# data_rx_unit

data_rx_unit, signal wires on met4:
Drawn at 4 px/µm. Supply wires on this layer in gray. Cells faint in the background.
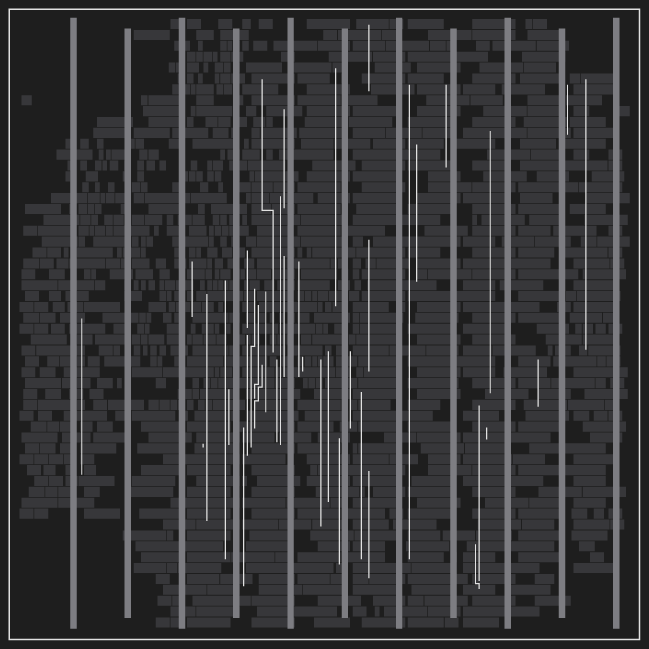
data_rx_unit, cell density map:
Drawn at 2 px/µm. The die is cut into 16 by 16 equal tiles; white is low, dark blue is high, 0 to 100% covered.
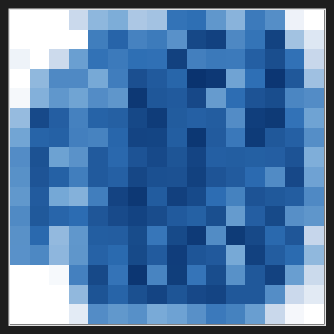
`config.mk`:
```
export PLATFORM = sky130hd
export DESIGN_NAME = data_rx_unit
export DESIGN_NICKNAME = d
export VERILOG_FILES = /design/src/rtl/data_rx_unit.sv
export SDC_FILE = /design/constraint.sdc
export NUM_CORES = 1
export LEC_CHECK = 0
export CAP_MARGIN = 20
export CORE_MARGIN = 2
export CORE_UTILIZATION = 60
export CTS_CLUSTER_DIAMETER = 200
export DETAILED_ROUTE_END_ITERATION = 16
export GPL_ROUTABILITY_DRIVEN = 1
export PLACE_DENSITY = 0.85
export SLEW_MARGIN = 20
export SYNTH_ARGS = -nofsm -noshare
export SYNTH_HDL_FRONTEND = slang
export SYNTH_SLANG_ARGS = --single-unit
```
`constraint.sdc`:
```
create_clock -name clk -period 4 [get_ports clk]
set_input_delay 0.6 -clock clk [delete_from_list [all_inputs] [get_ports clk]]
set_output_delay 0.6 -clock clk [all_outputs]
set_load 0.02 [all_outputs]
```
`src/rtl/data_rx_unit.sv`:
```
// data_rx_unit: receive one framed link burst into a local buffer, then let the GPP drain it
// Ports:
//   clk, rst (async active-low)
//   data_rx_flag_out, data_rx_node_id    : arm pulse and expected sender id from the control plane
//   link_valid, link_word                : link receiver stream, header {src,len} then payload {-,data}
//   gpp_rd_en, gpp_rd_data               : GPP drain port, 1-cycle registered read
//   rx_word_count                        : words currently held in the buffer
//   data_rx_complete_flag, rx_busy, rx_error : status back to the control plane
module data_rx_unit #(
  parameter int DEPTH   = 16,
  parameter int TIMEOUT = 1024,
  parameter int CW      = $clog2(DEPTH) + 1
) (
  input  logic          clk,
  input  logic          rst,
  input  logic          data_rx_flag_out,
  input  logic [15:0]   data_rx_node_id,
  input  logic          link_valid,
  input  logic [31:0]   link_word,
  input  logic          gpp_rd_en,
  output logic [15:0]   gpp_rd_data,
  output logic [CW-1:0] rx_word_count,
  output logic          data_rx_complete_flag,
  output logic          rx_busy,
  output logic          rx_error
);
  localparam int AW = $clog2(DEPTH);
  localparam int TW = $clog2(TIMEOUT) + 1;
  typedef enum logic [1:0] {IDLE, WAIT_HDR, RECV, DROP} state_t;
  state_t        state_q, state_d;
  logic [15:0]   exp_id_q, exp_id_d;
  logic [15:0]   remain_q, remain_d;
  logic [AW-1:0] wptr_q, wptr_d, rptr_q, rptr_d;
  logic [CW-1:0] count_q, count_d;
  logic [TW-1:0] tcnt_q, tcnt_d;
  logic          ret_hdr_q, ret_hdr_d;
  logic          err_q, err_d;
  logic          done_q, done_d;
  logic [15:0]   rd_data_q;
  logic          wr, rd;
  logic [15:0]   mem [DEPTH];
  logic [15:0]   hdr_src, hdr_len;
  assign hdr_src = link_word[31:16];
  assign hdr_len = link_word[15:0];
  always_comb begin
    state_d   = state_q;
    exp_id_d  = exp_id_q;
    remain_d  = remain_q;
    wptr_d    = wptr_q;
    rptr_d    = rptr_q;
    count_d   = count_q;
    tcnt_d    = tcnt_q;
    ret_hdr_d = ret_hdr_q;
    err_d     = err_q;
    done_d    = 1'b0;
    wr        = 1'b0;
    rd        = 1'b0;
    case (state_q)
      IDLE:
        if (data_rx_flag_out) begin
          exp_id_d = data_rx_node_id;
          wptr_d   = '0;
          rptr_d   = '0;
          count_d  = '0;
          tcnt_d   = '0;
          err_d    = 1'b0;
          state_d  = WAIT_HDR;
        end else if (gpp_rd_en && count_q != '0) begin
          rd      = 1'b1;
          rptr_d  = rptr_q + 1'b1;
          count_d = count_q - 1'b1;
        end
      WAIT_HDR:
        if (link_valid) begin
          if (hdr_src != exp_id_q) begin
            err_d     = 1'b1;
            remain_d  = hdr_len;
            ret_hdr_d = 1'b1;
            state_d   = DROP;
          end else if (hdr_len == '0) begin
            done_d  = 1'b1;
            state_d = IDLE;
          end else if (hdr_len <= 16'(DEPTH)) begin
            remain_d = hdr_len;
            state_d  = RECV;
          end else begin
            err_d     = 1'b1;
            remain_d  = hdr_len;
            ret_hdr_d = 1'b0;
            state_d   = DROP;
          end
        end else if (tcnt_q == TW'(TIMEOUT - 1)) begin
          err_d   = 1'b1;
          state_d = IDLE;
        end else begin
          tcnt_d = tcnt_q + 1'b1;
        end
      RECV:
        if (link_valid) begin
          wr       = 1'b1;
          wptr_d   = wptr_q + 1'b1;
          count_d  = count_q + 1'b1;
          remain_d = remain_q - 1'b1;
          if (remain_q == 16'd1) begin
            done_d  = 1'b1;
            state_d = IDLE;
          end
        end
      DROP:
        // a zero-length mismatched header leaves nothing to discard
        if (remain_q == '0 || (link_valid && remain_q == 16'd1)) begin
          remain_d = '0;
          state_d  = ret_hdr_q ? WAIT_HDR : IDLE;
          tcnt_d   = ret_hdr_q ? '0 : tcnt_q;
        end else if (link_valid) begin
          remain_d = remain_q - 1'b1;
        end
      default: state_d = IDLE;
    endcase
  end
  always_ff @(posedge clk or negedge rst) begin
    if (!rst) begin
      state_q   <= IDLE;
      exp_id_q  <= '0;
      remain_q  <= '0;
      wptr_q    <= '0;
      rptr_q    <= '0;
      count_q   <= '0;
      tcnt_q    <= '0;
      ret_hdr_q <= 1'b0;
      err_q     <= 1'b0;
      done_q    <= 1'b0;
      rd_data_q <= '0;
    end else begin
      state_q   <= state_d;
      exp_id_q  <= exp_id_d;
      remain_q  <= remain_d;
      wptr_q    <= wptr_d;
      rptr_q    <= rptr_d;
      count_q   <= count_d;
      tcnt_q    <= tcnt_d;
      ret_hdr_q <= ret_hdr_d;
      err_q     <= err_d;
      done_q    <= done_d;
      if (rd) rd_data_q <= mem[rptr_q];
    end
  end
  always_ff @(posedge clk) begin
    if (wr) mem[wptr_q] <= link_word[15:0];
  end
  assign gpp_rd_data           = rd_data_q;
  assign rx_word_count         = count_q;
  assign data_rx_complete_flag = done_q;
  assign rx_busy               = state_q != IDLE;
  assign rx_error              = err_q;
endmodule

```
==> ci_impl_report.md <==
## PnR job results

| Metric | Value |
|---|---|
| Final Skew | 0.0188 ns |
| Status | completed |
| Reg2reg setup slack | 1.28 ns |
| Met3 GRT Util | 0.0597 |
| CP bufs+invs | 3 |
| Root buf cell | clkbuf_16 |
| Worst flop-to-flop path startpoint | remain_q[5]$_DFFE_PN0P_ |
| Max-cap violations | 0 |
| Drc violations | 0 |
| Clock power frac | 0.298 |
| CP max stage delay | 0.64 ns |
| Grt peak-use layer | met2 |
| Worst EP required | 3.40 ns |
| Synth Seq Share | 0.683 |
| Number of hold buffers added after cts | 0 |
| Input/output buffers | 76 |
| Worst setup path endpoint | rx_busy |
| Initial antenna violation count | 2 |
| Antenna Nets Post-Route | 0 |
| Final Max Tran Viols | 0 |
| Number of global-route vias before repair | 8397 |
| Int Power | 0.00753 W |
| Design Area, Final | 16600 µm² |
| Mux area share | 0.157 |
| Adder Area Share | 0.0151 |
| Critical path startpoint | state_q[1]$_DFFE_PN0P_ |
| Post-CTS Resized | 0 |
| Xor/xnor share | 0.00995 |
| Area reported by Yosys stat | 14100 µm² |
| Yosys aoi share | 0.0550 |
Notes on 'signal wires on met4' of data_rx_unit above:
30 nets have wire on it. The layer holds 4.0% of the routed length. The layer carries 1320 µm of wire. The longest straight run is 118 µm. The wires run mostly vertical.

Notes on 'cell density map' of data_rx_unit above:
The mean over all tiles is 66%. 48% of the tiles are over 75% full. The emptiest ninth of the die: top left. The densest ninth of the die: middle. 7.4% of the tiles are nearly empty. The fullest tile reaches 99%.

## layout by cell type, fill, tap and decap left out, types with 5 or more instances in the layout
| cell type | netlist | final |
|---|---|---|
| edfxtp_1 | 256 | 256 |
| mux4_2 | 80 | 80 |
| dfrtp_1 | 77 | 75 |
| clkdlybuf4s50_1 | 0 | 75 |
| o21ai_0 | 55 | 55 |
| buf_4 | 0 | 45 |
| nand2_1 | 39 | 39 |
| clkbuf_16 | 0 | 36 |
| nor2_1 | 39 | 35 |
| mux2_2 | 35 | 35 |
| a21oi_1 | 26 | 26 |
| nand3_1 | 21 | 21 |
| nor3_1 | 19 | 18 |
| ha_1 | 17 | 17 |
| inv_1 | 16 | 16 |
| xor2_1 | 16 | 16 |
| clkbuf_1 | 25 | 13 |
| nor4_1 | 10 | 10 |
| nor2b_1 | 7 | 7 |
| a31oi_1 | 6 | 6 |
| and2_1 | 5 | 5 |
## area by class of cell
cell class	count	area, µm²
diodes	1	2.50
clock buffers	52	991
clock inverters	12	151
fillers	1441	6670
inverters	17	63.8
multi-input cells	445	4210
flip-flops and latches	333	9620
well taps	319	399
repair buffers	123	1150

# issue_scoreboard

--- config.mk ---
export PLATFORM = sky130hd
export DESIGN_NAME = issue_scoreboard
export DESIGN_NICKNAME = d
export VERILOG_FILES = /design/src/rtl/core_pkg.sv /design/src/rtl/scoreboard_bits.sv /design/src/rtl/issue_scoreboard.sv
export SDC_FILE = /design/constraint.sdc
export NUM_CORES = 1
export LEC_CHECK = 0
export CAP_MARGIN = 20
export CORE_MARGIN = 10
export CORE_UTILIZATION = 55
export CTS_CLUSTER_SIZE = 24
export DETAILED_ROUTE_END_ITERATION = 8
export PLACE_DENSITY_LB_ADDON = 0.2
export SLEW_MARGIN = 20
export SYNTH_ARGS = -nofsm -noshare
export SYNTH_HDL_FRONTEND = slang
export SYNTH_SLANG_ARGS = --single-unit
--- constraint.sdc ---
create_clock -name clk -period 14.6 [get_ports clk]
set_input_delay 2.92 -clock clk [delete_from_list [all_inputs] [get_ports clk]]
set_output_delay 2.92 -clock clk [all_outputs]
set_load 0.02 [all_outputs]
--- src/rtl/core_pkg.sv ---
// rtl/core_pkg.sv - shared types, opcode constants and slot record for the issue stage
package core_pkg;

    typedef logic [3:0] reg_id_t;
    typedef logic [3:0] op_t;

    localparam op_t OP_ONE_SRC_A = 4'b0100;
    localparam op_t OP_ONE_SRC_B = 4'b0010;

    localparam int NUM_LANES = 4;

    // Slot records carry branch/immediate at a fixed upper width so the struct
    // can live here; the issue stage zero-extends on capture and truncates on output.
    localparam int BR_W_MAX  = 32;
    localparam int IME_W_MAX = 32;

    // Single-source opcodes carry junk in s2, so it must not create a hazard
    function automatic logic uses_s2(op_t op);
        return (op != OP_ONE_SRC_A) && (op != OP_ONE_SRC_B);
    endfunction

    typedef struct packed {
        logic                 vld;
        op_t                  op;
        reg_id_t              s1;
        reg_id_t              s2;
        reg_id_t              des;
        logic [BR_W_MAX-1:0]  branch;
        logic [IME_W_MAX-1:0] ime;
    } slot_t;

endpackage

--- src/rtl/scoreboard_bits.sv ---
// rtl/scoreboard_bits.sv - busy flags for r1..r15 with set-wins set/clear ports
import core_pkg::*;

module scoreboard_bits (
    input  logic        clk,
    input  logic        rst,
    input  logic [3:0]  set_vld,
    input  reg_id_t     set_reg [4],
    input  logic [3:0]  clr_vld,
    input  reg_id_t     clr_reg [4],
    output logic [15:0] busy
);

    logic [15:1] busy_q;
    logic [15:1] busy_d;

    // Apply retires first, then issues, so an issue to the same register wins
    always_comb begin
        busy_d = busy_q;
        for (int i = 0; i < 4; i++) begin
            if (clr_vld[i] && (clr_reg[i] != 4'd0)) begin
                busy_d[clr_reg[i]] = 1'b0;
            end
        end
        for (int i = 0; i < 4; i++) begin
            if (set_vld[i] && (set_reg[i] != 4'd0)) begin
                busy_d[set_reg[i]] = 1'b1;
            end
        end
    end

    // Busy flop bank
    always_ff @(posedge clk) begin
        if (rst) begin
            busy_q <= '0;
        end else begin
            busy_q <= busy_d;
        end
    end

    // r0 is never busy
    assign busy = {busy_q, 1'b0};

endmodule

--- src/rtl/issue_scoreboard.sv ---
// rtl/issue_scoreboard.sv - in-order 4-wide issue buffer with busy scoreboard and stall counter
import core_pkg::*;

module issue_scoreboard #(
    parameter int IME_W = 16,
    parameter int BR_W  = 4
) (
    input  logic             clk,
    input  logic             rst,
    input  logic             grp_valid,
    output logic             grp_ready,
    input  logic             grp_1_vld,
    input  logic [3:0]       grp_1_op,
    input  logic [3:0]       grp_1_s1,
    input  logic [3:0]       grp_1_s2,
    input  logic [3:0]       grp_1_des,
    input  logic [BR_W-1:0]  grp_1_branch,
    input  logic [IME_W-1:0] grp_1_ime,
    input  logic             grp_2_vld,
    input  logic [3:0]       grp_2_op,
    input  logic [3:0]       grp_2_s1,
    input  logic [3:0]       grp_2_s2,
    input  logic [3:0]       grp_2_des,
    input  logic [BR_W-1:0]  grp_2_branch,
    input  logic [IME_W-1:0] grp_2_ime,
    input  logic             grp_3_vld,
    input  logic [3:0]       grp_3_op,
    input  logic [3:0]       grp_3_s1,
    input  logic [3:0]       grp_3_s2,
    input  logic [3:0]       grp_3_des,
    input  logic [BR_W-1:0]  grp_3_branch,
    input  logic [IME_W-1:0] grp_3_ime,
    input  logic             grp_4_vld,
    input  logic [3:0]       grp_4_op,
    input  logic [3:0]       grp_4_s1,
    input  logic [3:0]       grp_4_s2,
    input  logic [3:0]       grp_4_des,
    input  logic [BR_W-1:0]  grp_4_branch,
    input  logic [IME_W-1:0] grp_4_ime,
    input  logic             back_1_vld,
    input  logic [3:0]       back_1_des,
    input  logic             back_2_vld,
    input  logic [3:0]       back_2_des,
    input  logic             back_3_vld,
    input  logic [3:0]       back_3_des,
    input  logic             back_4_vld,
    input  logic [3:0]       back_4_des,
    input  logic             flush,
    output logic             iss_1_vld,
    output logic [3:0]       iss_1_op,
    output logic [3:0]       iss_1_s1,
    output logic [3:0]       iss_1_s2,
    output logic [3:0]       iss_1_des,
    output logic [BR_W-1:0]  iss_1_branch,
    output logic [IME_W-1:0] iss_1_ime,
    output logic             iss_2_vld,
    output logic [3:0]       iss_2_op,
    output logic [3:0]       iss_2_s1,
    output logic [3:0]       iss_2_s2,
    output logic [3:0]       iss_2_des,
    output logic [BR_W-1:0]  iss_2_branch,
    output logic [IME_W-1:0] iss_2_ime,
    output logic             iss_3_vld,
    output logic [3:0]       iss_3_op,
    output logic [3:0]       iss_3_s1,
    output logic [3:0]       iss_3_s2,
    output logic [3:0]       iss_3_des,
    output logic [BR_W-1:0]  iss_3_branch,
    output logic [IME_W-1:0] iss_3_ime,
    output logic             iss_4_vld,
    output logic [3:0]       iss_4_op,
    output logic [3:0]       iss_4_s1,
    output logic [3:0]       iss_4_s2,
    output logic [3:0]       iss_4_des,
    output logic [BR_W-1:0]  iss_4_branch,
    output logic [IME_W-1:0] iss_4_ime,
    output logic [15:0]      stall_cnt
);

    slot_t       grp_slot [4];
    slot_t       buf_q    [4];   // buf_q[k].vld doubles as the pending bit
    slot_t       iss_q    [4];
    logic [3:0]  pend;
    logic [3:0]  issuable;
    logic [3:0]  issue;
    logic        blocked;
    logic        haz;
    logic        accept;
    logic [15:0] busy;
    logic [15:0] claimed;
    logic [15:0] conf;
    logic [3:0]  back_vld;
    reg_id_t     back_des [4];
    reg_id_t     set_reg  [4];
    logic [3:0]  unused_hi;

    // Gather the flat per-slot ports into slot records
    always_comb begin
        grp_slot[0] = '{vld: grp_1_vld, op: grp_1_op, s1: grp_1_s1, s2: grp_1_s2, des: grp_1_des,
                        branch: BR_W_MAX'(grp_1_branch), ime: IME_W_MAX'(grp_1_ime)};
        grp_slot[1] = '{vld: grp_2_vld, op: grp_2_op, s1: grp_2_s1, s2: grp_2_s2, des: grp_2_des,
                        branch: BR_W_MAX'(grp_2_branch), ime: IME_W_MAX'(grp_2_ime)};
        grp_slot[2] = '{vld: grp_3_vld, op: grp_3_op, s1: grp_3_s1, s2: grp_3_s2, des: grp_3_des,
                        branch: BR_W_MAX'(grp_3_branch), ime: IME_W_MAX'(grp_3_ime)};
        grp_slot[3] = '{vld: grp_4_vld, op: grp_4_op, s1: grp_4_s1, s2: grp_4_s2, des: grp_4_des,
                        branch: BR_W_MAX'(grp_4_branch), ime: IME_W_MAX'(grp_4_ime)};
        back_vld    = {back_4_vld, back_3_vld, back_2_vld, back_1_vld};
        back_des[0] = back_1_des;
        back_des[1] = back_2_des;
        back_des[2] = back_3_des;
        back_des[3] = back_4_des;
        for (int k = 0; k < 4; k++) begin
            pend[k]    = buf_q[k].vld;
            set_reg[k] = buf_q[k].des;
        end
    end

    // Longest hazard-free prefix of pending slots; earlier pending slots claim their dest
    always_comb begin
        issuable = '0;
        blocked  = 1'b0;
        claimed  = '0;
        conf     = '0;
        haz      = 1'b0;
        for (int k = 0; k < 4; k++) begin
            if (buf_q[k].vld) begin
                conf = busy | claimed;
                haz  = conf[buf_q[k].s1]
                     | (uses_s2(buf_q[k].op) & conf[buf_q[k].s2])
                     | conf[buf_q[k].des];
                if (!blocked && !haz) begin
                    issuable[k] = 1'b1;
                    if (buf_q[k].des != 4'd0) begin
                        claimed[buf_q[k].des] = 1'b1;
                    end
                end else begin
                    blocked = 1'b1;
                end
            end
        end
    end

    assign issue     = flush ? 4'b0000 : issuable;
    assign grp_ready = !flush && !blocked;
    assign accept    = grp_valid && grp_ready;

    scoreboard_bits u_sb (
        .clk     (clk),
        .rst     (rst),
        .set_vld (issue),
        .set_reg (set_reg),
        .clr_vld (back_vld),
        .clr_reg (back_des),
        .busy    (busy)
    );

    // Group buffer: flush drops everything, accept reloads, issue clears pending
    always_ff @(posedge clk) begin
        if (rst) begin
            for (int k = 0; k < 4; k++) begin
                buf_q[k] <= '0;
            end
        end else if (flush) begin
            for (int k = 0; k < 4; k++) begin
                buf_q[k].vld <= 1'b0;
            end
        end else if (accept) begin
            for (int k = 0; k < 4; k++) begin
                buf_q[k] <= grp_slot[k];
            end
        end else begin
            for (int k = 0; k < 4; k++) begin
                if (issue[k]) begin
                    buf_q[k].vld <= 1'b0;
                end
            end
        end
    end

    // Issue registers: load on issue, otherwise drop vld and hold fields
    always_ff @(posedge clk) begin
        if (rst) begin
            for (int k = 0; k < 4; k++) begin
                iss_q[k] <= '0;
            end
        end else begin
            for (int k = 0; k < 4; k++) begin
                if (issue[k]) begin
                    iss_q[k] <= buf_q[k];
                end else begin
                    iss_q[k].vld <= 1'b0;
                end
            end
        end
    end

    // Saturating count of cycles with work pending but nothing leaving
    always_ff @(posedge clk) begin
        if (rst) begin
            stall_cnt <= '0;
        end else if ((|pend) && (issue == 4'b0000) && !flush && (stall_cnt != 16'hFFFF)) begin
            stall_cnt <= stall_cnt + 16'd1;
        end
    end

    // Upper bits of the widened branch/immediate fields are always zero
    always_comb begin
        for (int k = 0; k < 4; k++) begin
            unused_hi[k] = (^(iss_q[k].branch >> BR_W)) ^ (^(iss_q[k].ime >> IME_W));
        end
    end

    assign iss_1_vld    = iss_q[0].vld;
    assign iss_1_op     = iss_q[0].op;
    assign iss_1_s1     = iss_q[0].s1;
    assign iss_1_s2     = iss_q[0].s2;
    assign iss_1_des    = iss_q[0].des;
    assign iss_1_branch = iss_q[0].branch[BR_W-1:0];
    assign iss_1_ime    = iss_q[0].ime[IME_W-1:0];
    assign iss_2_vld    = iss_q[1].vld;
    assign iss_2_op     = iss_q[1].op;
    assign iss_2_s1     = iss_q[1].s1;
    assign iss_2_s2     = iss_q[1].s2;
    assign iss_2_des    = iss_q[1].des;
    assign iss_2_branch = iss_q[1].branch[BR_W-1:0];
    assign iss_2_ime    = iss_q[1].ime[IME_W-1:0];
    assign iss_3_vld    = iss_q[2].vld;
    assign iss_3_op     = iss_q[2].op;
    assign iss_3_s1     = iss_q[2].s1;
    assign iss_3_s2     = iss_q[2].s2;
    assign iss_3_des    = iss_q[2].des;
    assign iss_3_branch = iss_q[2].branch[BR_W-1:0];
    assign iss_3_ime    = iss_q[2].ime[IME_W-1:0];
    assign iss_4_vld    = iss_q[3].vld;
    assign iss_4_op     = iss_q[3].op;
    assign iss_4_s1     = iss_q[3].s1;
    assign iss_4_s2     = iss_q[3].s2;
    assign iss_4_des    = iss_q[3].des;
    assign iss_4_branch = iss_q[3].branch[BR_W-1:0];
    assign iss_4_ime    = iss_q[3].ime[IME_W-1:0];

endmodule

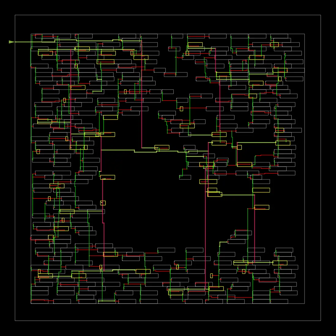
issue_scoreboard: clock routing
clock latency (worst-skew pair): 0.52 ns
Clk power: 0.000885 W
total CTS buffers: 35

==> ci_impl_report.md <==
## PnR job results

| Metric | Value |
|---|---|
| Most common logic cell in the routed design | clkdlybuf4s50_1 |
| Area growth, synth to finish | 28.2% |
| Worst path depth | 22 |
| Combinational power share | 0.134 |
| Critical path startpoint | buf_q[0][24]$_DFFE_PP_ |
| Logic power comb | 0.000310 W |
| Critical Path, Cell by Cell | mux4_2, nand2b_1, nand4_1, a41oi_1, nor3b_1, a2111oi_0, or4_1, and4_1, buf_4, nand2_1, o31ai_1, o2111ai_1, nand4_1, nor3_2, buf_4, a31oi_1, a21oi_1, o311a_1, o2bb2ai_2, o21ai_1, and2_1, clkdlybuf4s50_1 |
| WL met2 | 26400 µm |
| Seq. pwr | 0.00112 W |
| Worst Hold Class | reg -> reg |
| Root buf cell | clkbuf_16 |
| Syn Area/Cell | 11.2 µm² |
| Inst Count DP | 2116 |
| Floorplan core area | 29800 µm² |
| Reg power frac | 0.485 |
| Worst EP required | 11.68 ns |
| Origin of the worst min-delay path | stall_cnt[15]$_SDFFE_PP0P_ |
| Clock power frac | 0.382 |
| Die Ht | 194 µm |
| P_leak | 7.59 nW |
| Synth Seq Share | 0.567 |
| Share of layout cells above drive strength 1 | 0.0687 |
| CP arrival | 8.30 ns |
| CP bufs+invs | 3 |
| Post-layout min period | 11.22 ns |
| Status | completed |
| Final Skew | 0.0186 ns |
| Row cnt | 63 |
| Psw | 0.000586 W |
| Initial antenna violation count | 2 |
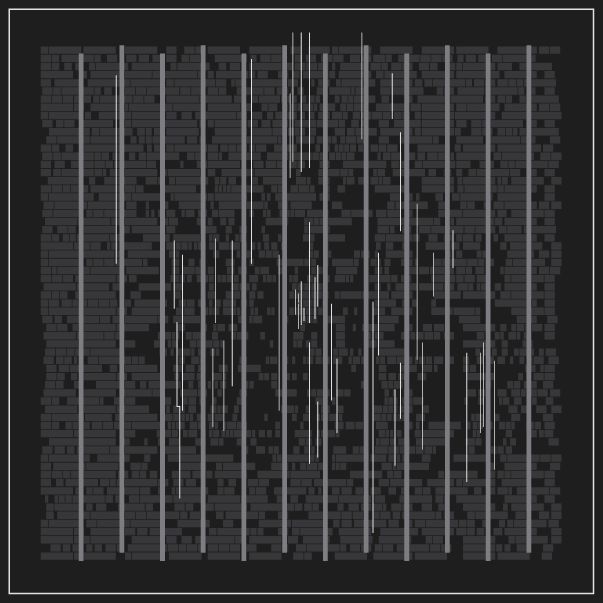
issue_scoreboard: signal wires on met4
Drawn at 3 px/µm. Supply wires on this layer in gray. Cells faint in the background.
The layer carries 1310 µm of wire. The longest straight run is 76.8 µm. 35 nets have wire on it.
via count: 13720
total length of routed wires: 53300 µm

## logic make-up (layout without fill, tap and decap cells)
kind of cell | count (synthesis) | count (layout) | synth area share
other cells | 1 | 6 | 0.000225
flops | 327 | 327 | 0.567
compound gates | 265 | 265 | 0.115
mux | 28 | 28 | 0.0230
fa+ha+maj | 1 | 1 | 0.000749
xor+xnor | 8 | 8 | 0.00419
simple gates | 716 | 716 | 0.253
buf+inv | 142 | 441 | 0.0359
## final cells by class
| class | instances | share of cell area |
|---|---|---|
| Antenna cell | 2 | 0.000234 |
| Clock inverter | 18 | 0.00841 |
| Sequential cell | 327 | 0.443 |
| Timing Repair Buffer | 352 | 0.164 |
| Tap cell | 390 | 0.0228 |
| Inverter | 26 | 0.00456 |
| Multi-Input combinational cell | 1022 | 0.313 |
| Clock buffer | 45 | 0.0450 |
## registers in the layout, summed over array words and instances (netlist names)
| signal | count |
|---|---|
| u_sb.busy_q | 15 |
| stall_cnt | 16 |
| iss_q | 148 |
| buf_q | 148 |
## worst reg2reg max path, delay by kind of cell, from the launching register on
kind	cells	cell delay, ns
and+or+nand+nor	10	2.87
muxes	1	0.37
DFF	1	0.51
AOI/OAI and AO/OA	8	3.35
buffers and inverters	4	1.47

# hdmi_src_switch

hdmi_src_switch, cell density map:
Drawn at 4 px/µm. The die is cut into 8 by 8 equal tiles; white is low, dark blue is high, 0 to 100% covered.
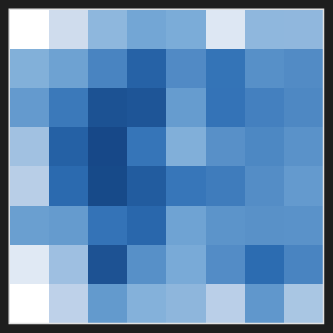
hdmi_src_switch, routed metal, one color a layer:
Drawn at 6 px/µm.
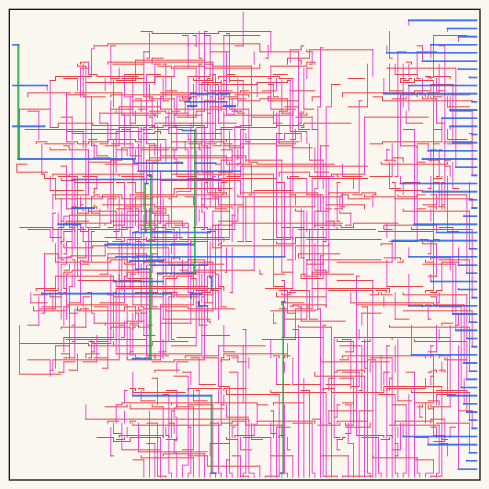
hdmi_src_switch, clock routing:
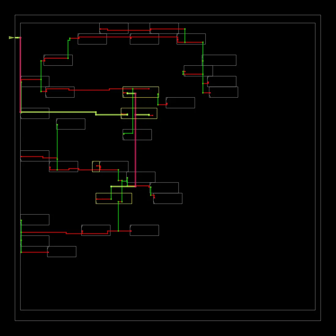
<file path="src/rtl/hdmi_src_switch.sv">
// Frame-synchronous two-source AXI4-Stream video switch in front of hdmi_tx.
// Source changes only happen at end of frame, and the block flags malformed line/frame framing.
module hdmi_src_switch #(
    parameter int DATA_WIDTH = 32,
    parameter int X_RES      = 1920,
    parameter int Y_RES      = 1080
) (
    input  logic                  px_clk_i,
    input  logic                  rst_i,
    input  logic                  sel_i,

    input  logic [DATA_WIDTH-1:0] s0_tdata,
    input  logic                  s0_tvalid,
    input  logic                  s0_tuser,
    input  logic                  s0_tlast,
    output logic                  s0_tready,

    input  logic [DATA_WIDTH-1:0] s1_tdata,
    input  logic                  s1_tvalid,
    input  logic                  s1_tuser,
    input  logic                  s1_tlast,
    output logic                  s1_tready,

    output logic [DATA_WIDTH-1:0] m_tdata,
    output logic                  m_tvalid,
    output logic                  m_tuser,
    output logic                  m_tlast,
    input  logic                  m_tready,

    output logic                  active_o,
    output logic                  switch_pending_o,
    output logic                  frame_err_o
);

    localparam int PX_W = (X_RES > 1) ? $clog2(X_RES) : 1;
    localparam int LN_W = (Y_RES > 1) ? $clog2(Y_RES) : 1;
    localparam logic [PX_W-1:0] PX_LAST = PX_W'(X_RES - 1);
    localparam logic [LN_W-1:0] LN_LAST = LN_W'(Y_RES - 1);

    typedef enum logic {
        SYNC,
        PASS
    } state_t;

    state_t          state;
    logic            sel_r;
    logic [PX_W-1:0] px_cnt;
    logic [LN_W-1:0] line_cnt;

    state_t          eff_state;
    logic            eff_active;

    logic [DATA_WIDTH-1:0] act_tdata;
    logic            act_tvalid;
    logic            act_tuser;
    logic            act_tlast;
    logic            act_tready;

    logic            m_acc;
    logic            sof_acc;
    logic            eol_acc;
    logic            eof_acc;
    logic            err_sof;
    logic            err_eol;
    logic [PX_W-1:0] px_base;
    logic [LN_W-1:0] ln_base;

    // While reset is held the stream side already behaves as SYNC with s0 selected.
    always_comb begin
        eff_state  = rst_i ? SYNC : state;
        eff_active = rst_i ? 1'b0 : active_o;
    end

    always_comb begin
        if (eff_active) begin
            act_tdata  = s1_tdata;
            act_tvalid = s1_tvalid;
            act_tuser  = s1_tuser;
            act_tlast  = s1_tlast;
        end else begin
            act_tdata  = s0_tdata;
            act_tvalid = s0_tvalid;
            act_tuser  = s0_tuser;
            act_tlast  = s0_tlast;
        end
    end

    // In SYNC everything up to the next SOF is swallowed; a parked source is drained
    // except for its SOF beat, which is held so the switch can start on it immediately.
    always_comb begin
        act_tready = m_tready;
        m_tvalid   = act_tvalid;
        if (eff_state == SYNC && !act_tuser) begin
            act_tready = 1'b1;
            m_tvalid   = 1'b0;
        end
        m_tdata = act_tdata;
        m_tuser = act_tuser;
        m_tlast = act_tlast;

        s0_tready = eff_active ? !s0_tuser : act_tready;
        s1_tready = eff_active ? act_tready : !s1_tuser;
    end

    // An accepted SOF restarts position from (0,0) before the tlast/EOF tests apply.
    always_comb begin
        m_acc   = m_tvalid & m_tready;
        sof_acc = m_acc & act_tuser;
        eol_acc = m_acc & act_tlast;
        px_base = sof_acc ? '0 : px_cnt;
        ln_base = sof_acc ? '0 : line_cnt;
        err_sof = sof_acc && (state == PASS) && ((px_cnt != '0) || (line_cnt != '0));
        err_eol = eol_acc && (px_base != PX_LAST);
        eof_acc = eol_acc && (ln_base == LN_LAST);
    end

    always_ff @(posedge px_clk_i) begin
        if (rst_i) begin
            state            <= SYNC;
            active_o         <= 1'b0;
            sel_r            <= 1'b0;
            px_cnt           <= '0;
            line_cnt         <= '0;
            frame_err_o      <= 1'b0;
            switch_pending_o <= 1'b0;
        end else begin
            sel_r            <= sel_i;
            switch_pending_o <= (sel_r != active_o);
            frame_err_o      <= err_sof | err_eol;

            if (m_acc) begin
                if (eol_acc) begin
                    px_cnt   <= '0;
                    line_cnt <= (ln_base == LN_LAST) ? '0 : ln_base + LN_W'(1);
                end else begin
                    px_cnt   <= px_base + PX_W'(1);
                    line_cnt <= ln_base;
                end

                if (eof_acc) begin
                    state    <= SYNC;
                    active_o <= sel_r;
                end else begin
                    state    <= PASS;
                end
            end
        end
    end

endmodule

</file>
<file path="config.mk">
export PLATFORM = sky130hd
export DESIGN_NAME = hdmi_src_switch
export DESIGN_NICKNAME = d
export VERILOG_FILES = /design/src/rtl/hdmi_src_switch.sv
export SDC_FILE = /design/constraint.sdc
export NUM_CORES = 1
export LEC_CHECK = 0
export CAP_MARGIN = 15
export CORE_UTILIZATION = 35
export CTS_BUF_LIST = sky130_fd_sc_hd__clkbuf_16
export CTS_CLUSTER_SIZE = 24
export DETAILED_ROUTE_END_ITERATION = 8
export GPL_TIMING_DRIVEN = 0
export PLACE_DENSITY_LB_ADDON = 0.08
export SETUP_SLACK_MARGIN = 0.02
export SLEW_MARGIN = 20
export SYNTH_ARGS = -nofsm -noshare
export SYNTH_HDL_FRONTEND = slang
export SYNTH_SLANG_ARGS = --single-unit
</file>
<file path="constraint.sdc">
create_clock -name px_clk_i -period 2.86 [get_ports px_clk_i]
set_clock_uncertainty 0.15 [all_clocks]
set_input_delay 0.572 -clock px_clk_i [delete_from_list [all_inputs] [get_ports px_clk_i]]
set_output_delay 0.572 -clock px_clk_i [all_outputs]
set_load 0.01 [all_outputs]
</file>
==> ci_impl_report.md <==
## PnR job results

| Metric | Value |
|---|---|
| Logic power comb | 0.000276 W |
| GR Util met2 | 0.451 |
| Ports | 114 |
| Yosys aoi share | 0.158 |
| Grt ovf | 0 |
| Status | completed |
| Cell type with the largest total area | dfxtp_1 |
| Register-to-Register Path Depth | 11 |
| Synth Seq Share | 0.266 |
| Switching share of power | 0.255 |
| Final-report hold violation count | 0 |
| Clock latency (worst-skew pair) | 0.27 ns |
| Final Cycle Share | 0.988 |
| Xor/xnor share | 0.00862 |
| P_leak | 1.43 nW |
Notes on 'cell density map' of hdmi_src_switch above:
17% of the tiles are over 75% full. The mean over all tiles is 57%. The fullest tile reaches 90%. 3.1% of the tiles are nearly empty. The emptiest ninth of the die: bottom left. The densest ninth of the die: middle.
Init Core Util: 0.367
Util after Layout: 0.641
floorplan core area: 5540 µm²

Notes on 'routed metal, one color a layer' of hdmi_src_switch above:
Blue stands for metal 3, wire length 530 µm. Green stands for metal 4, wire length 123 µm. Magenta stands for metal 2, wire length 3670 µm. Red stands for metal 1, wire length 3350 µm.
overall routing resource usage: 0.247
WL/cell: 15.0 µm
via count: 2711
total length of routed wires: 7670 µm

Notes on 'clock routing' of hdmi_src_switch above:
clock buf count: 3
Clk power: 0.000331 W
total CTS buffers: 3

==> sequential cells by signal (all words and copies together), names as in the netlist <==
register / count
px_cnt: 11
sel_r: 1
active_o: 1
frame_err_o: 1
switch_pending_o: 1
state: 1
line_cnt: 11
==> metrics by stage <==
stage	worst slack [ns]	TNS [ns]	area (µm²)	hold WS (ns)	util
global placement	-1.07	-30.44	3250	0.338	0.587
CTS	0.00400	0	3430	0.357	0.618
finish	0.0333	0	3550	0.362	0.641
global route	-0.0203	-0.0203	3550	0.396	0.641
detailed placement	-1.08	-30.89	3250	0.347	0.587
floorplan	0.0730	0	2030	0.317	-
==> placed cells by master (no fill, tap or decap), types with 3 or more instances in the layout <==
master             n
or4_1              5
clkbuf_1           4
nand3_1           11
o21ai_0           12
or3_1              6
o31ai_1            3
and2_1             3
mux2i_1            4
clkbuf_16          3
nor2_1            11
buf_2              3
inv_1              4
clkbuf_4           4
a21oi_1           17
a31oi_1            5
nor4_1             3
nor3_1             6
a21o_1             3
dfxtp_1           26
dlygate4sd2_1      3
nand2_1          111
buf_4             18
nor2b_1            5
nand4_1           10
nand2b_1           4
clkdlybuf4s50_1  106

# traffic_light_fsm

traffic_light_fsm, cell density map:
Drawn at 8 px/µm. The die is cut into 9 by 10 equal tiles; white is low, dark blue is high, 0 to 100% covered.
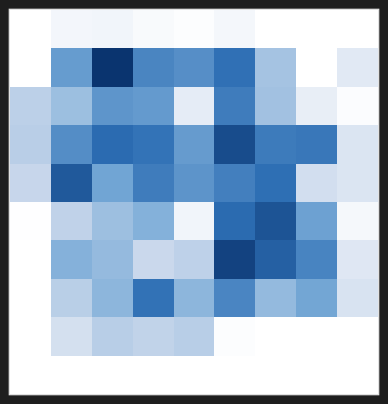
traffic_light_fsm, routed metal, one color a layer:
Drawn at 10 px/µm.
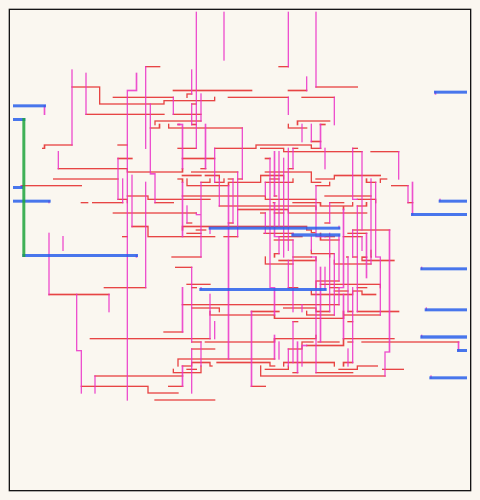
===== src/rtl/tlc_pkg.sv =====
// tlc_pkg: shared state enum, {R,Y,G} lamp encodings and default intervals for traffic_light_fsm.
// The WALK state exists only when TLC_WALK_EN is defined.
package tlc_pkg;

    typedef enum logic [2:0] {
        MAIN_GREEN,
        MAIN_YELLOW,
        RED_1,
        SIDE_GREEN,
        SIDE_YELLOW,
        RED_2
`ifdef TLC_WALK_EN
        , WALK
`endif
    } state_t;

    localparam logic [2:0] LAMP_RED = 3'b100;
    localparam logic [2:0] LAMP_YEL = 3'b010;
    localparam logic [2:0] LAMP_GRN = 3'b001;

    localparam int DEF_T_BASE = 6;
    localparam int DEF_T_EXT  = 3;
    localparam int DEF_T_YEL  = 2;
    localparam int DEF_T_RED  = 1;
    localparam int DEF_T_WALK = 5;

    function automatic logic [2:0] lamp(input logic green, input logic yellow);
        return green ? LAMP_GRN : yellow ? LAMP_YEL : LAMP_RED;
    endfunction

endpackage


===== src/rtl/walk_latch.sv =====
// walk_latch: pedestrian request pending flag; a set arriving with clear wins,
// so a request coinciding with WALK entry is carried to the next round.
module walk_latch (
    input  logic clk,
    input  logic Reset_Sync,
    input  logic set,
    input  logic clear,
    output logic pending
);

    always_ff @(posedge clk or negedge Reset_Sync) begin
        if (!Reset_Sync) pending <= 1'b0;
        else if (set)    pending <= 1'b1;
        else if (clear)  pending <= 1'b0;
    end

endmodule


===== src/rtl/traffic_light_fsm.sv =====
// traffic_light_fsm: main/side street controller driving an external interval timer.
// Define TLC_WALK_EN to add the pedestrian WALK phase and walk_req latch.
module traffic_light_fsm
    import tlc_pkg::*;
#(
    parameter int T_BASE = DEF_T_BASE,
    parameter int T_EXT  = DEF_T_EXT,
    parameter int T_YEL  = DEF_T_YEL,
    parameter int T_RED  = DEF_T_RED,
    parameter int T_WALK = DEF_T_WALK
) (
    input  logic       clk,
    input  logic       Reset_Sync,
    input  logic       sensor,
    input  logic       walk_req,
    input  logic       expired,
    output logic       start_timer,
    output logic [3:0] Value,
    output logic [2:0] main_lights,
    output logic [2:0] side_lights,
    output logic       walk
);

    localparam logic [3:0] V_BASE = 4'(T_BASE);
    localparam logic [3:0] V_EXT  = 4'(T_EXT);
    localparam logic [3:0] V_YEL  = 4'(T_YEL);
    localparam logic [3:0] V_RED  = 4'(T_RED);
    localparam logic [3:0] V_WALK = 4'(T_WALK);

    state_t     state_q, state_d;
    logic [3:0] value_q, value_d;
    logic       start_q, start_d;
    logic       armed_q, armed_d;
    logic       ext_q, ext_d;

    function automatic logic [3:0] interval(input state_t s);
        case (s)
            MAIN_GREEN, SIDE_GREEN:  return V_BASE;
            MAIN_YELLOW, SIDE_YELLOW: return V_YEL;
            RED_1, RED_2:            return V_RED;
            default:                 return V_WALK;
        endcase
    endfunction

`ifdef TLC_WALK_EN
    logic walk_pending;

    walk_latch u_walk_latch (
        .clk       (clk),
        .Reset_Sync(Reset_Sync),
        .set       (walk_req),
        .clear     (state_q == RED_2 && state_d == WALK),
        .pending   (walk_pending)
    );

    assign walk = (state_q == WALK);
`else
    logic walk_req_unused;
    assign walk_req_unused = walk_req;
    assign walk = 1'b0;
`endif

    always_ff @(posedge clk or negedge Reset_Sync) begin
        if (!Reset_Sync) begin
            state_q <= MAIN_GREEN;
            value_q <= '0;
            start_q <= 1'b0;
            armed_q <= 1'b0;
            ext_q   <= 1'b0;
        end else begin
            state_q <= state_d;
            value_q <= value_d;
            start_q <= start_d;
            armed_q <= armed_d;
            ext_q   <= ext_d;
        end
    end

    // armed_q=0 only right after reset: the initial MAIN_GREEN entry still needs its timer load.
    always_comb begin
        state_d = state_q;
        value_d = value_q;
        start_d = 1'b0;
        armed_d = armed_q;
        ext_d   = ext_q;
        if (!armed_q) begin
            start_d = 1'b1;
            value_d = interval(state_q);
            armed_d = 1'b1;
        end else if (!start_q && expired) begin
            start_d = 1'b1;
            case (state_q)
                MAIN_GREEN:  state_d = sensor ? MAIN_YELLOW : MAIN_GREEN;
                MAIN_YELLOW: state_d = RED_1;
                RED_1:       state_d = SIDE_GREEN;
                SIDE_GREEN: begin
                    ext_d   = sensor && !ext_q;
                    state_d = (sensor && !ext_q) ? SIDE_GREEN : SIDE_YELLOW;
                end
                SIDE_YELLOW: state_d = RED_2;
`ifdef TLC_WALK_EN
                RED_2:       state_d = walk_pending ? WALK : MAIN_GREEN;
`else
                RED_2:       state_d = MAIN_GREEN;
`endif
                default:     state_d = MAIN_GREEN;
            endcase
            value_d = ext_d ? V_EXT : interval(state_d);
        end
    end

    assign start_timer = start_q;
    assign Value       = value_q;
    assign main_lights = lamp(state_q == MAIN_GREEN, state_q == MAIN_YELLOW);
    assign side_lights = lamp(state_q == SIDE_GREEN, state_q == SIDE_YELLOW);

endmodule


===== config.mk =====
export PLATFORM = sky130hd
export DESIGN_NAME = traffic_light_fsm
export DESIGN_NICKNAME = d
export VERILOG_FILES = /design/src/rtl/tlc_pkg.sv /design/src/rtl/walk_latch.sv /design/src/rtl/traffic_light_fsm.sv
export SDC_FILE = /design/constraint.sdc
export NUM_CORES = 1
export LEC_CHECK = 0
export ABC_AREA = 1
export ABC_CLOCK_PERIOD_IN_PS = 2000
export CAP_MARGIN = 20
export CORE_AREA = 2 2 44 46
export CTS_CLUSTER_DIAMETER = 200
export DETAILED_ROUTE_END_ITERATION = 10
export DIE_AREA = 0 0 46 48
export RECOVER_POWER = 100
export SYNTH_ARGS = -nofsm -noshare
export SYNTH_HDL_FRONTEND = slang
export SYNTH_SLANG_ARGS = --single-unit

===== constraint.sdc =====
create_clock -name clk -period 2 [get_ports clk]
set_clock_uncertainty 0.15 [all_clocks]
set_input_delay 0.4 -clock clk [delete_from_list [all_inputs] [get_ports clk]]
set_output_delay 0.4 -clock clk [all_outputs]
set_load 0.005 [all_outputs]

==> ci_impl_report.md <==
## PnR job results

| Metric | Value |
|---|---|
| Clock latency (worst-skew pair) | 0.25 ns |
| Tool Warnings | 27 |
| Mux area share | 0 |
| Area leader share | 0.397 |
| Yosys aoi share | 0.117 |
| Flops after synth | 9 |
| Largest net degree at the start of global routing | 10 |
| First-pass GRT wire length | 1920 µm |
| Top comb family, area | simple AND/OR/NAND/NOR gates |
| Family with the most delay on the worst path | flip-flops |
| WL/cell | 10.1 µm |
| PnR worst setup slack | 0.0823 ns |
| Setup tns final | 0 ns |
| Most used cell, CP | inv_1 |
| Status | completed |
| Number of global-route vias before repair | 477 |
| Adder Area Share | 0 |
Notes on 'cell density map' of traffic_light_fsm above:
The densest ninth of the die: middle. The mean over all tiles is 33%. 28% of the tiles are nearly empty. The fullest tile reaches 99%. 8.9% of the tiles are over 75% full.
Util after Layout: 0.442
Init Core Util: 0.336
floorplan core area: 1690 µm²

Notes on 'routed metal, one color a layer' of traffic_light_fsm above:
Magenta stands for metal 2, wire length 506 µm. Green stands for metal 4, wire length 13.6 µm. Blue stands for metal 3, wire length 76.8 µm. Red stands for metal 1, wire length 571 µm.

==> layout make-up <==
class,instances,area share
tap,17,0.0285
timing repair buffer,18,0.203
clock buffer,4,0.0352
multi-input combinational,54,0.367
sequential,9,0.302
inverter,13,0.0653
==> metal layers <==
metal,track usage,routed length [µm]
met4,0.0800,13
met5,0,0
met3,0.0189,76
met2,0.175,505
met1,0.166,570
==> per-stage QoR <==
| stage | cell area, µm² | instances | hold slack, ns | total power (W) |
|---|---|---|---|---|
| floorplan | 571 | 79 | -0.0456 | 0.000678 |
| global placement | 707 | 107 | 0.316 | 0.000941 |
| detailed placement | 707 | 107 | 0.322 | 0.000952 |
| CTS | 761 | 115 | 0.311 | 0.00112 |
| global route | 747 | 115 | 0.344 | 0.00117 |
| finish | 747 | 115 | 0.328 | 0.00107 |
==> power breakdown <==
| part | total [W] | leakage, nW | switching (W) | internal, W |
|---|---|---|---|---|
| logic | 0.000632 | 0.259 | 0.000339 | 0.000293 |
| clock network | 0.000134 | 0.0150 | 0.0000571 | 0.0000765 |
| registers | 0.000305 | 0.110 | 0.0000542 | 0.000250 |
| total | 0.00107 | 0.384 | 0.000450 | 0.000620 |

# pipe_hazard_ctrl

pipe_hazard_ctrl, cell density map:
Drawn at 8 px/µm. The die is cut into 9 by 9 equal tiles; white is low, dark blue is high, 0 to 100% covered.
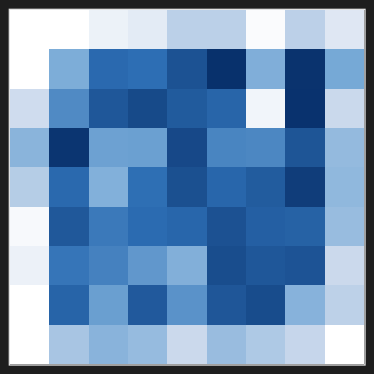
pipe_hazard_ctrl, clock routing:
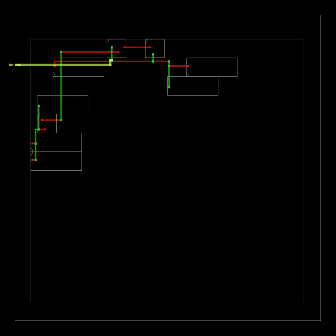
pipe_hazard_ctrl, routed metal, one color a layer:
Drawn at 12 px/µm.
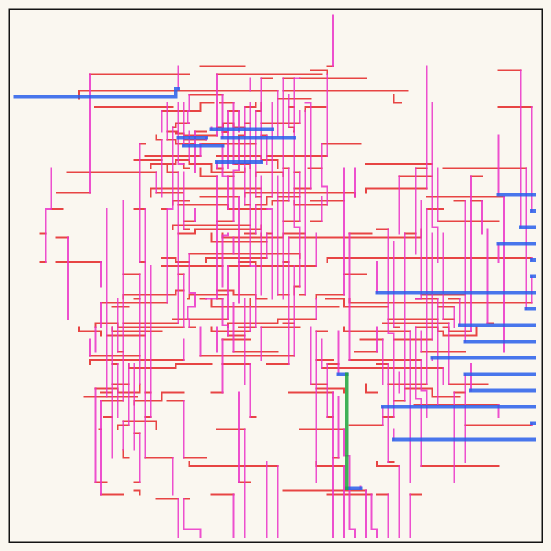
**src/rtl/pipe_hazard_ctrl_pkg.sv**
```systemverilog
// Shared types and defaults for the pipeline hazard controller.
// Build macro PIPE_HAZARD_CTRL_PERF_EN enables the stall/flush counters in the top.
package pipe_hazard_ctrl_pkg;

  typedef enum logic [1:0] {
    RUN,
    MUL_WAIT,
    DRAIN,
    HALT
  } hazard_state_t;

  localparam int MUL_LATENCY_DEF  = 4;
  localparam int DRAIN_CYCLES_DEF = 3;
  localparam int CNT_W            = 4;

endpackage

```
**src/rtl/pipe_hazard_ctrl_hazard_detect.sv**
```systemverilog
// Combinational load-use comparator: a load in EX whose rd feeds a source of the
// instruction in ID. Kept standalone so forwarding logic can reuse it.
module hazard_detect (
  input  logic [4:0] i_ra_idx,
  input  logic [4:0] i_rb_idx,
  input  logic       i_uses_ra,
  input  logic       i_uses_rb,
  input  logic [4:0] i_ex_dest_idx,
  input  logic       i_ex_rd_mem,
  output logic       o_load_use
);

  logic w_ra_hit;
  logic w_rb_hit;

  assign w_ra_hit   = i_uses_ra && (i_ra_idx == i_ex_dest_idx);
  assign w_rb_hit   = i_uses_rb && (i_rb_idx == i_ex_dest_idx);
  // x0 is hard-wired to zero, so a load targeting it never produces a hazard.
  assign o_load_use = i_ex_rd_mem && (i_ex_dest_idx != 5'd0) && (w_ra_hit || w_rb_hit);

endmodule

```
**src/rtl/pipe_hazard_ctrl.sv**
```systemverilog
// Central stall/bubble/flush control for the 5-stage core: load-use, MUL hold,
// branch flush and EBREAK drain-and-halt. Define PIPE_HAZARD_CTRL_PERF_EN for perf counters.
module pipe_hazard_ctrl
  import pipe_hazard_ctrl_pkg::*;
#(
  parameter int MUL_LATENCY  = MUL_LATENCY_DEF,
  parameter int DRAIN_CYCLES = DRAIN_CYCLES_DEF
) (
  input  logic        clk,
  input  logic        rst,
  input  logic        id_valid_inst,
  input  logic [4:0]  id_ra_idx,
  input  logic [4:0]  id_rb_idx,
  input  logic        id_uses_ra,
  input  logic        id_uses_rb,
  input  logic        id_is_mul,
  input  logic        id_is_ebreak,
  input  logic [4:0]  id_ex_dest_reg_idx,
  input  logic        id_ex_rd_mem,
  input  logic        ex_take_branch,
  output logic        if_stall,
  output logic        id_stall,
  output logic        id_ex_bubble,
  output logic        ex_hold,
  output logic        if_id_flush,
  output logic        id_ex_flush,
  output logic        mul_busy,
  output logic        halted
`ifdef PIPE_HAZARD_CTRL_PERF_EN
  ,
  output logic [31:0] stall_cycles_out,
  output logic [31:0] flush_count_out
`endif
);

  localparam logic [CNT_W-1:0] MUL_INIT   = (MUL_LATENCY > 1) ? CNT_W'(MUL_LATENCY - 2) : '0;
  localparam logic [CNT_W-1:0] DRAIN_INIT = CNT_W'(DRAIN_CYCLES - 1);

  hazard_state_t    r_state;
  hazard_state_t    w_next_state;
  logic [CNT_W-1:0] r_cnt;
  logic [CNT_W-1:0] w_next_cnt;
  logic             w_load_use;
  logic             w_issue;

  hazard_detect u_hazard_detect (
    .i_ra_idx      (id_ra_idx),
    .i_rb_idx      (id_rb_idx),
    .i_uses_ra     (id_uses_ra),
    .i_uses_rb     (id_uses_rb),
    .i_ex_dest_idx (id_ex_dest_reg_idx),
    .i_ex_rd_mem   (id_ex_rd_mem),
    .o_load_use    (w_load_use)
  );

  assign w_issue = id_valid_inst && !w_load_use && !ex_take_branch;

  // NOTE: state registers use non-blocking assignments so every flop samples pre-edge values.
  always_ff @(posedge clk) begin
    if (rst) begin
      r_state <= RUN;
      r_cnt   <= '0;
    end else begin
      r_state <= w_next_state;
      r_cnt   <= w_next_cnt;
    end
  end

  // NOTE: defaults first so every path assigns every signal and no latch is inferred.
  always_comb begin
    w_next_state = r_state;
    w_next_cnt   = r_cnt;
    case (r_state)
      RUN: begin
        if (w_issue && id_is_mul && (MUL_LATENCY > 1)) begin
          w_next_state = MUL_WAIT;
          w_next_cnt   = MUL_INIT;
        end else if (w_issue && id_is_ebreak) begin
          w_next_state = DRAIN;
          w_next_cnt   = DRAIN_INIT;
        end
      end
      MUL_WAIT: begin
        if (r_cnt == '0) w_next_state = RUN;
        else             w_next_cnt   = r_cnt - 1'b1;
      end
      DRAIN: begin
        if (r_cnt == '0) w_next_state = HALT;
        else             w_next_cnt   = r_cnt - 1'b1;
      end
      HALT:    w_next_state = HALT;
      default: w_next_state = RUN;
    endcase
  end

  always_comb begin
    if_stall     = 1'b0;
    id_stall     = 1'b0;
    id_ex_bubble = 1'b0;
    ex_hold      = 1'b0;
    if_id_flush  = 1'b0;
    id_ex_flush  = 1'b0;
    mul_busy     = 1'b0;
    halted       = 1'b0;
    case (r_state)
      RUN: begin
        // A taken branch squashes the dependent instruction, so its load-use stall is moot.
        if (ex_take_branch) begin
          if_id_flush = 1'b1;
          id_ex_flush = 1'b1;
        end else if (w_load_use) begin
          if_stall     = 1'b1;
          id_stall     = 1'b1;
          id_ex_bubble = 1'b1;
        end
      end
      MUL_WAIT: begin
        if_stall = 1'b1;
        id_stall = 1'b1;
        ex_hold  = 1'b1;
        mul_busy = 1'b1;
      end
      DRAIN: begin
        if_stall     = 1'b1;
        id_stall     = 1'b1;
        id_ex_bubble = 1'b1;
      end
      HALT: begin
        if_stall     = 1'b1;
        id_stall     = 1'b1;
        id_ex_bubble = 1'b1;
        halted       = 1'b1;
      end
      default: ;
    endcase
  end

`ifdef PIPE_HAZARD_CTRL_PERF_EN
  logic [31:0] r_stall_cycles;
  logic [31:0] r_flush_count;

  always_ff @(posedge clk) begin
    if (rst) begin
      r_stall_cycles <= '0;
      r_flush_count  <= '0;
    end else begin
      if (if_stall && (r_state != HALT) && (r_stall_cycles != '1))
        r_stall_cycles <= r_stall_cycles + 1'b1;
      if (ex_take_branch && (r_flush_count != '1))
        r_flush_count <= r_flush_count + 1'b1;
    end
  end

  assign stall_cycles_out = r_stall_cycles;
  assign flush_count_out  = r_flush_count;
`endif

endmodule
```
**config.mk**
```make
export PLATFORM = sky130hd
export DESIGN_NAME = pipe_hazard_ctrl
export DESIGN_NICKNAME = d
export VERILOG_FILES = /design/src/rtl/pipe_hazard_ctrl_pkg.sv /design/src/rtl/pipe_hazard_ctrl_hazard_detect.sv /design/src/rtl/pipe_hazard_ctrl.sv
export SDC_FILE = /design/constraint.sdc
export NUM_CORES = 1
export LEC_CHECK = 0
export CAP_MARGIN = 25
export CORE_MARGIN = 2
export CORE_UTILIZATION = 40
export CTS_BUF_LIST = sky130_fd_sc_hd__clkbuf_4 sky130_fd_sc_hd__clkbuf_8
export CTS_CLUSTER_DIAMETER = 30
export DETAILED_ROUTE_END_ITERATION = 8
export PLACE_DENSITY_LB_ADDON = 0.15
export SLEW_MARGIN = 20
export SYNTH_ARGS = -nofsm -noshare
export SYNTH_HDL_FRONTEND = slang
export SYNTH_SLANG_ARGS = --single-unit
```
**constraint.sdc**
```tcl
create_clock -name clk -period 3.15 [get_ports clk]
set_input_delay 0.7875 -clock clk [delete_from_list [all_inputs] [get_ports clk]]
set_output_delay 0.7875 -clock clk [all_outputs]
set_load 0.1 [all_outputs]
```
==> ci_impl_report.md <==
## PnR job results

| Metric | Value |
|---|---|
| First-pass GRT wire length | 3130 µm |
| Area leader share | 0.185 |
| CP max stage cell | or4_4 |
| Max-cap violations | 0 |
| Top sig layer | met4 |
| Status | completed |
| Fillers | 121 |
| Tapcell Cnt | 16 |
| Largest class | combinational gates |
| Drc violations | 0 |
| Final setup violation count | 0 |
| Overall routing resource usage | 0.216 |
| Synth cell count leaders | nand2_1 (11), xnor2_1 (10), dfxtp_1 (6), ha_1 (6), o21ai_0 (6) |
| Multi-input gates | 70 |
| HPWL Detailed | 1560 µm |
| Family with the most delay on the worst path | simple AND/OR/NAND/NOR gates |
| Total length of routed wires | 1820 µm |
| Top cell type by instance count after synthesis | nand2_1 |
| Worst Hold Class | reg -> reg |
| Cell type with the largest total area | dfxtp_1 |
| Yosys warning count | 0 |
| Non-CTS inverters | 5 |
| Reg2reg setup slack | 1.31 ns |
| Ports | 32 |
| Worst Setup End Kind | output port |
| Final Skew | 0.00844 ns |
| Antenna diodes | 0 |
| Max Fclk | 323 MHz |
| Async SR Flop Fraction | 0 |
About 'cell density map' of pipe_hazard_ctrl:
The fullest tile reaches 100%. 37% of the tiles are over 75% full. The densest ninth of the die: middle.
floorplan core area: 1510 µm²
Init Core Util: 0.431
Util after Layout: 0.716

About 'clock routing' of pipe_hazard_ctrl:
# clock sinks: 6
total CTS buffers: 3

About 'routed metal, one color a layer' of pipe_hazard_ctrl:
Magenta stands for metal 2, wire length 997 µm. Blue stands for metal 3, wire length 114 µm. Green stands for metal 4, wire length 9.50 µm. Red stands for metal 1, wire length 697 µm.

[per-stage QoR]
stage          instance area, µm²  TNS, ns  hold slack, ns  worst slack [ns]  std cells
2_1_floorplan                 672  -0.0734           0.443           -0.0734         85
6_report                     1080        0           0.468            0.0522        135
3_3_place_gp                 1050   -0.431           0.460            -0.172        132
4_1_cts                      1060        0           0.470           0.00160        135
3_5_place_dp                 1050   -0.469           0.467            -0.192        132
5_1_grt                      1080        0           0.509           0.00576        135
[flip-flops by register name (all words and copies together) (netlist names)]
name and flops:
r_cnt 4, r_state 2
[cells in the final DEF, fill, tap and decap left out, types with 3 or more instances in the layout]
master and count:
a21oi_1 3, buf_12 5, buf_4 7, clkbuf_4 3
clkdlybuf4s50_1 8, dfxtp_1 6, dlygate4sd2_1 11, dlymetal6s2s_1 4
ha_1 6, inv_1 5, nand2_1 11, nand4_1 4
nor2_1 3, o21ai_0 5, xnor2_1 10
[worst paths after layout]
path	to	depth (start not counted)
worst max-delay path	id_ex_bubble	7
worst min register to register	r_cnt[2]$_SDFFE_PP0P_	1
worst min-delay path	r_cnt[2]$_SDFFE_PP0P_	1
worst max register to register	r_state[1]$_SDFFE_PP0P_	7

# nasti_stream_reader

[src/rtl/nasti_stream_pkg.sv]
// Shared constants and state encoding for the NASTI memory/stream movers.
// Both the reader and the writer import this package.
package nasti_stream_pkg;

    localparam int ID_WIDTH = 4;

    localparam logic [1:0] BURST_INCR  = 2'b01;
    localparam logic [1:0] RESP_OKAY   = 2'b00;
    localparam logic [1:0] RESP_SLVERR = 2'b10;

    typedef logic [1:0] state_t;

    localparam state_t ST_IDLE    = 2'd0;
    localparam state_t ST_ADDRESS = 2'd1;
    localparam state_t ST_READ    = 2'd2;
    localparam state_t ST_STREAM  = 2'd3;

endpackage

[src/rtl/nasti_burst_buffer.sv]
// One-burst staging store: a single write port and a combinational read port.
module nasti_burst_buffer #(
    parameter int DEPTH      = 8,
    parameter int DATA_WIDTH = 64,
    parameter int IDX_W      = 3
) (
    input  logic                  clk_i,
    input  logic                  rst_i,
    input  logic                  we_i,
    input  logic [IDX_W-1:0]      waddr_i,
    input  logic [DATA_WIDTH-1:0] wdata_i,
    input  logic [IDX_W-1:0]      raddr_i,
    output logic [DATA_WIDTH-1:0] rdata_o
);

    logic [DATA_WIDTH-1:0] mem_q [DEPTH];

    // Storage array: cleared on reset so the stream never exposes stale X data.
    always_ff @(posedge clk_i or posedge rst_i) begin
        if (rst_i) begin
            for (int i = 0; i < DEPTH; i++) begin
                mem_q[i] <= {DATA_WIDTH{1'b0}};
            end
        end else if (we_i) begin
            mem_q[waddr_i] <= wdata_i;
        end
    end

    assign rdata_o = mem_q[raddr_i];

endmodule

[src/rtl/nasti_stream_reader.sv]
// Memory-to-stream mover: fetches a request in NASTI read bursts, stages each
// burst locally, then replays it on the stream master port.
module nasti_stream_reader
    import nasti_stream_pkg::*;
#(
    parameter int ADDR_WIDTH       = 64,
    parameter int DATA_WIDTH       = 64,
    parameter int MAX_BURST_LENGTH = 8,
    parameter int LEN_WIDTH        = 16
) (
    input  logic                    aclk,
    input  logic                    areset,
    // read-side NASTI master
    output logic [ID_WIDTH-1:0]     src_ar_id,
    output logic [ADDR_WIDTH-1:0]   src_ar_addr,
    output logic [7:0]              src_ar_len,
    output logic [2:0]              src_ar_size,
    output logic [1:0]              src_ar_burst,
    output logic                    src_ar_lock,
    output logic [3:0]              src_ar_cache,
    output logic [2:0]              src_ar_prot,
    output logic                    src_ar_valid,
    input  logic                    src_ar_ready,
    input  logic [DATA_WIDTH-1:0]   src_r_data,
    input  logic [1:0]              src_r_resp,
    input  logic                    src_r_last,
    input  logic                    src_r_valid,
    output logic                    src_r_ready,
    output logic                    src_aw_valid,
    output logic                    src_w_valid,
    output logic                    src_b_ready,
    // stream master
    output logic                    dest_t_valid,
    input  logic                    dest_t_ready,
    output logic [DATA_WIDTH-1:0]   dest_t_data,
    output logic [DATA_WIDTH/8-1:0] dest_t_keep,
    output logic [DATA_WIDTH/8-1:0] dest_t_strb,
    output logic                    dest_t_last,
    // request port
    input  logic [ADDR_WIDTH-1:0]   r_src,
    input  logic [LEN_WIDTH-1:0]    r_len,
    input  logic                    r_valid,
    output logic                    r_ready,
    output logic                    r_err
);

    localparam int SIZE_LOG2 = $clog2(DATA_WIDTH / 8);
    localparam int IDX_W     = (MAX_BURST_LENGTH > 1) ? $clog2(MAX_BURST_LENGTH) : 1;
    localparam int CNT_W     = $clog2(MAX_BURST_LENGTH) + 1;
    localparam int STRB_W    = DATA_WIDTH / 8;
    localparam logic [ADDR_WIDTH-1:0] ALIGN_MASK =
        ~ADDR_WIDTH'((64'd1 << SIZE_LOG2) - 64'd1);

    state_t                state_q,       state_d;
    logic [ADDR_WIDTH-1:0] addr_q,        addr_d;
    logic [LEN_WIDTH-1:0]  remaining_q,   remaining_d;
    logic [CNT_W-1:0]      burst_q,       burst_d;
    logic [IDX_W-1:0]      wr_ptr_q,      wr_ptr_d;
    logic [IDX_W-1:0]      rd_ptr_q,      rd_ptr_d;
    logic [7:0]            ar_len_q,      ar_len_d;
    logic                  ar_valid_q,    ar_valid_d;
    logic                  src_r_ready_q, src_r_ready_d;
    logic                  t_valid_q,     t_valid_d;
    logic                  t_last_q,      t_last_d;
    logic                  r_ready_q,     r_ready_d;
    logic                  r_err_q,       r_err_d;

    logic                  buf_we_s;
    logic [CNT_W-1:0]      burst_req_s;
    logic [CNT_W-1:0]      burst_rem_s;
    logic                  wr_last_s;
    logic                  rd_last_s;

    function automatic logic [CNT_W-1:0] burst_of(input logic [LEN_WIDTH-1:0] rem);
        if (rem >= LEN_WIDTH'(MAX_BURST_LENGTH)) begin
            return CNT_W'(MAX_BURST_LENGTH);
        end else begin
            return rem[CNT_W-1:0];
        end
    endfunction

    assign burst_req_s = burst_of(r_len);
    assign burst_rem_s = burst_of(remaining_q);
    assign wr_last_s   = (CNT_W'(wr_ptr_q) == (burst_q - CNT_W'(1)));
    assign rd_last_s   = (CNT_W'(rd_ptr_q) == (burst_q - CNT_W'(1)));

    // Next-state logic for the IDLE/ADDRESS/READ/STREAM sequencer.
    always_comb begin
        state_d       = state_q;
        addr_d        = addr_q;
        remaining_d   = remaining_q;
        burst_d       = burst_q;
        wr_ptr_d      = wr_ptr_q;
        rd_ptr_d      = rd_ptr_q;
        ar_len_d      = ar_len_q;
        ar_valid_d    = ar_valid_q;
        src_r_ready_d = src_r_ready_q;
        t_valid_d     = t_valid_q;
        t_last_d      = t_last_q;
        r_ready_d     = r_ready_q;
        r_err_d       = r_err_q;
        buf_we_s      = 1'b0;

        case (state_q)
            ST_IDLE: begin
                if (!r_ready_q) begin
                    // zero-length request: reopen one cycle after accept
                    r_ready_d = 1'b1;
                end else if (r_valid) begin
                    addr_d      = r_src & ALIGN_MASK;
                    remaining_d = r_len;
                    r_err_d     = 1'b0;
                    r_ready_d   = 1'b0;
                    if (r_len != LEN_WIDTH'(0)) begin
                        state_d    = ST_ADDRESS;
                        burst_d    = burst_req_s;
                        ar_len_d   = 8'(burst_req_s - CNT_W'(1));
                        ar_valid_d = 1'b1;
                    end else begin
                        state_d = ST_IDLE;
                    end
                end else begin
                    state_d = ST_IDLE;
                end
            end

            ST_ADDRESS: begin
                if (ar_valid_q && src_ar_ready) begin
                    ar_valid_d    = 1'b0;
                    src_r_ready_d = 1'b1;
                    wr_ptr_d      = {IDX_W{1'b0}};
                    addr_d        = addr_q + (ADDR_WIDTH'(burst_q) << SIZE_LOG2);
                    remaining_d   = remaining_q - LEN_WIDTH'(burst_q);
                    state_d       = ST_READ;
                end else begin
                    state_d = ST_ADDRESS;
                end
            end

            ST_READ: begin
                if (src_r_valid && src_r_ready_q) begin
                    buf_we_s = 1'b1;
                    wr_ptr_d = wr_ptr_q + IDX_W'(1);
                    if (src_r_resp != RESP_OKAY) begin
                        r_err_d = 1'b1;
                    end else begin
                        r_err_d = r_err_q;
                    end
                    // beat count decides the end of burst; r_last only shortens it
                    if (src_r_last || wr_last_s) begin
                        src_r_ready_d = 1'b0;
                        rd_ptr_d      = {IDX_W{1'b0}};
                        t_valid_d     = 1'b1;
                        t_last_d      = (burst_q == CNT_W'(1)) && (remaining_q == LEN_WIDTH'(0));
                        state_d       = ST_STREAM;
                    end else begin
                        state_d = ST_READ;
                    end
                end else begin
                    state_d = ST_READ;
                end
            end

            ST_STREAM: begin
                if (t_valid_q && dest_t_ready) begin
                    if (rd_last_s) begin
                        t_valid_d = 1'b0;
                        t_last_d  = 1'b0;
                        if (remaining_q != LEN_WIDTH'(0)) begin
                            state_d    = ST_ADDRESS;
                            burst_d    = burst_rem_s;
                            ar_len_d   = 8'(burst_rem_s - CNT_W'(1));
                            ar_valid_d = 1'b1;
                        end else begin
                            r_ready_d = 1'b1;
                            state_d   = ST_IDLE;
                        end
                    end else begin
                        rd_ptr_d = rd_ptr_q + IDX_W'(1);
                        t_last_d = ((CNT_W'(rd_ptr_q) + CNT_W'(2)) == burst_q) &&
                                   (remaining_q == LEN_WIDTH'(0));
                    end
                end else begin
                    state_d = ST_STREAM;
                end
            end

            default: begin
                state_d = ST_IDLE;
            end
        endcase
    end

    // State and output registers; reset abandons any transfer in flight.
    always_ff @(posedge aclk or posedge areset) begin
        if (areset) begin
            state_q       <= ST_IDLE;
            addr_q        <= {ADDR_WIDTH{1'b0}};
            remaining_q   <= {LEN_WIDTH{1'b0}};
            burst_q       <= {CNT_W{1'b0}};
            wr_ptr_q      <= {IDX_W{1'b0}};
            rd_ptr_q      <= {IDX_W{1'b0}};
            ar_len_q      <= 8'd0;
            ar_valid_q    <= 1'b0;
            src_r_ready_q <= 1'b0;
            t_valid_q     <= 1'b0;
            t_last_q      <= 1'b0;
            r_ready_q     <= 1'b1;
            r_err_q       <= 1'b0;
        end else begin
            state_q       <= state_d;
            addr_q        <= addr_d;
            remaining_q   <= remaining_d;
            burst_q       <= burst_d;
            wr_ptr_q      <= wr_ptr_d;
            rd_ptr_q      <= rd_ptr_d;
            ar_len_q      <= ar_len_d;
            ar_valid_q    <= ar_valid_d;
            src_r_ready_q <= src_r_ready_d;
            t_valid_q     <= t_valid_d;
            t_last_q      <= t_last_d;
            r_ready_q     <= r_ready_d;
            r_err_q       <= r_err_d;
        end
    end

    nasti_burst_buffer #(
        .DEPTH      (MAX_BURST_LENGTH),
        .DATA_WIDTH (DATA_WIDTH),
        .IDX_W      (IDX_W)
    ) u_buffer (
        .clk_i   (aclk),
        .rst_i   (areset),
        .we_i    (buf_we_s),
        .waddr_i (wr_ptr_q),
        .wdata_i (src_r_data),
        .raddr_i (rd_ptr_q),
        .rdata_o (dest_t_data)
    );

    assign src_ar_id    = {ID_WIDTH{1'b0}};
    assign src_ar_addr  = addr_q;
    assign src_ar_len   = ar_len_q;
    assign src_ar_size  = 3'(SIZE_LOG2);
    assign src_ar_burst = BURST_INCR;
    assign src_ar_lock  = 1'b0;
    assign src_ar_cache = 4'd0;
    assign src_ar_prot  = 3'd0;
    assign src_ar_valid = ar_valid_q;
    assign src_r_ready  = src_r_ready_q;
    assign src_aw_valid = 1'b0;
    assign src_w_valid  = 1'b0;
    assign src_b_ready  = 1'b0;

    assign dest_t_valid = t_valid_q;
    assign dest_t_last  = t_last_q;
    assign dest_t_keep  = {STRB_W{1'b1}};
    assign dest_t_strb  = {STRB_W{1'b1}};

    assign r_ready = r_ready_q;
    assign r_err   = r_err_q;

endmodule
[config.mk]
export PLATFORM = sky130hd
export DESIGN_NAME = nasti_stream_reader
export DESIGN_NICKNAME = d
export VERILOG_FILES = /design/src/rtl/nasti_stream_pkg.sv /design/src/rtl/nasti_burst_buffer.sv /design/src/rtl/nasti_stream_reader.sv
export SDC_FILE = /design/constraint.sdc
export NUM_CORES = 1
export LEC_CHECK = 0
export ABC_AREA = 1
export ABC_CLOCK_PERIOD_IN_PS = 39900
export CAP_MARGIN = 40
export CORE_MARGIN = 3
export CORE_UTILIZATION = 55
export DETAILED_ROUTE_END_ITERATION = 8
export PLACE_DENSITY = 0.81
export SETUP_SLACK_MARGIN = 0.4
export SYNTH_ARGS = -nofsm -noshare
export SYNTH_HDL_FRONTEND = slang
export SYNTH_SLANG_ARGS = --single-unit
[constraint.sdc]
create_clock -name aclk -period 39.9 [get_ports aclk]
set_clock_uncertainty 0.15 [all_clocks]
set_input_delay 7.98 -clock aclk [delete_from_list [all_inputs] [get_ports aclk]]
set_output_delay 7.98 -clock aclk [all_outputs]
set_load 0.005 [all_outputs]
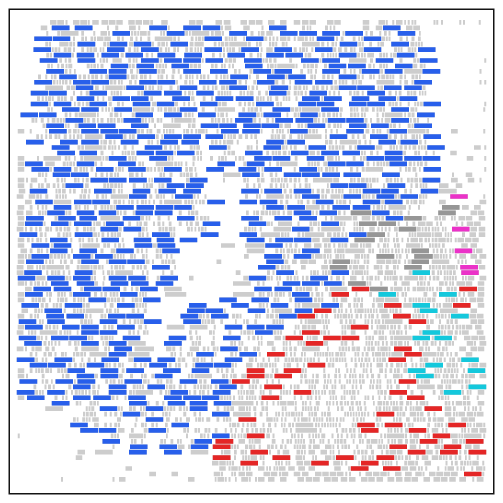
nasti_stream_reader: register map, names as in the netlist
Drawn at 2 px/µm. Other sequential cells in the stronger gray, the rest of the logic in the fainter gray.
Red stands for src_ar_addr, sequential cells 61. Blue stands for u_buffer.mem_q, sequential cells 512, where spread over the die. Cyan stands for remaining_q, sequential cells 16. Magenta stands for src_ar_len, sequential cells 5, where right middle.
Another 18 sequential cells are not colored.
Util after Layout: 0.658
register area: 15300 µm²

==> ci_impl_report.md <==
## PnR job results

| Metric | Value |
|---|---|
| Status | completed |
| Most common logic cell in the routed design | nand2_1 |
| CP bufs+invs | 5 |
| Vias per cell | 5.69 |
| Number of global-route vias before repair | 26298 |
| Async SR Flop Fraction | 1.00 |
| Synth cell count leaders | nand2_1 (956), nor2_1 (682), dfrtp_1 (611), o21ai_0 (468), o21ai_1 (386) |
| Final layout net count | 4310 |
| # clock sinks | 612 |
| Worst Hold Class | reg -> reg |
| Final setup violation count | 0 |
| Share of layout cells above drive strength 1 | 0.0432 |
| Register-to-Register Path Depth | 12 |
| Via count | 28016 |
| Total CTS buffers | 66 |
| Root buf cell | clkbuf_16 |
| Fillers | 4610 |
| Main synth FF type | dfrtp_1 |
| Grt ovf | 0 |
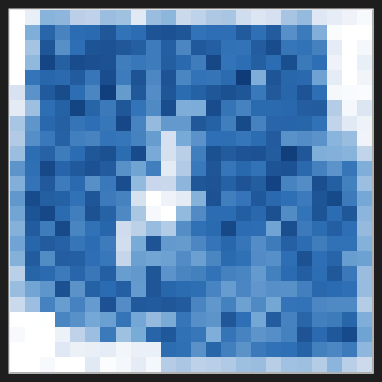
nasti_stream_reader: cell density map
Drawn at 1.5 px/µm. The die is cut into 24 by 24 equal tiles; white is low, dark blue is high, 0 to 100% covered.
35% of the tiles are over 75% full. The fullest tile reaches 96%. 4.3% of the tiles are nearly empty.
floorplan core area: 54300 µm²
Init Core Util: 0.561

==> per-layer routing <==
metal / global-route usage / part of all wire / vias up
li1: - / - / 13308
met1: 0.417 / 0.43 / 13366
met2: 0.459 / 0.45 / 1165
met3: 0.0525 / 0.083 / 177
met4: 0.108 / 0.032 / 0
met5: 0 / 0 / -
==> cells by family (layout without fill, tap and decap cells) <==
| kind of cell | Yosys count | after routing | synth area share |
|---|---|---|---|
| AND/OR/NAND/NOR | 1826 | 1826 | 0.237 |
| other | 2 | 41 | 0.000246 |
| AND-OR/OR-AND | 1039 | 1039 | 0.177 |
| buffers and inverters | 485 | 634 | 0.0710 |
| flip-flops | 612 | 612 | 0.502 |
| XOR/XNOR | 19 | 19 | 0.00546 |
| adder cells (fa/ha/maj) | 16 | 16 | 0.00706 |
==> power breakdown <==
group | leakage (nW) | internal [W] | switching (W) | total, W
clock | 1.05 | 0.000365 | 0.000249 | 0.000613
combinational | 6.90 | 0.0000153 | 0.0000258 | 0.0000411
sequential | 8.43 | 0.000621 | 0 | 0.000621

# morse_char_sequencer

morse_char_sequencer, clock routing:
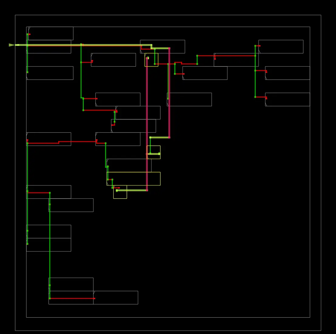
morse_char_sequencer, cell density map:
Drawn at 6 px/µm. The die is cut into 6 by 6 equal tiles; white is low, dark blue is high, 0 to 100% covered.
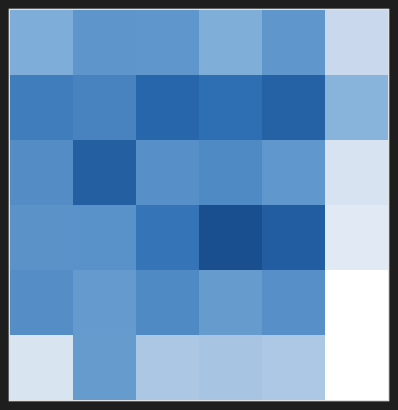
`src/rtl/morse_pkg.sv`:
```
`default_nettype none
// ============================================================================
// Module      : morse_pkg
// Description : Shared types and constants for the Morse character sequencer.
//               Covers the collector state, the symbol length limit, the ASCII
//               codes used for space and error, and the element bit encoding.
// Revision    : 1.0 - initial release
// ============================================================================
package morse_pkg;

  typedef enum logic [0:0] {
    IDLE    = 1'b0,
    COLLECT = 1'b1
  } state_e;

  localparam int MAX_LEN_DEF = 6;

  // Fixed key width of the lookup table: {len[2:0], pattern[5:0]}
  localparam int LUT_LEN_W = 3;
  localparam int LUT_PAT_W = 6;

  localparam logic [7:0] ASCII_SPACE = 8'h20;
  localparam logic [7:0] ASCII_ERR   = 8'h3F;

  localparam logic DOT  = 1'b0;
  localparam logic DASH = 1'b1;

endpackage
`default_nettype wire

```
`src/rtl/morse_char_sequencer_lut.sv`:
```
`default_nettype none
// ============================================================================
// Module      : morse_char_sequencer_lut
// Description : Combinational Morse code lookup. The symbol is given as its
//               element count and a right-aligned pattern in which the first
//               element sits at bit len-1 (dot=0, dash=1).
// Ports       : len     in  3  number of elements in the symbol
//               pattern in  6  element bits, right-aligned
//               ascii   out 8  decoded character (0x00 on miss)
//               hit     out 1  symbol is a known letter or digit
// Revision    : 1.0 - initial release
// ============================================================================
module morse_char_sequencer_lut
  import morse_pkg::*;
(
  input  logic [LUT_LEN_W-1:0] len,
  input  logic [LUT_PAT_W-1:0] pattern,
  output logic [7:0]           ascii,
  output logic                 hit
);

  always_comb begin
    ascii = 8'h00;
    hit   = 1'b1;
    case ({len, pattern})
      {3'd2, 6'b000001}: ascii = 8'h41; // A .-
      {3'd4, 6'b001000}: ascii = 8'h42; // B -...
      {3'd4, 6'b001010}: ascii = 8'h43; // C -.-.
      {3'd3, 6'b000100}: ascii = 8'h44; // D -..
      {3'd1, 6'b000000}: ascii = 8'h45; // E .
      {3'd4, 6'b000010}: ascii = 8'h46; // F ..-.
      {3'd3, 6'b000110}: ascii = 8'h47; // G --.
      {3'd4, 6'b000000}: ascii = 8'h48; // H ....
      {3'd2, 6'b000000}: ascii = 8'h49; // I ..
      {3'd4, 6'b000111}: ascii = 8'h4A; // J .---
      {3'd3, 6'b000101}: ascii = 8'h4B; // K -.-
      {3'd4, 6'b000100}: ascii = 8'h4C; // L .-..
      {3'd2, 6'b000011}: ascii = 8'h4D; // M --
      {3'd2, 6'b000010}: ascii = 8'h4E; // N -.
      {3'd3, 6'b000111}: ascii = 8'h4F; // O ---
      {3'd4, 6'b000110}: ascii = 8'h50; // P .--.
      {3'd4, 6'b001101}: ascii = 8'h51; // Q --.-
      {3'd3, 6'b000010}: ascii = 8'h52; // R .-.
      {3'd3, 6'b000000}: ascii = 8'h53; // S ...
      {3'd1, 6'b000001}: ascii = 8'h54; // T -
      {3'd3, 6'b000001}: ascii = 8'h55; // U ..-
      {3'd4, 6'b000001}: ascii = 8'h56; // V ...-
      {3'd3, 6'b000011}: ascii = 8'h57; // W .--
      {3'd4, 6'b001001}: ascii = 8'h58; // X -..-
      {3'd4, 6'b001011}: ascii = 8'h59; // Y -.--
      {3'd4, 6'b001100}: ascii = 8'h5A; // Z --..
      {3'd5, 6'b011111}: ascii = 8'h30; // 0 -----
      {3'd5, 6'b001111}: ascii = 8'h31; // 1 .----
      {3'd5, 6'b000111}: ascii = 8'h32; // 2 ..---
      {3'd5, 6'b000011}: ascii = 8'h33; // 3 ...--
      {3'd5, 6'b000001}: ascii = 8'h34; // 4 ....-
      {3'd5, 6'b000000}: ascii = 8'h35; // 5 .....
      {3'd5, 6'b010000}: ascii = 8'h36; // 6 -....
      {3'd5, 6'b011000}: ascii = 8'h37; // 7 --...
      {3'd5, 6'b011100}: ascii = 8'h38; // 8 ---..
      {3'd5, 6'b011110}: ascii = 8'h39; // 9 ----.
      default:           hit   = 1'b0;
    endcase
  end

endmodule
`default_nettype wire

```
`src/rtl/morse_char_sequencer.sv`:
```
`default_nettype none
// ============================================================================
// Module      : morse_char_sequencer
// Description : Collects dot/dash pulses into a symbol, resolves the symbol to
//               ASCII on a letter or word gap, inserts one space per word gap
//               and presents characters on a one-entry valid/ready slot.
// Ports       : clk, reset_n                 clock, async active-low reset
//               dot_in, dash_in, lg_in, wg_in one-cycle element/gap pulses
//               char_data, char_valid         output character slot
//               char_ready                    downstream accept
//               clr_err                       clear sticky error flags
//               overrun, too_long             sticky error flags
//               busy                          symbol or space in progress
// Revision    : 1.0 - initial release
// ============================================================================
module morse_char_sequencer
  import morse_pkg::*;
#(
  parameter int         MAX_LEN  = MAX_LEN_DEF, // 2..7
  parameter logic [7:0] ERR_CHAR = ASCII_ERR
) (
  input  logic       clk,
  input  logic       reset_n,
  input  logic       dot_in,
  input  logic       dash_in,
  input  logic       lg_in,
  input  logic       wg_in,
  output logic [7:0] char_data,
  output logic       char_valid,
  input  logic       char_ready,
  input  logic       clr_err,
  output logic       overrun,
  output logic       too_long,
  output logic       busy
);

  localparam int LEN_W = LUT_LEN_W;

  state_e               state_q, state_d;
  logic [LEN_W-1:0]     len_q, len_d;
  logic [MAX_LEN-1:0]   pattern_q, pattern_d;
  logic                 invalid_q, invalid_d;
  logic                 space_pend_q, space_pend_d;
  logic                 last_space_q, last_space_d;
  logic [7:0]           char_data_q, char_data_d;
  logic                 char_valid_q, char_valid_d;
  logic                 overrun_q, overrun_d;
  logic                 too_long_q, too_long_d;

  logic                 elem;
  logic                 elem_bit;
  logic                 char_load;
  logic                 space_req;
  logic                 slot_free;
  logic                 too_long_set;
  logic                 overrun_set;
  logic [7:0]           resolved;
  logic [7:0]           lut_ascii;
  logic                 lut_hit;
  logic [LUT_PAT_W-1:0] lut_pattern;

  assign lut_pattern = LUT_PAT_W'(pattern_q);

  morse_char_sequencer_lut u_lut (
    .len     (len_q),
    .pattern (lut_pattern),
    .ascii   (lut_ascii),
    .hit     (lut_hit)
  );

  assign resolved  = (invalid_q || !lut_hit) ? ERR_CHAR : lut_ascii;
  assign slot_free = ~char_valid_q | char_ready;
  assign elem      = dot_in | dash_in;
  assign elem_bit  = dash_in ? DASH : DOT; // dash wins when both pulse

  // Symbol collection FSM
  always_comb begin
    state_d      = state_q;
    len_d        = len_q;
    pattern_d    = pattern_q;
    invalid_d    = invalid_q;
    char_load    = 1'b0;
    space_req    = 1'b0;
    too_long_set = 1'b0;
    case (state_q)
      IDLE: begin
        // A space is only worth requesting if the last output was not one
        if (wg_in && !last_space_q) space_req = 1'b1;
        if (elem) begin
          len_d     = LEN_W'(1);
          pattern_d = {{(MAX_LEN-1){1'b0}}, elem_bit};
          invalid_d = 1'b0;
          state_d   = COLLECT;
        end
      end
      COLLECT: begin
        if (lg_in || wg_in) begin
          // The gap closes the current symbol; a coincident element opens
          // the next one.
          char_load = 1'b1;
          space_req = wg_in;
          invalid_d = 1'b0;
          if (elem) begin
            len_d     = LEN_W'(1);
            pattern_d = {{(MAX_LEN-1){1'b0}}, elem_bit};
          end else begin
            len_d     = '0;
            pattern_d = '0;
            state_d   = IDLE;
          end
        end else if (elem) begin
          if (len_q == LEN_W'(MAX_LEN)) begin
            too_long_set = 1'b1;
            invalid_d    = 1'b1;
          end else begin
            len_d     = len_q + LEN_W'(1);
            pattern_d = {pattern_q[MAX_LEN-2:0], elem_bit};
          end
        end
      end
      default: state_d = IDLE;
    endcase
  end

  // Output slot: resolved character has priority over a pending space
  always_comb begin
    char_data_d  = char_data_q;
    char_valid_d = char_valid_q;
    space_pend_d = space_pend_q;
    last_space_d = last_space_q;
    overrun_set  = 1'b0;
    if (char_load) begin
      if (slot_free) begin
        char_data_d  = resolved;
        char_valid_d = 1'b1;
        last_space_d = 1'b0;
      end else begin
        overrun_set  = 1'b1;
      end
    end else if (space_pend_q && slot_free) begin
      char_data_d  = ASCII_SPACE;
      char_valid_d = 1'b1;
      space_pend_d = 1'b0;
      last_space_d = 1'b1;
    end else if (char_valid_q && char_ready) begin
      char_valid_d = 1'b0;
    end
    if (space_req) space_pend_d = 1'b1;

    // A set event in the same cycle as clr_err wins
    overrun_d  = overrun_set  ? 1'b1 : (clr_err ? 1'b0 : overrun_q);
    too_long_d = too_long_set ? 1'b1 : (clr_err ? 1'b0 : too_long_q);
  end

  always_ff @(posedge clk or negedge reset_n) begin
    if (!reset_n) begin
      state_q      <= IDLE;
      len_q        <= '0;
      pattern_q    <= '0;
      invalid_q    <= 1'b0;
      space_pend_q <= 1'b0;
      last_space_q <= 1'b1;
      char_data_q  <= 8'h00;
      char_valid_q <= 1'b0;
      overrun_q    <= 1'b0;
      too_long_q   <= 1'b0;
    end else begin
      state_q      <= state_d;
      len_q        <= len_d;
      pattern_q    <= pattern_d;
      invalid_q    <= invalid_d;
      space_pend_q <= space_pend_d;
      last_space_q <= last_space_d;
      char_data_q  <= char_data_d;
      char_valid_q <= char_valid_d;
      overrun_q    <= overrun_d;
      too_long_q   <= too_long_d;
    end
  end

  assign char_data  = char_data_q;
  assign char_valid = char_valid_q;
  assign overrun    = overrun_q;
  assign too_long   = too_long_q;
  assign busy       = (state_q == COLLECT) | space_pend_q;

endmodule
`default_nettype wire

```
`config.mk`:
```
export PLATFORM = sky130hd
export DESIGN_NAME = morse_char_sequencer
export DESIGN_NICKNAME = d
export VERILOG_FILES = /design/src/rtl/morse_pkg.sv /design/src/rtl/morse_char_sequencer_lut.sv /design/src/rtl/morse_char_sequencer.sv
export SDC_FILE = /design/constraint.sdc
export NUM_CORES = 1
export LEC_CHECK = 0
export ABC_AREA = 1
export ABC_CLOCK_PERIOD_IN_PS = 4600
export CORE_AREA = 2 2 61 63
export CTS_CLUSTER_SIZE = 20
export DETAILED_ROUTE_END_ITERATION = 8
export DIE_AREA = 0 0 63 65
export PLACE_DENSITY = 0.79
export SYNTH_ARGS = -nofsm -noshare
export SYNTH_HDL_FRONTEND = slang
export SYNTH_HIERARCHICAL = 1
export SYNTH_SLANG_ARGS = --single-unit
```
`constraint.sdc`:
```
create_clock -name clk -period 4.6 [get_ports clk]
set_input_delay 0.92 -clock clk [delete_from_list [all_inputs] [get_ports clk]]
set_output_delay 0.92 -clock clk [all_outputs]
set_load 0.005 [all_outputs]
```
==> ci_impl_report.md <==
## PnR job results

| Metric | Value |
|---|---|
| Status | completed |
| Worst Setup End Kind | output port |
| Max Fclk | 419 MHz |
| Reg2reg end | char_data[5]$_DFFE_PN0P_ |
| Tool Warnings | 27 |
| Number of hold buffers added after cts | 0 |
| Row cnt | 22 |
| CP max stage delay | 0.49 ns |
| Most common logic cell in the routed design | nand2_1 |
| Placement Cell Area | 2170 µm² |
| Inst Count DP | 373 |
| M1 WL | 2120 µm |
| Post-CTS Resized | 0 |
| Worst Tran Pin Value | 1.03 ns |
| Psw | 0.000177 W |
| Overall routing resource usage | 0.255 |
| Main synth FF type | dfrtp_1 |
| Cell Type Count | 29 |
| Post-layout min period | 2.38 ns |
| Syn Area/Cell | 6.32 µm² |
| Flops after synth | 24 |
| Setup tns final | 0 ns |
| Register-to-Register Path Depth | 16 |
| Grt ovf | 0 |
| Top power group | sequential cells |
| Switching share of power | 0.311 |
| Area reported by Yosys stat | 1950 µm² |
| Via count | 1996 |
About 'clock routing' of morse_char_sequencer:
total CTS buffers: 3
clock buf count: 3
Final Skew: 0.0163 ns

About 'cell density map' of morse_char_sequencer:
The densest ninth of the die: middle. 5.6% of the tiles are nearly empty. The mean over all tiles is 53%. The fullest tile reaches 88%. 14% of the tiles are over 75% full.
Init Core Util: 0.559
Util after Layout: 0.636
floorplan core area: 3500 µm²

==> cell type report <==
| class | instances | area share |
|---|---|---|
| clock buffers | 3 | 0.0101 |
| multi-input cells | 246 | 0.532 |
| clock inverters | 1 | 0.0135 |
| well taps | 48 | 0.0270 |
| inverters | 36 | 0.0608 |
| flip-flops and latches | 24 | 0.271 |
| repair buffers | 19 | 0.0855 |
==> routing by layer <==
layer  up-vias  global-route usage
met1       881               0.343
met2        78               0.427
met4         0              0.0778
li1       1024                   -
met5         -                   0
met3        13              0.0365
==> logic make-up (layout without fill, tap and decap cells) <==
family / count (synthesis) / after routing / synth area share
other: 1 / 1 / 0.00192
buffers and inverters: 39 / 59 / 0.0858
AOI/OAI and AO/OA: 34 / 34 / 0.107
DFF: 24 / 24 / 0.308
and+or+nand+nor: 208 / 208 / 0.480
adders and majority gates: 2 / 2 / 0.0128
xor gates and xnor gates: 1 / 1 / 0.00449
==> metrics by stage <==
stage | util | total power, W
floorplan | - | 0.000355
global placement | 0.621 | 0.000420
detailed placement | 0.621 | 0.000420
CTS | 0.636 | 0.000572
global route | 0.636 | 0.000608
finish | 0.636 | 0.000569

# ac_sys_check_seq

ac_sys_check_seq, routed metal, one color a layer:
Drawn at 8 px/µm.
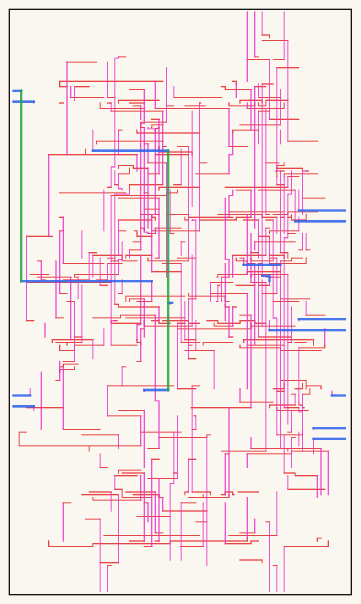
ac_sys_check_seq, PDN straps and rails:
Drawn at 6 px/µm. Pins as bars on the die edge. Tap cells in gray.
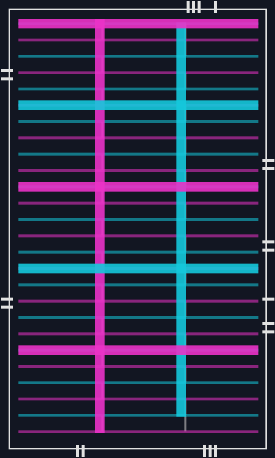
**config.mk**
```make
export PLATFORM = sky130hd
export DESIGN_NAME = ac_sys_check_seq
export DESIGN_NICKNAME = d
export VERILOG_FILES = /design/src/rtl/ac_sys_check_pkg.sv /design/src/rtl/ac_skt_occ_debounce.sv /design/src/rtl/ac_sys_check_seq.sv
export SDC_FILE = /design/constraint.sdc
export NUM_CORES = 1
export LEC_CHECK = 0
export CAP_MARGIN = 10
export CELL_PAD_IN_SITES_DETAIL_PLACEMENT = 0
export CELL_PAD_IN_SITES_GLOBAL_PLACEMENT = 1
export CORE_ASPECT_RATIO = 1.75
export CORE_MARGIN = 1
export CORE_UTILIZATION = 44
export DETAILED_ROUTE_END_ITERATION = 8
export GPL_TIMING_DRIVEN = 1
export PLACE_DENSITY = 0.85
export SKIP_LAST_GASP = 1
export SYNTH_ARGS = -nofsm -noshare
export SYNTH_HDL_FRONTEND = slang
export SYNTH_SLANG_ARGS = --single-unit
```
**constraint.sdc**
```tcl
create_clock -name iClk -period 2.75 [get_ports iClk]
set_clock_uncertainty 0.15 [all_clocks]
set_input_delay 0.825 -clock iClk [delete_from_list [all_inputs] [get_ports iClk]]
set_output_delay 0.825 -clock iClk [all_outputs]
set_load 0.1 [all_outputs]
```
**src/rtl/ac_sys_check_pkg.sv**
```systemverilog
// Shared definitions for the system-check sequencer: FSM state encodings,
// fault codes, and a small sizing helper.
package ac_sys_check_pkg;

  // Sequencer states (3-bit encoding, also exported on the debug port)
  localparam logic [2:0] IDLE        = 3'd0;
  localparam logic [2:0] SETTLE      = 3'd1;
  localparam logic [2:0] WAIT_RESULT = 3'd2;
  localparam logic [2:0] GRANT       = 3'd3;
  localparam logic [2:0] FAULT       = 3'd4;

  // Fault codes reported to the BMC SGPIO path
  localparam logic [1:0] FLT_NONE        = 2'b00;
  localparam logic [1:0] FLT_MISMATCH    = 2'b01;
  localparam logic [1:0] FLT_SKT_REMOVED = 2'b10;
  localparam logic [1:0] FLT_TIMEOUT     = 2'b11;

  // Larger of two integers; sizes the shared settle/timeout counter
  function automatic int max_int(input int a, input int b);
    return (a > b) ? a : b;
  endfunction

endpackage

```
**src/rtl/ac_skt_occ_debounce.sv**
```systemverilog
// Single-bit debouncer for an active-low socket-occupied strap.
// The output only changes after DEBOUNCE consecutive samples that disagree
// with it; any agreeing sample restarts the count. Resets to 1 (unoccupied).
module ac_skt_occ_debounce #(
  parameter int DEBOUNCE = 4
) (
  input  logic clk_i,
  input  logic rst_ni,
  input  logic sample_i,
  output logic db_o
);

  localparam int CW = $clog2(DEBOUNCE + 1);
  localparam logic [CW-1:0] CNT_LAST = CW'(DEBOUNCE - 1);

  logic [CW-1:0] cnt_q, cnt_d;
  logic          db_q,  db_d;

  // Count disagreeing samples; toggle and clear when the count reaches DEBOUNCE
  always_comb begin
    db_d  = db_q;
    cnt_d = '0;
    if (sample_i != db_q) begin
      if (cnt_q == CNT_LAST) begin
        db_d  = ~db_q;
        cnt_d = '0;
      end else begin
        cnt_d = cnt_q + CW'(1);
      end
    end
  end

  // Debounce state registers
  always_ff @(posedge clk_i or negedge rst_ni) begin
    if (!rst_ni) begin
      cnt_q <= '0;
      db_q  <= 1'b1;
    end else begin
      cnt_q <= cnt_d;
      db_q  <= db_d;
    end
  end

  assign db_o = db_q;

endmodule

```
**src/rtl/ac_sys_check_seq.sv**
```systemverilog
// System-check sequencer/supervisor. Holds the system-check block in reset
// until AUX has settled, releases it, collects its verdict under a timeout,
// and grants or denies power-up permission. Latches a fault code and re-arms
// on a deep-sleep exit pulse (iREARM, a single-cycle request that is only
// honoured in GRANT or FAULT; AUX loss always takes precedence over it).
// All outputs are registered from the next-state logic so they change on the
// same edge as the state.
module ac_sys_check_seq
  import ac_sys_check_pkg::*;
#(
  parameter int SETTLE_CNT = 20,
  parameter int DEBOUNCE   = 4,
  parameter int TIMEOUT    = 255
) (
  input  logic       iClk,
  input  logic       iRst_n,
  input  logic       iAUX_PWR_DONE,
  input  logic       iREARM,
  input  logic [1:0] ivCPU_SKT_OCC,
  output logic [1:0] ovCPU_SKT_OCC_DB,
  output logic       oSYS_CHK_RST_N,
  input  logic       iSYS_OK,
  input  logic       iCPU_MISMATCH,
  input  logic       iSOCKET_REMOVED,
  output logic       oPWR_EN,
  output logic       oFAULT,
  output logic [1:0] ovFAULT_CODE,
  output logic       oBUSY,
  output logic [2:0] ovDBG_STATE
);

  // One counter serves both SETTLE and WAIT_RESULT, so size it for the longer
  localparam int CNT_MAX = max_int(SETTLE_CNT, TIMEOUT);
  localparam int CW      = $clog2(CNT_MAX + 1);
  localparam logic [CW-1:0] SETTLE_LAST  = CW'(SETTLE_CNT - 1);
  localparam logic [CW-1:0] TIMEOUT_LAST = CW'(TIMEOUT - 1);

  logic [2:0]    state_q, state_d;
  logic [CW-1:0] cnt_q,   cnt_d;
  logic          fault_q, fault_d;
  logic [1:0]    code_q,  code_d;
  logic          chk_rst_n_q, chk_rst_n_d;
  logic          pwr_en_q,    pwr_en_d;
  logic          busy_q,      busy_d;

  // Per-bit strap debouncers; they run regardless of sequencer state
  for (genvar g = 0; g < 2; g++) begin : g_db
    ac_skt_occ_debounce #(
      .DEBOUNCE (DEBOUNCE)
    ) u_db (
      .clk_i    (iClk),
      .rst_ni   (iRst_n),
      .sample_i (ivCPU_SKT_OCC[g]),
      .db_o     (ovCPU_SKT_OCC_DB[g])
    );
  end

  // Next-state and fault latch: AUX loss, then re-arm, then per-state rules
  always_comb begin
    state_d = state_q;
    fault_d = fault_q;
    code_d  = code_q;
    if (!iAUX_PWR_DONE) begin
      // Fault flag and code survive AUX loss for the BMC to read
      state_d = IDLE;
    end else if (iREARM && (state_q == GRANT || state_q == FAULT)) begin
      state_d = SETTLE;
      fault_d = 1'b0;
      code_d  = FLT_NONE;
    end else begin
      case (state_q)
        IDLE: state_d = SETTLE;
        SETTLE: begin
          if (cnt_q == SETTLE_LAST) state_d = WAIT_RESULT;
        end
        WAIT_RESULT: begin
          if (iSOCKET_REMOVED) begin
            state_d = FAULT;
            fault_d = 1'b1;
            code_d  = FLT_SKT_REMOVED;
          end else if (iCPU_MISMATCH) begin
            state_d = FAULT;
            fault_d = 1'b1;
            code_d  = FLT_MISMATCH;
          end else if (iSYS_OK) begin
            state_d = GRANT;
          end else if (cnt_q == TIMEOUT_LAST) begin
            state_d = FAULT;
            fault_d = 1'b1;
            code_d  = FLT_TIMEOUT;
          end
        end
        GRANT: begin
          // GRANT is only entered with iSYS_OK high, so a low level is a fall
          if (iSOCKET_REMOVED) begin
            state_d = FAULT;
            fault_d = 1'b1;
            code_d  = FLT_SKT_REMOVED;
          end else if (!iSYS_OK) begin
            state_d = FAULT;
            fault_d = 1'b1;
            code_d  = iCPU_MISMATCH ? FLT_MISMATCH : FLT_TIMEOUT;
          end
        end
        FAULT: state_d = FAULT;
        default: state_d = IDLE;
      endcase
    end
  end

  // Shared counter: cleared on any state change, counts while SETTLE/WAIT hold
  always_comb begin
    cnt_d = '0;
    if (state_d == state_q && (state_q == SETTLE || state_q == WAIT_RESULT)) begin
      cnt_d = cnt_q + CW'(1);
    end
  end

  // Output decode from the next state so outputs track the state register
  always_comb begin
    chk_rst_n_d = (state_d == WAIT_RESULT) || (state_d == GRANT) || (state_d == FAULT);
    pwr_en_d    = (state_d == GRANT);
    busy_d      = (state_d == SETTLE) || (state_d == WAIT_RESULT);
  end

  // State, counter, fault and output registers
  always_ff @(posedge iClk or negedge iRst_n) begin
    if (!iRst_n) begin
      state_q     <= IDLE;
      cnt_q       <= '0;
      fault_q     <= 1'b0;
      code_q      <= FLT_NONE;
      chk_rst_n_q <= 1'b0;
      pwr_en_q    <= 1'b0;
      busy_q      <= 1'b0;
    end else begin
      state_q     <= state_d;
      cnt_q       <= cnt_d;
      fault_q     <= fault_d;
      code_q      <= code_d;
      chk_rst_n_q <= chk_rst_n_d;
      pwr_en_q    <= pwr_en_d;
      busy_q      <= busy_d;
    end
  end

  assign oSYS_CHK_RST_N = chk_rst_n_q;
  assign oPWR_EN        = pwr_en_q;
  assign oFAULT         = fault_q;
  assign ovFAULT_CODE   = code_q;
  assign oBUSY          = busy_q;
  assign ovDBG_STATE    = state_q;

endmodule

```
==> ci_impl_report.md <==
## PnR job results

| Metric | Value |
|---|---|
| Main synth FF type | dfrtp_1 |
| Slew HR | 0.711 |
| Gpl congestion | 0.830 |
| Final Max Tran Viols | 0 |
| Top cells by area | dfrtp_1 (45%), dfstp_2 (4.1%), ha_1 (3.9%) |
| Unrepaired setup endpoints after global routing | false |
| Worst Setup End Kind | register |
| Clock power frac | 0.212 |
| Setup crit start kind | input port |
| Mapped Cells | 120 |
| Status | completed |
| Clock latency (worst-skew pair) | 0.27 ns |
| PnR worst setup slack | 0.355 ns |
| CTS H-tree lvls | 1 |
| Inst Count DP | 164 |
| M1 WL | 930 µm |
| Post-synth EDFFs | 0 |
| Buffers inserted by post-CTS timing repair | 0 |
| Design Area, Final | 1500 µm² |
| Drc violations | 0 |
| Worst path depth | 7 |
| Worst Tran Pin Value | 0.427 ns |
| Most common logic cell in the routed design | dfrtp_1 |
| Setup tns final | 0 ns |
| CP max FO | 8 |
| Area growth, synth to finish | 18.7% |
| Yosys warning count | 0 |
Notes on 'routed metal, one color a layer' of ac_sys_check_seq above:
Green stands for metal 4, wire length 53.7 µm. Magenta stands for metal 2, wire length 1180 µm. Blue stands for metal 3, wire length 79.8 µm. Red stands for metal 1, wire length 930 µm.
overall routing resource usage: 0.174
total length of routed wires: 2240 µm
WL/cell: 13.3 µm

Notes on 'PDN straps and rails' of ac_sys_check_seq above:
Magenta stands for VSS. Cyan stands for VDD.
2 straps on met4. 27 tap cells. 5 straps on met5. The core has 25 rows. 26 met1 rails follow the rows.
maximum vdd drop: 0.622 mV
Die Ht: 73 µm

[power groups by stage]
stage / Combinational (W) / Sequential [W] / Clock [W]
3_5_place_dp: 0.000332 / 0.000467 / 0
2_1_floorplan: 0.000234 / 0.000503 / 0
3_3_place_gp: 0.000328 / 0.000462 / 0
5_1_grt: 0.000356 / 0.000466 / 0.000235
4_1_cts: 0.000333 / 0.000460 / 0.000219
6_report: 0.000331 / 0.000458 / 0.000212
[flip-flops by register name (all words and copies together), names as in the netlist]
signal,flops
oFAULT,1
cnt_q,8
oSYS_CHK_RST_N,1
g_db.u_db.cnt_q,6
oBUSY,1
oPWR_EN,1
ovDBG_STATE,3
ovFAULT_CODE,2
g_db.u_db.db_o,2
[cell families after synthesis]
| group | count (synthesis) | synth area share |
|---|---|---|
| simple gates | 51 | 0.230 |
| xor+xnor | 8 | 0.0553 |
| flops | 25 | 0.496 |
| buf+inv | 12 | 0.0424 |
| mux | 2 | 0.0178 |
| compound gates | 18 | 0.119 |
| fa+ha+maj | 4 | 0.0395 |
[layout make-up]
class / instances / share of cell area
inverter: 7 / 0.0175
sequential: 25 / 0.418
tap: 27 / 0.0225
timing repair buffer: 22 / 0.123
multi-input combinational: 83 / 0.389
clock buffer: 4 / 0.0300

# btn_debounce_pulse_flat

btn_debounce_pulse_flat, routed metal, one color a layer:
Drawn at 8 px/µm.
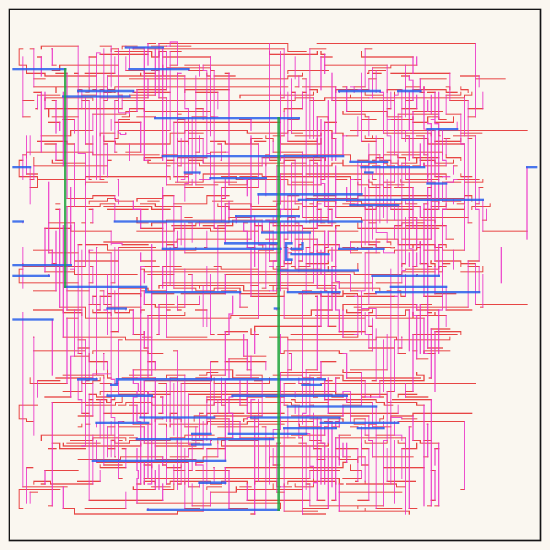
[src/rtl/btn_pkg.sv]
// Shared types and timing constants for the button debounce path.
package btn_pkg;

  // Debounce FSM states. All four 2-bit codes are assigned.
  typedef enum logic [1:0] {
    S_LOW  = 2'b00,
    S_RISE = 2'b01,
    S_HIGH = 2'b10,
    S_FALL = 2'b11
  } btn_state_e;

  // Default timing for a 100 MHz clock.
  localparam int DEBOUNCE_1MS  = 100_000;
  localparam int HOLD_500MS    = 50_000_000;
  localparam int REPEAT_100MS  = 10_000_000;

  // Larger of two integers, used to size the shared hold/repeat counter.
  function automatic int max_int(input int a, input int b);
    if (a > b) begin
      return a;
    end else begin
      return b;
    end
  endfunction

endpackage

[src/rtl/btn_debounce_pulse_if.sv]
// Button bundle: synchronized level in, debounced level and strobes out.
// The release strobe is named rel because "release" is a reserved word.
interface btn_debounce_pulse_if;
  logic din;
  logic level;
  logic press;
  logic rel;
  logic rpt;

  modport master (output din, input level, input press, input rel, input rpt);
  modport slave  (input din, output level, output press, output rel, output rpt);
endinterface

[src/rtl/btn_debounce_pulse.sv]
// Debounces a synchronized button level and produces one-cycle press,
// release and auto-repeat strobes. A single 4-state FSM with a stability
// counter (shared by both edges) and a hold/repeat counter.
module btn_debounce_pulse
  import btn_pkg::*;
#(
  parameter int STABLE_CYCLES = DEBOUNCE_1MS,
  parameter int HOLD_CYCLES   = HOLD_500MS,
  parameter int REPEAT_CYCLES = REPEAT_100MS,
  parameter bit REPEAT_EN     = 1'b1
) (
  input  logic                 clk,
  input  logic                 rst,
  btn_debounce_pulse_if.slave  bus
);

  localparam int SW = $clog2(STABLE_CYCLES + 1);
  localparam int HW = $clog2(max_int(HOLD_CYCLES, REPEAT_CYCLES) + 1);

  localparam logic [SW-1:0] STAB_LAST = SW'(STABLE_CYCLES - 1);
  localparam logic [HW-1:0] HOLD_LAST = HW'(HOLD_CYCLES - 1);
  localparam logic [HW-1:0] REP_LAST  = HW'(REPEAT_CYCLES - 1);

  btn_state_e      state_q, state_d;
  logic [SW-1:0]   stab_cnt_q, stab_cnt_d;
  logic [HW-1:0]   hold_cnt_q, hold_cnt_d;
  logic            rep_phase_q, rep_phase_d;
  logic            level_q, level_d;
  logic            press_q, press_d;
  logic            rel_q, rel_d;
  logic            rpt_q, rpt_d;

  // Next-state, counter and strobe decode; strobes default low every cycle.
  always_comb begin
    state_d     = state_q;
    stab_cnt_d  = stab_cnt_q;
    hold_cnt_d  = hold_cnt_q;
    rep_phase_d = rep_phase_q;
    level_d     = level_q;
    press_d     = 1'b0;
    rel_d       = 1'b0;
    rpt_d       = 1'b0;

    case (state_q)
      S_LOW: begin
        level_d = 1'b0;
        if (bus.din) begin
          state_d    = S_RISE;
          stab_cnt_d = {SW{1'b0}};
        end else begin
          state_d = S_LOW;
        end
      end

      S_RISE: begin
        level_d = 1'b0;
        if (!bus.din) begin
          // Bounce rejected silently.
          state_d = S_LOW;
        end else if (stab_cnt_q == STAB_LAST) begin
          state_d     = S_HIGH;
          level_d     = 1'b1;
          press_d     = 1'b1;
          hold_cnt_d  = {HW{1'b0}};
          rep_phase_d = 1'b0;
        end else begin
          stab_cnt_d = stab_cnt_q + SW'(1);
        end
      end

      S_HIGH: begin
        level_d = 1'b1;
        if (!bus.din) begin
          // hold_cnt is frozen, so a release glitch only delays the repeat.
          state_d    = S_FALL;
          stab_cnt_d = {SW{1'b0}};
        end else if (REPEAT_EN) begin
          if (!rep_phase_q && (hold_cnt_q == HOLD_LAST)) begin
            rpt_d       = 1'b1;
            hold_cnt_d  = {HW{1'b0}};
            rep_phase_d = 1'b1;
          end else if (rep_phase_q && (hold_cnt_q == REP_LAST)) begin
            rpt_d      = 1'b1;
            hold_cnt_d = {HW{1'b0}};
          end else begin
            hold_cnt_d = hold_cnt_q + HW'(1);
          end
        end else begin
          hold_cnt_d = hold_cnt_q;
        end
      end

      S_FALL: begin
        level_d = 1'b1;
        if (bus.din) begin
          // Glitch: resume holding with counters untouched.
          state_d = S_HIGH;
        end else if (stab_cnt_q == STAB_LAST) begin
          state_d = S_LOW;
          level_d = 1'b0;
          rel_d   = 1'b1;
        end else begin
          stab_cnt_d = stab_cnt_q + SW'(1);
        end
      end

      default: begin
        state_d     = S_LOW;
        stab_cnt_d  = {SW{1'b0}};
        hold_cnt_d  = {HW{1'b0}};
        rep_phase_d = 1'b0;
        level_d     = 1'b0;
      end
    endcase
  end

  // State, counters and registered outputs; synchronous reset wins.
  always_ff @(posedge clk) begin
    if (rst) begin
      state_q     <= S_LOW;
      stab_cnt_q  <= {SW{1'b0}};
      hold_cnt_q  <= {HW{1'b0}};
      rep_phase_q <= 1'b0;
      level_q     <= 1'b0;
      press_q     <= 1'b0;
      rel_q       <= 1'b0;
      rpt_q       <= 1'b0;
    end else begin
      state_q     <= state_d;
      stab_cnt_q  <= stab_cnt_d;
      hold_cnt_q  <= hold_cnt_d;
      rep_phase_q <= rep_phase_d;
      level_q     <= level_d;
      press_q     <= press_d;
      rel_q       <= rel_d;
      rpt_q       <= rpt_d;
    end
  end

  assign bus.level = level_q;
  assign bus.press = press_q;
  assign bus.rel   = rel_q;
  assign bus.rpt   = rpt_q;

endmodule

[src/flat_wrapper.sv]
// flat-port wrapper written by rule: the top's interface ports become plain ports
module btn_debounce_pulse_flat import btn_pkg::*;
#(
  parameter int STABLE_CYCLES = DEBOUNCE_1MS,
  parameter int HOLD_CYCLES   = HOLD_500MS,
  parameter int REPEAT_CYCLES = REPEAT_100MS,
  parameter bit REPEAT_EN     = 1'b1
)
  (clk, rst, bus_din, bus_level, bus_press, bus_rel, bus_rpt);
  btn_debounce_pulse_if bus_i ();
  input  logic clk;
  input  logic rst;
  input wire logic [$bits(bus_i.din)-1:0] bus_din;
  output wire logic [$bits(bus_i.level)-1:0] bus_level;
  output wire logic [$bits(bus_i.press)-1:0] bus_press;
  output wire logic [$bits(bus_i.rel)-1:0] bus_rel;
  output wire logic [$bits(bus_i.rpt)-1:0] bus_rpt;
  assign bus_i.din = bus_din;
  assign bus_level = bus_i.level;
  assign bus_press = bus_i.press;
  assign bus_rel = bus_i.rel;
  assign bus_rpt = bus_i.rpt;
  btn_debounce_pulse #(.STABLE_CYCLES(STABLE_CYCLES), .HOLD_CYCLES(HOLD_CYCLES), .REPEAT_CYCLES(REPEAT_CYCLES), .REPEAT_EN(REPEAT_EN)) u_core (.clk(clk), .rst(rst), .bus(bus_i));
endmodule
[config.mk]
export PLATFORM = sky130hd
export DESIGN_NAME = btn_debounce_pulse_flat
export DESIGN_NICKNAME = d
export VERILOG_FILES = /design/src/rtl/btn_pkg.sv /design/src/rtl/btn_debounce_pulse_if.sv /design/src/rtl/btn_debounce_pulse.sv /design/src/flat_wrapper.sv
export SDC_FILE = /design/constraint.sdc
export NUM_CORES = 1
export LEC_CHECK = 0
export CAP_MARGIN = 20
export CORE_UTILIZATION = 65
export CTS_BUF_LIST = sky130_fd_sc_hd__clkbuf_4 sky130_fd_sc_hd__clkbuf_8
export DETAILED_ROUTE_END_ITERATION = 12
export PLACE_DENSITY = 0.9
export RECOVER_POWER = 100
export SYNTH_ARGS = -nofsm -noshare
export SYNTH_HDL_FRONTEND = slang
export SYNTH_SLANG_ARGS = --single-unit
[constraint.sdc]
create_clock -name clk -period 3.4 [get_ports clk]
set_clock_uncertainty 0.05 [all_clocks]
set_input_delay 0.85 -clock clk [delete_from_list [all_inputs] [get_ports clk]]
set_output_delay 0.85 -clock clk [all_outputs]
set_load 0.05 [all_outputs]
==> ci_impl_report.md <==
## PnR job results

| Metric | Value |
|---|---|
| Hold Slack | 0.450 ns |
| Status | completed |
| Clock buf count | 7 |
| Multi-input gates | 248 |
| HPWL Detailed | 4570 µm |
| Area leader share | 0.373 |
| Worst Hold Class | reg -> reg |
| Pwr Density | 342 nW/µm² |
| Overall routing resource usage | 0.320 |
| Met1 Resource Use GR | 0.460 |
| Final setup violation count | 0 |
| Seq cells | 50 |
| Mapped Cells | 323 |
| Worst EP required | 3.57 ns |
| Longest Clk Path Bufs | 2 |
## Picture notes: 'routed metal, one color a layer' of btn_debounce_pulse_flat
Red stands for metal 1, wire length 2990 µm. Magenta stands for metal 2, wire length 2850 µm. Blue stands for metal 3, wire length 500 µm. Green stands for metal 4, wire length 76.2 µm.

[metal layers]
metal	routed length, µm	share of wire	vias up
met5	0	0	-
met4	76	0.012	0
met3	499	0.078	6
met2	2850	0.44	123
met1	2990	0.47	1215
li1	-	-	1285
[cell usage in the layout, fill, tap and decap left out, types with 4 or more instances in the layout]
master	count
a21oi_1	13
nor3_1	7
buf_4	7
nand3_1	17
nor3b_1	5
o21ai_0	10
a41o_1	4
inv_1	9
o31ai_1	8
nand2_1	31
nor4b_1	4
dlygate4sd3_1	5
or3_1	9
dfxtp_1	50
a211oi_1	13
nand4_1	16
or4_1	13
nor2_1	20
nor4_1	5
clkbuf_8	6
a31oi_1	14
[state kept, by name (all words and copies together), names as in the netlist, named ones only]
name and cells:
u_core.bus.press 1, u_core.bus.rel 1, u_core.bus.rpt 1, u_core.stab_cnt_q 17
u_core.rep_phase_q 1, u_core.bus.level 1, u_core.hold_cnt_q 26, u_core.state_q 1
[report_power, final]
part           switching, W  internal [W]  total [W]
Clock              0.000195      0.000173   0.000368
Combinational     0.0000221    0.00000863  0.0000307
Sequential       0.00000223      0.000586   0.000588
Total              0.000220      0.000767   0.000987

# alu_seq

## src/rtl/alu_seq.sv

```systemverilog
// alu_seq: registered ALU with valid/ready handshakes, NZCV flags, shifts/rotates.
// Optional multi-cycle shift-add unsigned multiplier (op E) enabled by macro ALU_MUL_EN.
// Without ALU_MUL_EN, op E executes as the reserved op and y_hi is tied to zero.
module alu_seq #(
   parameter int unsigned WIDTH = 8
) (
   input  logic             clk,
   input  logic             rst,
   input  logic             in_valid,
   output logic             in_ready,
   input  logic [3:0]       op,
   input  logic [WIDTH-1:0] a,
   input  logic [WIDTH-1:0] b,
   input  logic             cin,
   output logic             out_valid,
   input  logic             out_ready,
   output logic [WIDTH-1:0] y,
   output logic [WIDTH-1:0] y_hi,
   output logic [3:0]       flags,
   output logic             err
);

   localparam int unsigned SHW = $clog2(WIDTH);
   localparam int unsigned W2  = 2 * WIDTH;

   localparam logic [3:0] OP_ADD  = 4'h0;
   localparam logic [3:0] OP_ADDC = 4'h1;
   localparam logic [3:0] OP_SUB  = 4'h2;
   localparam logic [3:0] OP_SUBC = 4'h3;
   localparam logic [3:0] OP_AND  = 4'h4;
   localparam logic [3:0] OP_OR   = 4'h5;
   localparam logic [3:0] OP_XOR  = 4'h6;
   localparam logic [3:0] OP_NOT  = 4'h7;
   localparam logic [3:0] OP_SHL  = 4'h8;
   localparam logic [3:0] OP_SHR  = 4'h9;
   localparam logic [3:0] OP_SAR  = 4'hA;
   localparam logic [3:0] OP_ROL  = 4'hB;
   localparam logic [3:0] OP_PASS = 4'hC;
   localparam logic [3:0] OP_INC  = 4'hD;

   // Signed overflow: the exact signed result does not fit in WIDTH bits
   function automatic logic ovf(input logic [WIDTH+1:0] s);
      return !((s[WIDTH+1] == s[WIDTH]) && (s[WIDTH] == s[WIDTH-1]));
   endfunction

   // Output register
   logic             out_valid_q, out_valid_d;
   logic [WIDTH-1:0] y_q, y_d;
   logic [3:0]       flags_q, flags_d;
   logic             err_q, err_d;
   logic             accept_c;
   logic             busy_c;

   // Single-cycle datapath
   logic [SHW-1:0]   amt_c;
   logic [WIDTH-1:0] add_b_c;
   logic             add_ci_c, sub_ci_c;
   logic [WIDTH:0]   add_u_c, sub_u_c;
   logic [WIDTH+1:0] add_s_c, sub_s_c;
   logic [W2-1:0]    shl_c, shr_c, sar_c, rol_c;
   logic [WIDTH-1:0] alu_y_c;
   logic             alu_c_c, alu_v_c, alu_err_c;
   logic [3:0]       alu_flags_c;

`ifdef ALU_MUL_EN
   localparam logic [3:0] OP_MUL = 4'hE;

   typedef enum logic [0:0] {S_IDLE, S_MUL} state_e;

   state_e           state_q, state_d;
   logic [SHW-1:0]   cnt_q, cnt_d;
   logic [W2-1:0]    acc_q, acc_d;
   logic [WIDTH-1:0] mcand_q, mcand_d;
   logic [WIDTH-1:0] y_hi_q, y_hi_d;
   logic [WIDTH:0]   mul_sum_c;
   logic [W2-1:0]    mul_step_c;

   assign busy_c = (state_q == S_MUL);
   assign y_hi   = y_hi_q;
`else
   assign busy_c = 1'b0;
   assign y_hi   = '0;
`endif

   assign in_ready  = !rst && !busy_c && (!out_valid_q || out_ready);
   assign accept_c  = in_valid && in_ready;
   assign out_valid = out_valid_q;
   assign y         = y_q;
   assign flags     = flags_q;
   assign err       = err_q;

   // Adder/subtractor and shifter operands shared by the single-cycle ops
   assign amt_c    = b[SHW-1:0];
   assign add_b_c  = (op == OP_INC) ? WIDTH'(1) : b;
   assign add_ci_c = (op == OP_ADDC) ? cin : 1'b0;
   assign sub_ci_c = (op == OP_SUBC) ? cin : 1'b0;
   assign add_u_c  = {1'b0, a} + {1'b0, add_b_c} + (WIDTH+1)'(add_ci_c);
   assign sub_u_c  = {1'b0, a} - {1'b0, b} - (WIDTH+1)'(sub_ci_c);
   assign add_s_c  = {{2{a[WIDTH-1]}}, a} + {{2{add_b_c[WIDTH-1]}}, add_b_c}
                     + (WIDTH+2)'(add_ci_c);
   assign sub_s_c  = {{2{a[WIDTH-1]}}, a} - {{2{b[WIDTH-1]}}, b}
                     - (WIDTH+2)'(sub_ci_c);
   assign shl_c    = {WIDTH'(0), a} << amt_c;
   assign shr_c    = {a, WIDTH'(0)} >> amt_c;
   assign sar_c    = W2'($signed({a, WIDTH'(0)}) >>> amt_c);
   assign rol_c    = {a, a} << amt_c;

   // Single-cycle result and flags; the bit shifted out lands next to the kept window
   always_comb begin
      alu_y_c   = '0;
      alu_c_c   = 1'b0;
      alu_v_c   = 1'b0;
      alu_err_c = 1'b0;
      case (op)
         OP_ADD, OP_ADDC, OP_INC: begin
            alu_y_c = add_u_c[WIDTH-1:0];
            alu_c_c = add_u_c[WIDTH];
            alu_v_c = ovf(add_s_c);
         end
         OP_SUB, OP_SUBC: begin
            alu_y_c = sub_u_c[WIDTH-1:0];
            alu_c_c = sub_u_c[WIDTH];
            alu_v_c = ovf(sub_s_c);
         end
         OP_AND:  alu_y_c = a & b;
         OP_OR:   alu_y_c = a | b;
         OP_XOR:  alu_y_c = a ^ b;
         OP_NOT:  alu_y_c = ~a;
         OP_SHL: begin
            alu_y_c = shl_c[WIDTH-1:0];
            alu_c_c = shl_c[WIDTH];
         end
         OP_SHR: begin
            alu_y_c = shr_c[W2-1:WIDTH];
            alu_c_c = shr_c[WIDTH-1];
         end
         OP_SAR: begin
            alu_y_c = sar_c[W2-1:WIDTH];
            alu_c_c = sar_c[WIDTH-1];
         end
         OP_ROL: begin
            alu_y_c = rol_c[W2-1:WIDTH];
            alu_c_c = (amt_c != '0) ? rol_c[WIDTH] : 1'b0;
         end
         OP_PASS: alu_y_c = b;
         default: alu_err_c = 1'b1;
      endcase
      alu_flags_c = {alu_y_c[WIDTH-1], (alu_y_c == '0), alu_c_c, alu_v_c};
   end

`ifdef ALU_MUL_EN
   // One shift-add step: add multiplicand into the high half when the multiplier LSB is set
   always_comb begin
      mul_sum_c  = {1'b0, acc_q[W2-1:WIDTH]} + (acc_q[0] ? {1'b0, mcand_q} : '0);
      mul_step_c = {mul_sum_c, acc_q[WIDTH-1:1]};
   end
`endif

   // Next-state: output handshake, op accept and multiplier sequencing
   always_comb begin
      out_valid_d = out_valid_q;
      y_d         = y_q;
      flags_d     = flags_q;
      err_d       = err_q;
`ifdef ALU_MUL_EN
      state_d     = state_q;
      cnt_d       = cnt_q;
      acc_d       = acc_q;
      mcand_d     = mcand_q;
      y_hi_d      = y_hi_q;
`endif
      if (out_valid_q && out_ready) begin
         out_valid_d = 1'b0;
      end
      if (accept_c) begin
`ifdef ALU_MUL_EN
         if (op == OP_MUL) begin
            state_d = S_MUL;
            cnt_d   = '0;
            acc_d   = {WIDTH'(0), b};
            mcand_d = a;
         end else begin
            y_d         = alu_y_c;
            y_hi_d      = '0;
            flags_d     = alu_flags_c;
            err_d       = alu_err_c;
            out_valid_d = 1'b1;
         end
`else
         y_d         = alu_y_c;
         flags_d     = alu_flags_c;
         err_d       = alu_err_c;
         out_valid_d = 1'b1;
`endif
      end
`ifdef ALU_MUL_EN
      if (state_q == S_MUL) begin
         acc_d = mul_step_c;
         cnt_d = cnt_q + SHW'(1);
         if (cnt_q == SHW'(WIDTH - 1)) begin
            state_d     = S_IDLE;
            cnt_d       = '0;
            y_d         = mul_step_c[WIDTH-1:0];
            y_hi_d      = mul_step_c[W2-1:WIDTH];
            flags_d     = {mul_step_c[W2-1], (mul_step_c == '0),
                           (mul_step_c[W2-1:WIDTH] != '0), 1'b0};
            err_d       = 1'b0;
            out_valid_d = 1'b1;
         end
      end
`endif
   end

   // State and output registers with synchronous reset
   always_ff @(posedge clk) begin
      if (rst) begin
         out_valid_q <= 1'b0;
         y_q         <= '0;
         flags_q     <= '0;
         err_q       <= 1'b0;
`ifdef ALU_MUL_EN
         state_q     <= S_IDLE;
         cnt_q       <= '0;
         acc_q       <= '0;
         mcand_q     <= '0;
         y_hi_q      <= '0;
`endif
      end else begin
         out_valid_q <= out_valid_d;
         y_q         <= y_d;
         flags_q     <= flags_d;
         err_q       <= err_d;
`ifdef ALU_MUL_EN
         state_q     <= state_d;
         cnt_q       <= cnt_d;
         acc_q       <= acc_d;
         mcand_q     <= mcand_d;
         y_hi_q      <= y_hi_d;
`endif
      end
   end

endmodule

```

## config.mk

```make
export PLATFORM = sky130hd
export DESIGN_NAME = alu_seq
export DESIGN_NICKNAME = d
export VERILOG_FILES = /design/src/rtl/alu_seq.sv
export SDC_FILE = /design/constraint.sdc
export NUM_CORES = 1
export LEC_CHECK = 0
export CAP_MARGIN = 20
export CORE_ASPECT_RATIO = 0.8
export CORE_UTILIZATION = 57
export DETAILED_ROUTE_END_ITERATION = 8
export PLACE_DENSITY = 0.84
export SLEW_MARGIN = 20
export SYNTH_ARGS = -nofsm -noshare
export SYNTH_HDL_FRONTEND = slang
export SYNTH_SLANG_ARGS = --single-unit
```

## constraint.sdc

```tcl
create_clock -name clk -period 4.9 [get_ports clk]
set_input_delay 0.98 -clock clk [delete_from_list [all_inputs] [get_ports clk]]
set_output_delay 0.98 -clock clk [all_outputs]
set_load 0.02 [all_outputs]
```

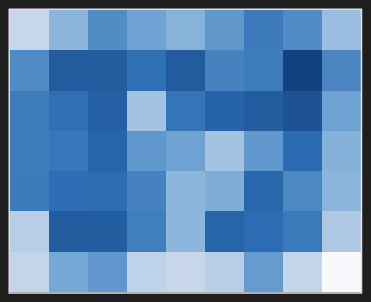
alu_seq: cell density map
Drawn at 4 px/µm. The die is cut into 9 by 7 equal tiles; white is low, dark blue is high, 0 to 100% covered.
The mean over all tiles is 60%. The fullest tile reaches 93%. 27% of the tiles are over 75% full. The densest ninth of the die: left middle.

==> ci_impl_report.md <==
## PnR job results

| Metric | Value |
|---|---|
| Simple share | 0.227 |
| Family with the most delay on the worst path | AND-OR/OR-AND gates |
| Endpoint, Worst Hold | y[4]$_SDFFE_PP0P_ |
| Inst Count DP | 524 |
| Post-layout min period | 4.16 ns |
| Post-synth EDFFs | 0 |
| Register-to-Register Path Depth | 7 |
| Final Max Tran Viols | 0 |
| Unrepaired setup endpoints after global routing | false |
| Longest Clk Path Bufs | 2 |
| Main synth FF type | dfxtp_1 |
| CP max stage delay | 0.47 ns |
| Design Area, Final | 3780 µm² |
| Layout Cells excl Fill | 528 |
| Share of layout cells above drive strength 1 | 0.104 |
| CTS tree | yes |
| Initial antenna violation count | 0 |
| Status | completed |
| Worst path depth | 12 |
| Worst Hold Class | reg -> reg |
| Origin of the worst min-delay path | y[4]$_SDFFE_PP0P_ |
| Async SR Flop Fraction | 0 |
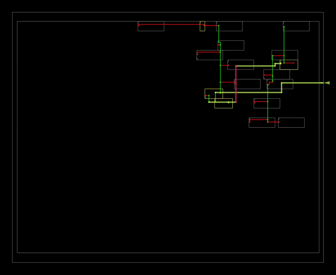
alu_seq: clock routing
total CTS buffers: 3
Final Skew: 0.00192 ns
Clk power: 0.0000951 W
Seq cells: 13
# clock sinks: 13

[placed cells by master, fill, tap and decap left out, types with 9 or more instances in the layout]
cell,n
nand2_1,41
ha_1,40
clkdlybuf4s50_1,39
inv_1,31
nor2_1,25
o21ai_0,24
a21oi_1,23
buf_4,19
dfxtp_1,13
xnor2_1,11
nand3_1,9
mux2i_1,9
nand4_1,9
[final cells by class]
type / count / area (µm²) / area share
multi-input combinational: 344 / 2730 / 0.722
timing repair buffer: 58 / 533 / 0.141
sequential: 13 / 260 / 0.0688
inverter: 31 / 116 / 0.0308
tap: 78 / 97.6 / 0.0258
clock buffer: 4 / 45.0 / 0.0119
[kinds of logic (layout without fill, tap and decap cells)]
| logic type | after synthesis | count (layout) |
|---|---|---|
| compound gates | 110 | 110 |
| xor+xnor | 14 | 14 |
| fa+ha+maj | 44 | 44 |
| buf+inv | 68 | 93 |
| flops | 13 | 13 |
| mux | 29 | 29 |
| other cells | 1 | 8 |
| simple gates | 139 | 139 |
[per-layer routing]
metal,part of all wire,track usage
met1,0.43,0.495
met2,0.44,0.545
met3,0.10,0.0747
met4,0.022,0.0965
met5,0,0


==> layout pictures side by side <==
Signal wires on met4.
image #1
Drawn at 6 px/µm. Supply wires on this layer in gray. Cells faint in the background.
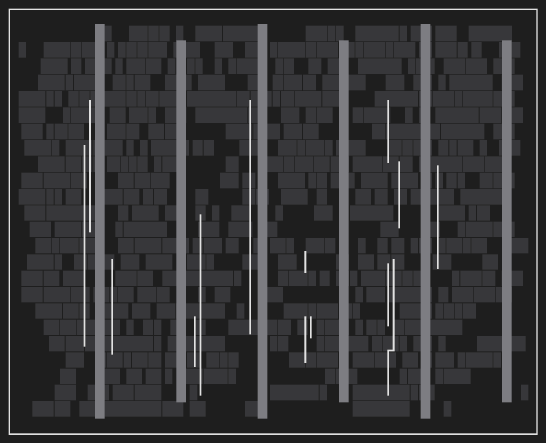
image #2
Drawn at 2 px/µm. Supply wires on this layer in gray. Cells faint in the background.
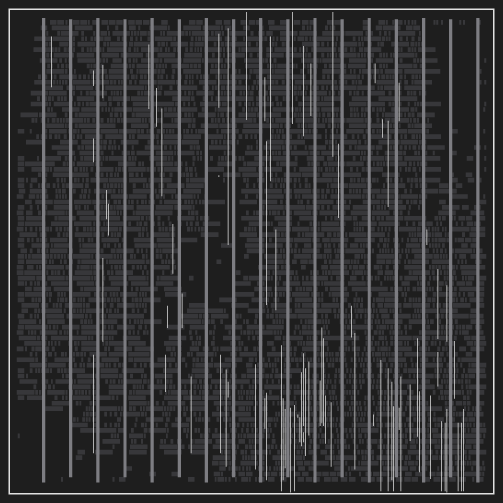
image #3
Drawn at 8 px/µm. Supply wires on this layer in gray. Cells faint in the background.
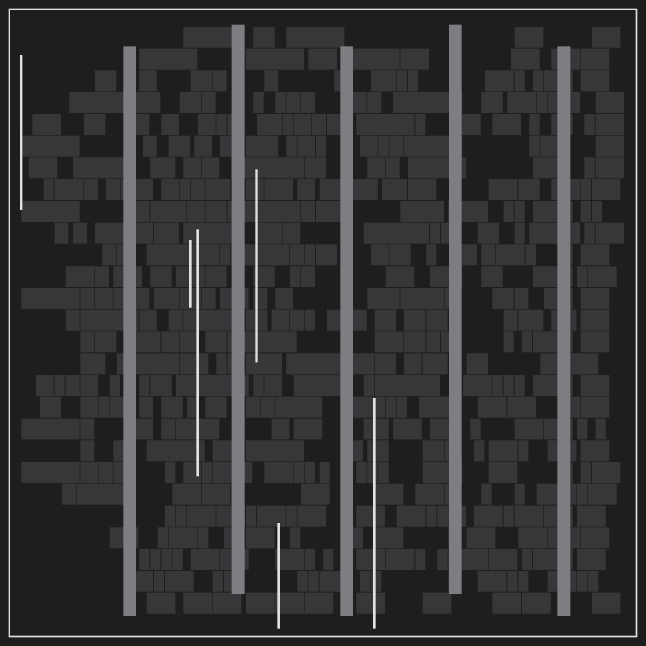
| from | picture |
|---|---|
| alu_seq | image #1 |
| nasti_stream_reader | image #2 |
| hdmi_src_switch | image #3 |
The one with the largest die is image #2.

Key to image #1:
The layer holds 2.2% of the routed length. The wires run mostly vertical.


==> layout pictures side by side <==
Register map, names as in the netlist.
picture 1
Drawn at 12 px/µm. Other cells in gray.
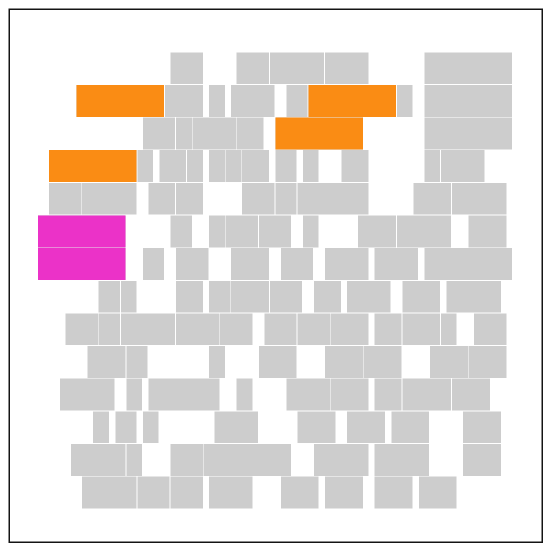
picture 2
Drawn at 8 px/µm. Other sequential cells in the stronger gray, the rest of the logic in the fainter gray.
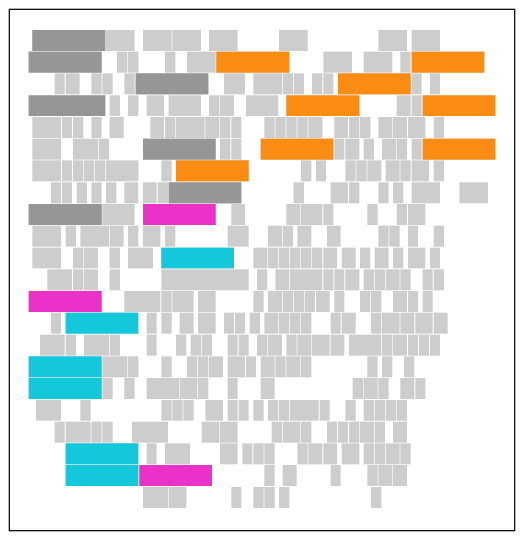
picture 3
Drawn at 8 px/µm. Other sequential cells in the stronger gray, the rest of the logic in the fainter gray.
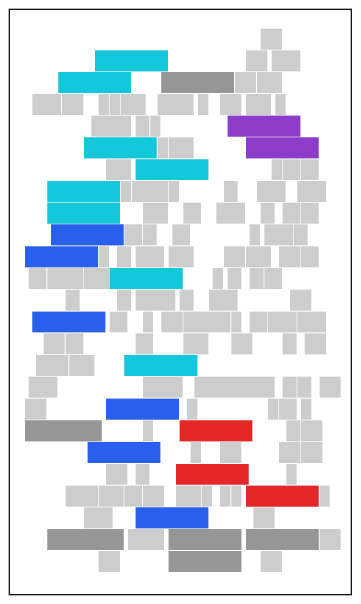
picture 4
Drawn at 8 px/µm. Other sequential cells in the stronger gray, the rest of the logic in the fainter gray.
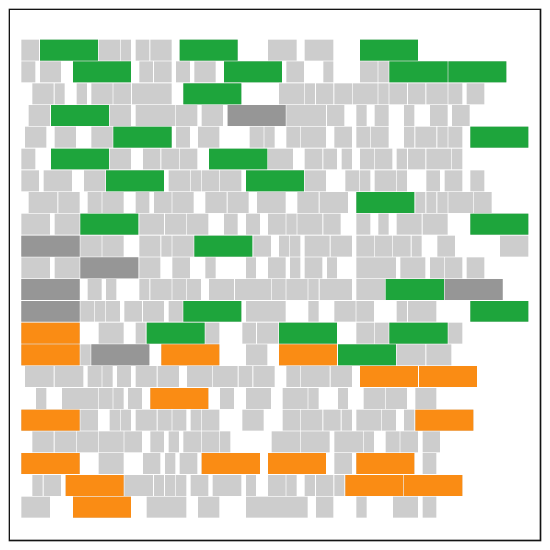
picture 5
Drawn at 3 px/µm. Other sequential cells in the stronger gray, the rest of the logic in the fainter gray.
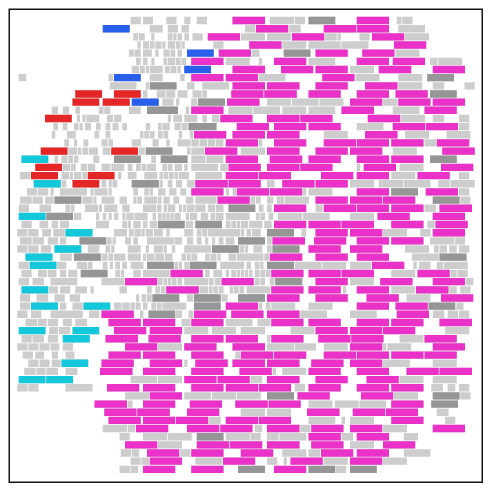
picture 6
Drawn at 2 px/µm. Other sequential cells in the stronger gray, the rest of the logic in the fainter gray.
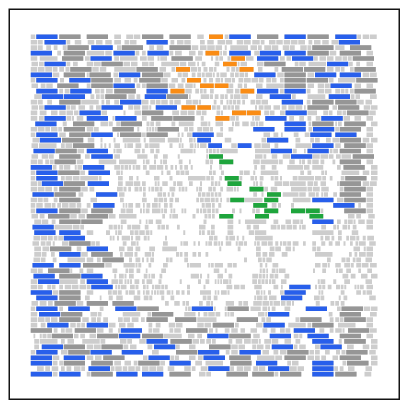
- picture 6 = issue_scoreboard
- picture 4 = btn_debounce_pulse_flat
- picture 1 = pipe_hazard_ctrl
- picture 3 = ac_sys_check_seq
- picture 5 = data_rx_unit
- picture 2 = morse_char_sequencer
Of these, fewest cells: picture 1
Of these, fewest sequential cells: picture 1

Power and IR drop assume default switching activity.
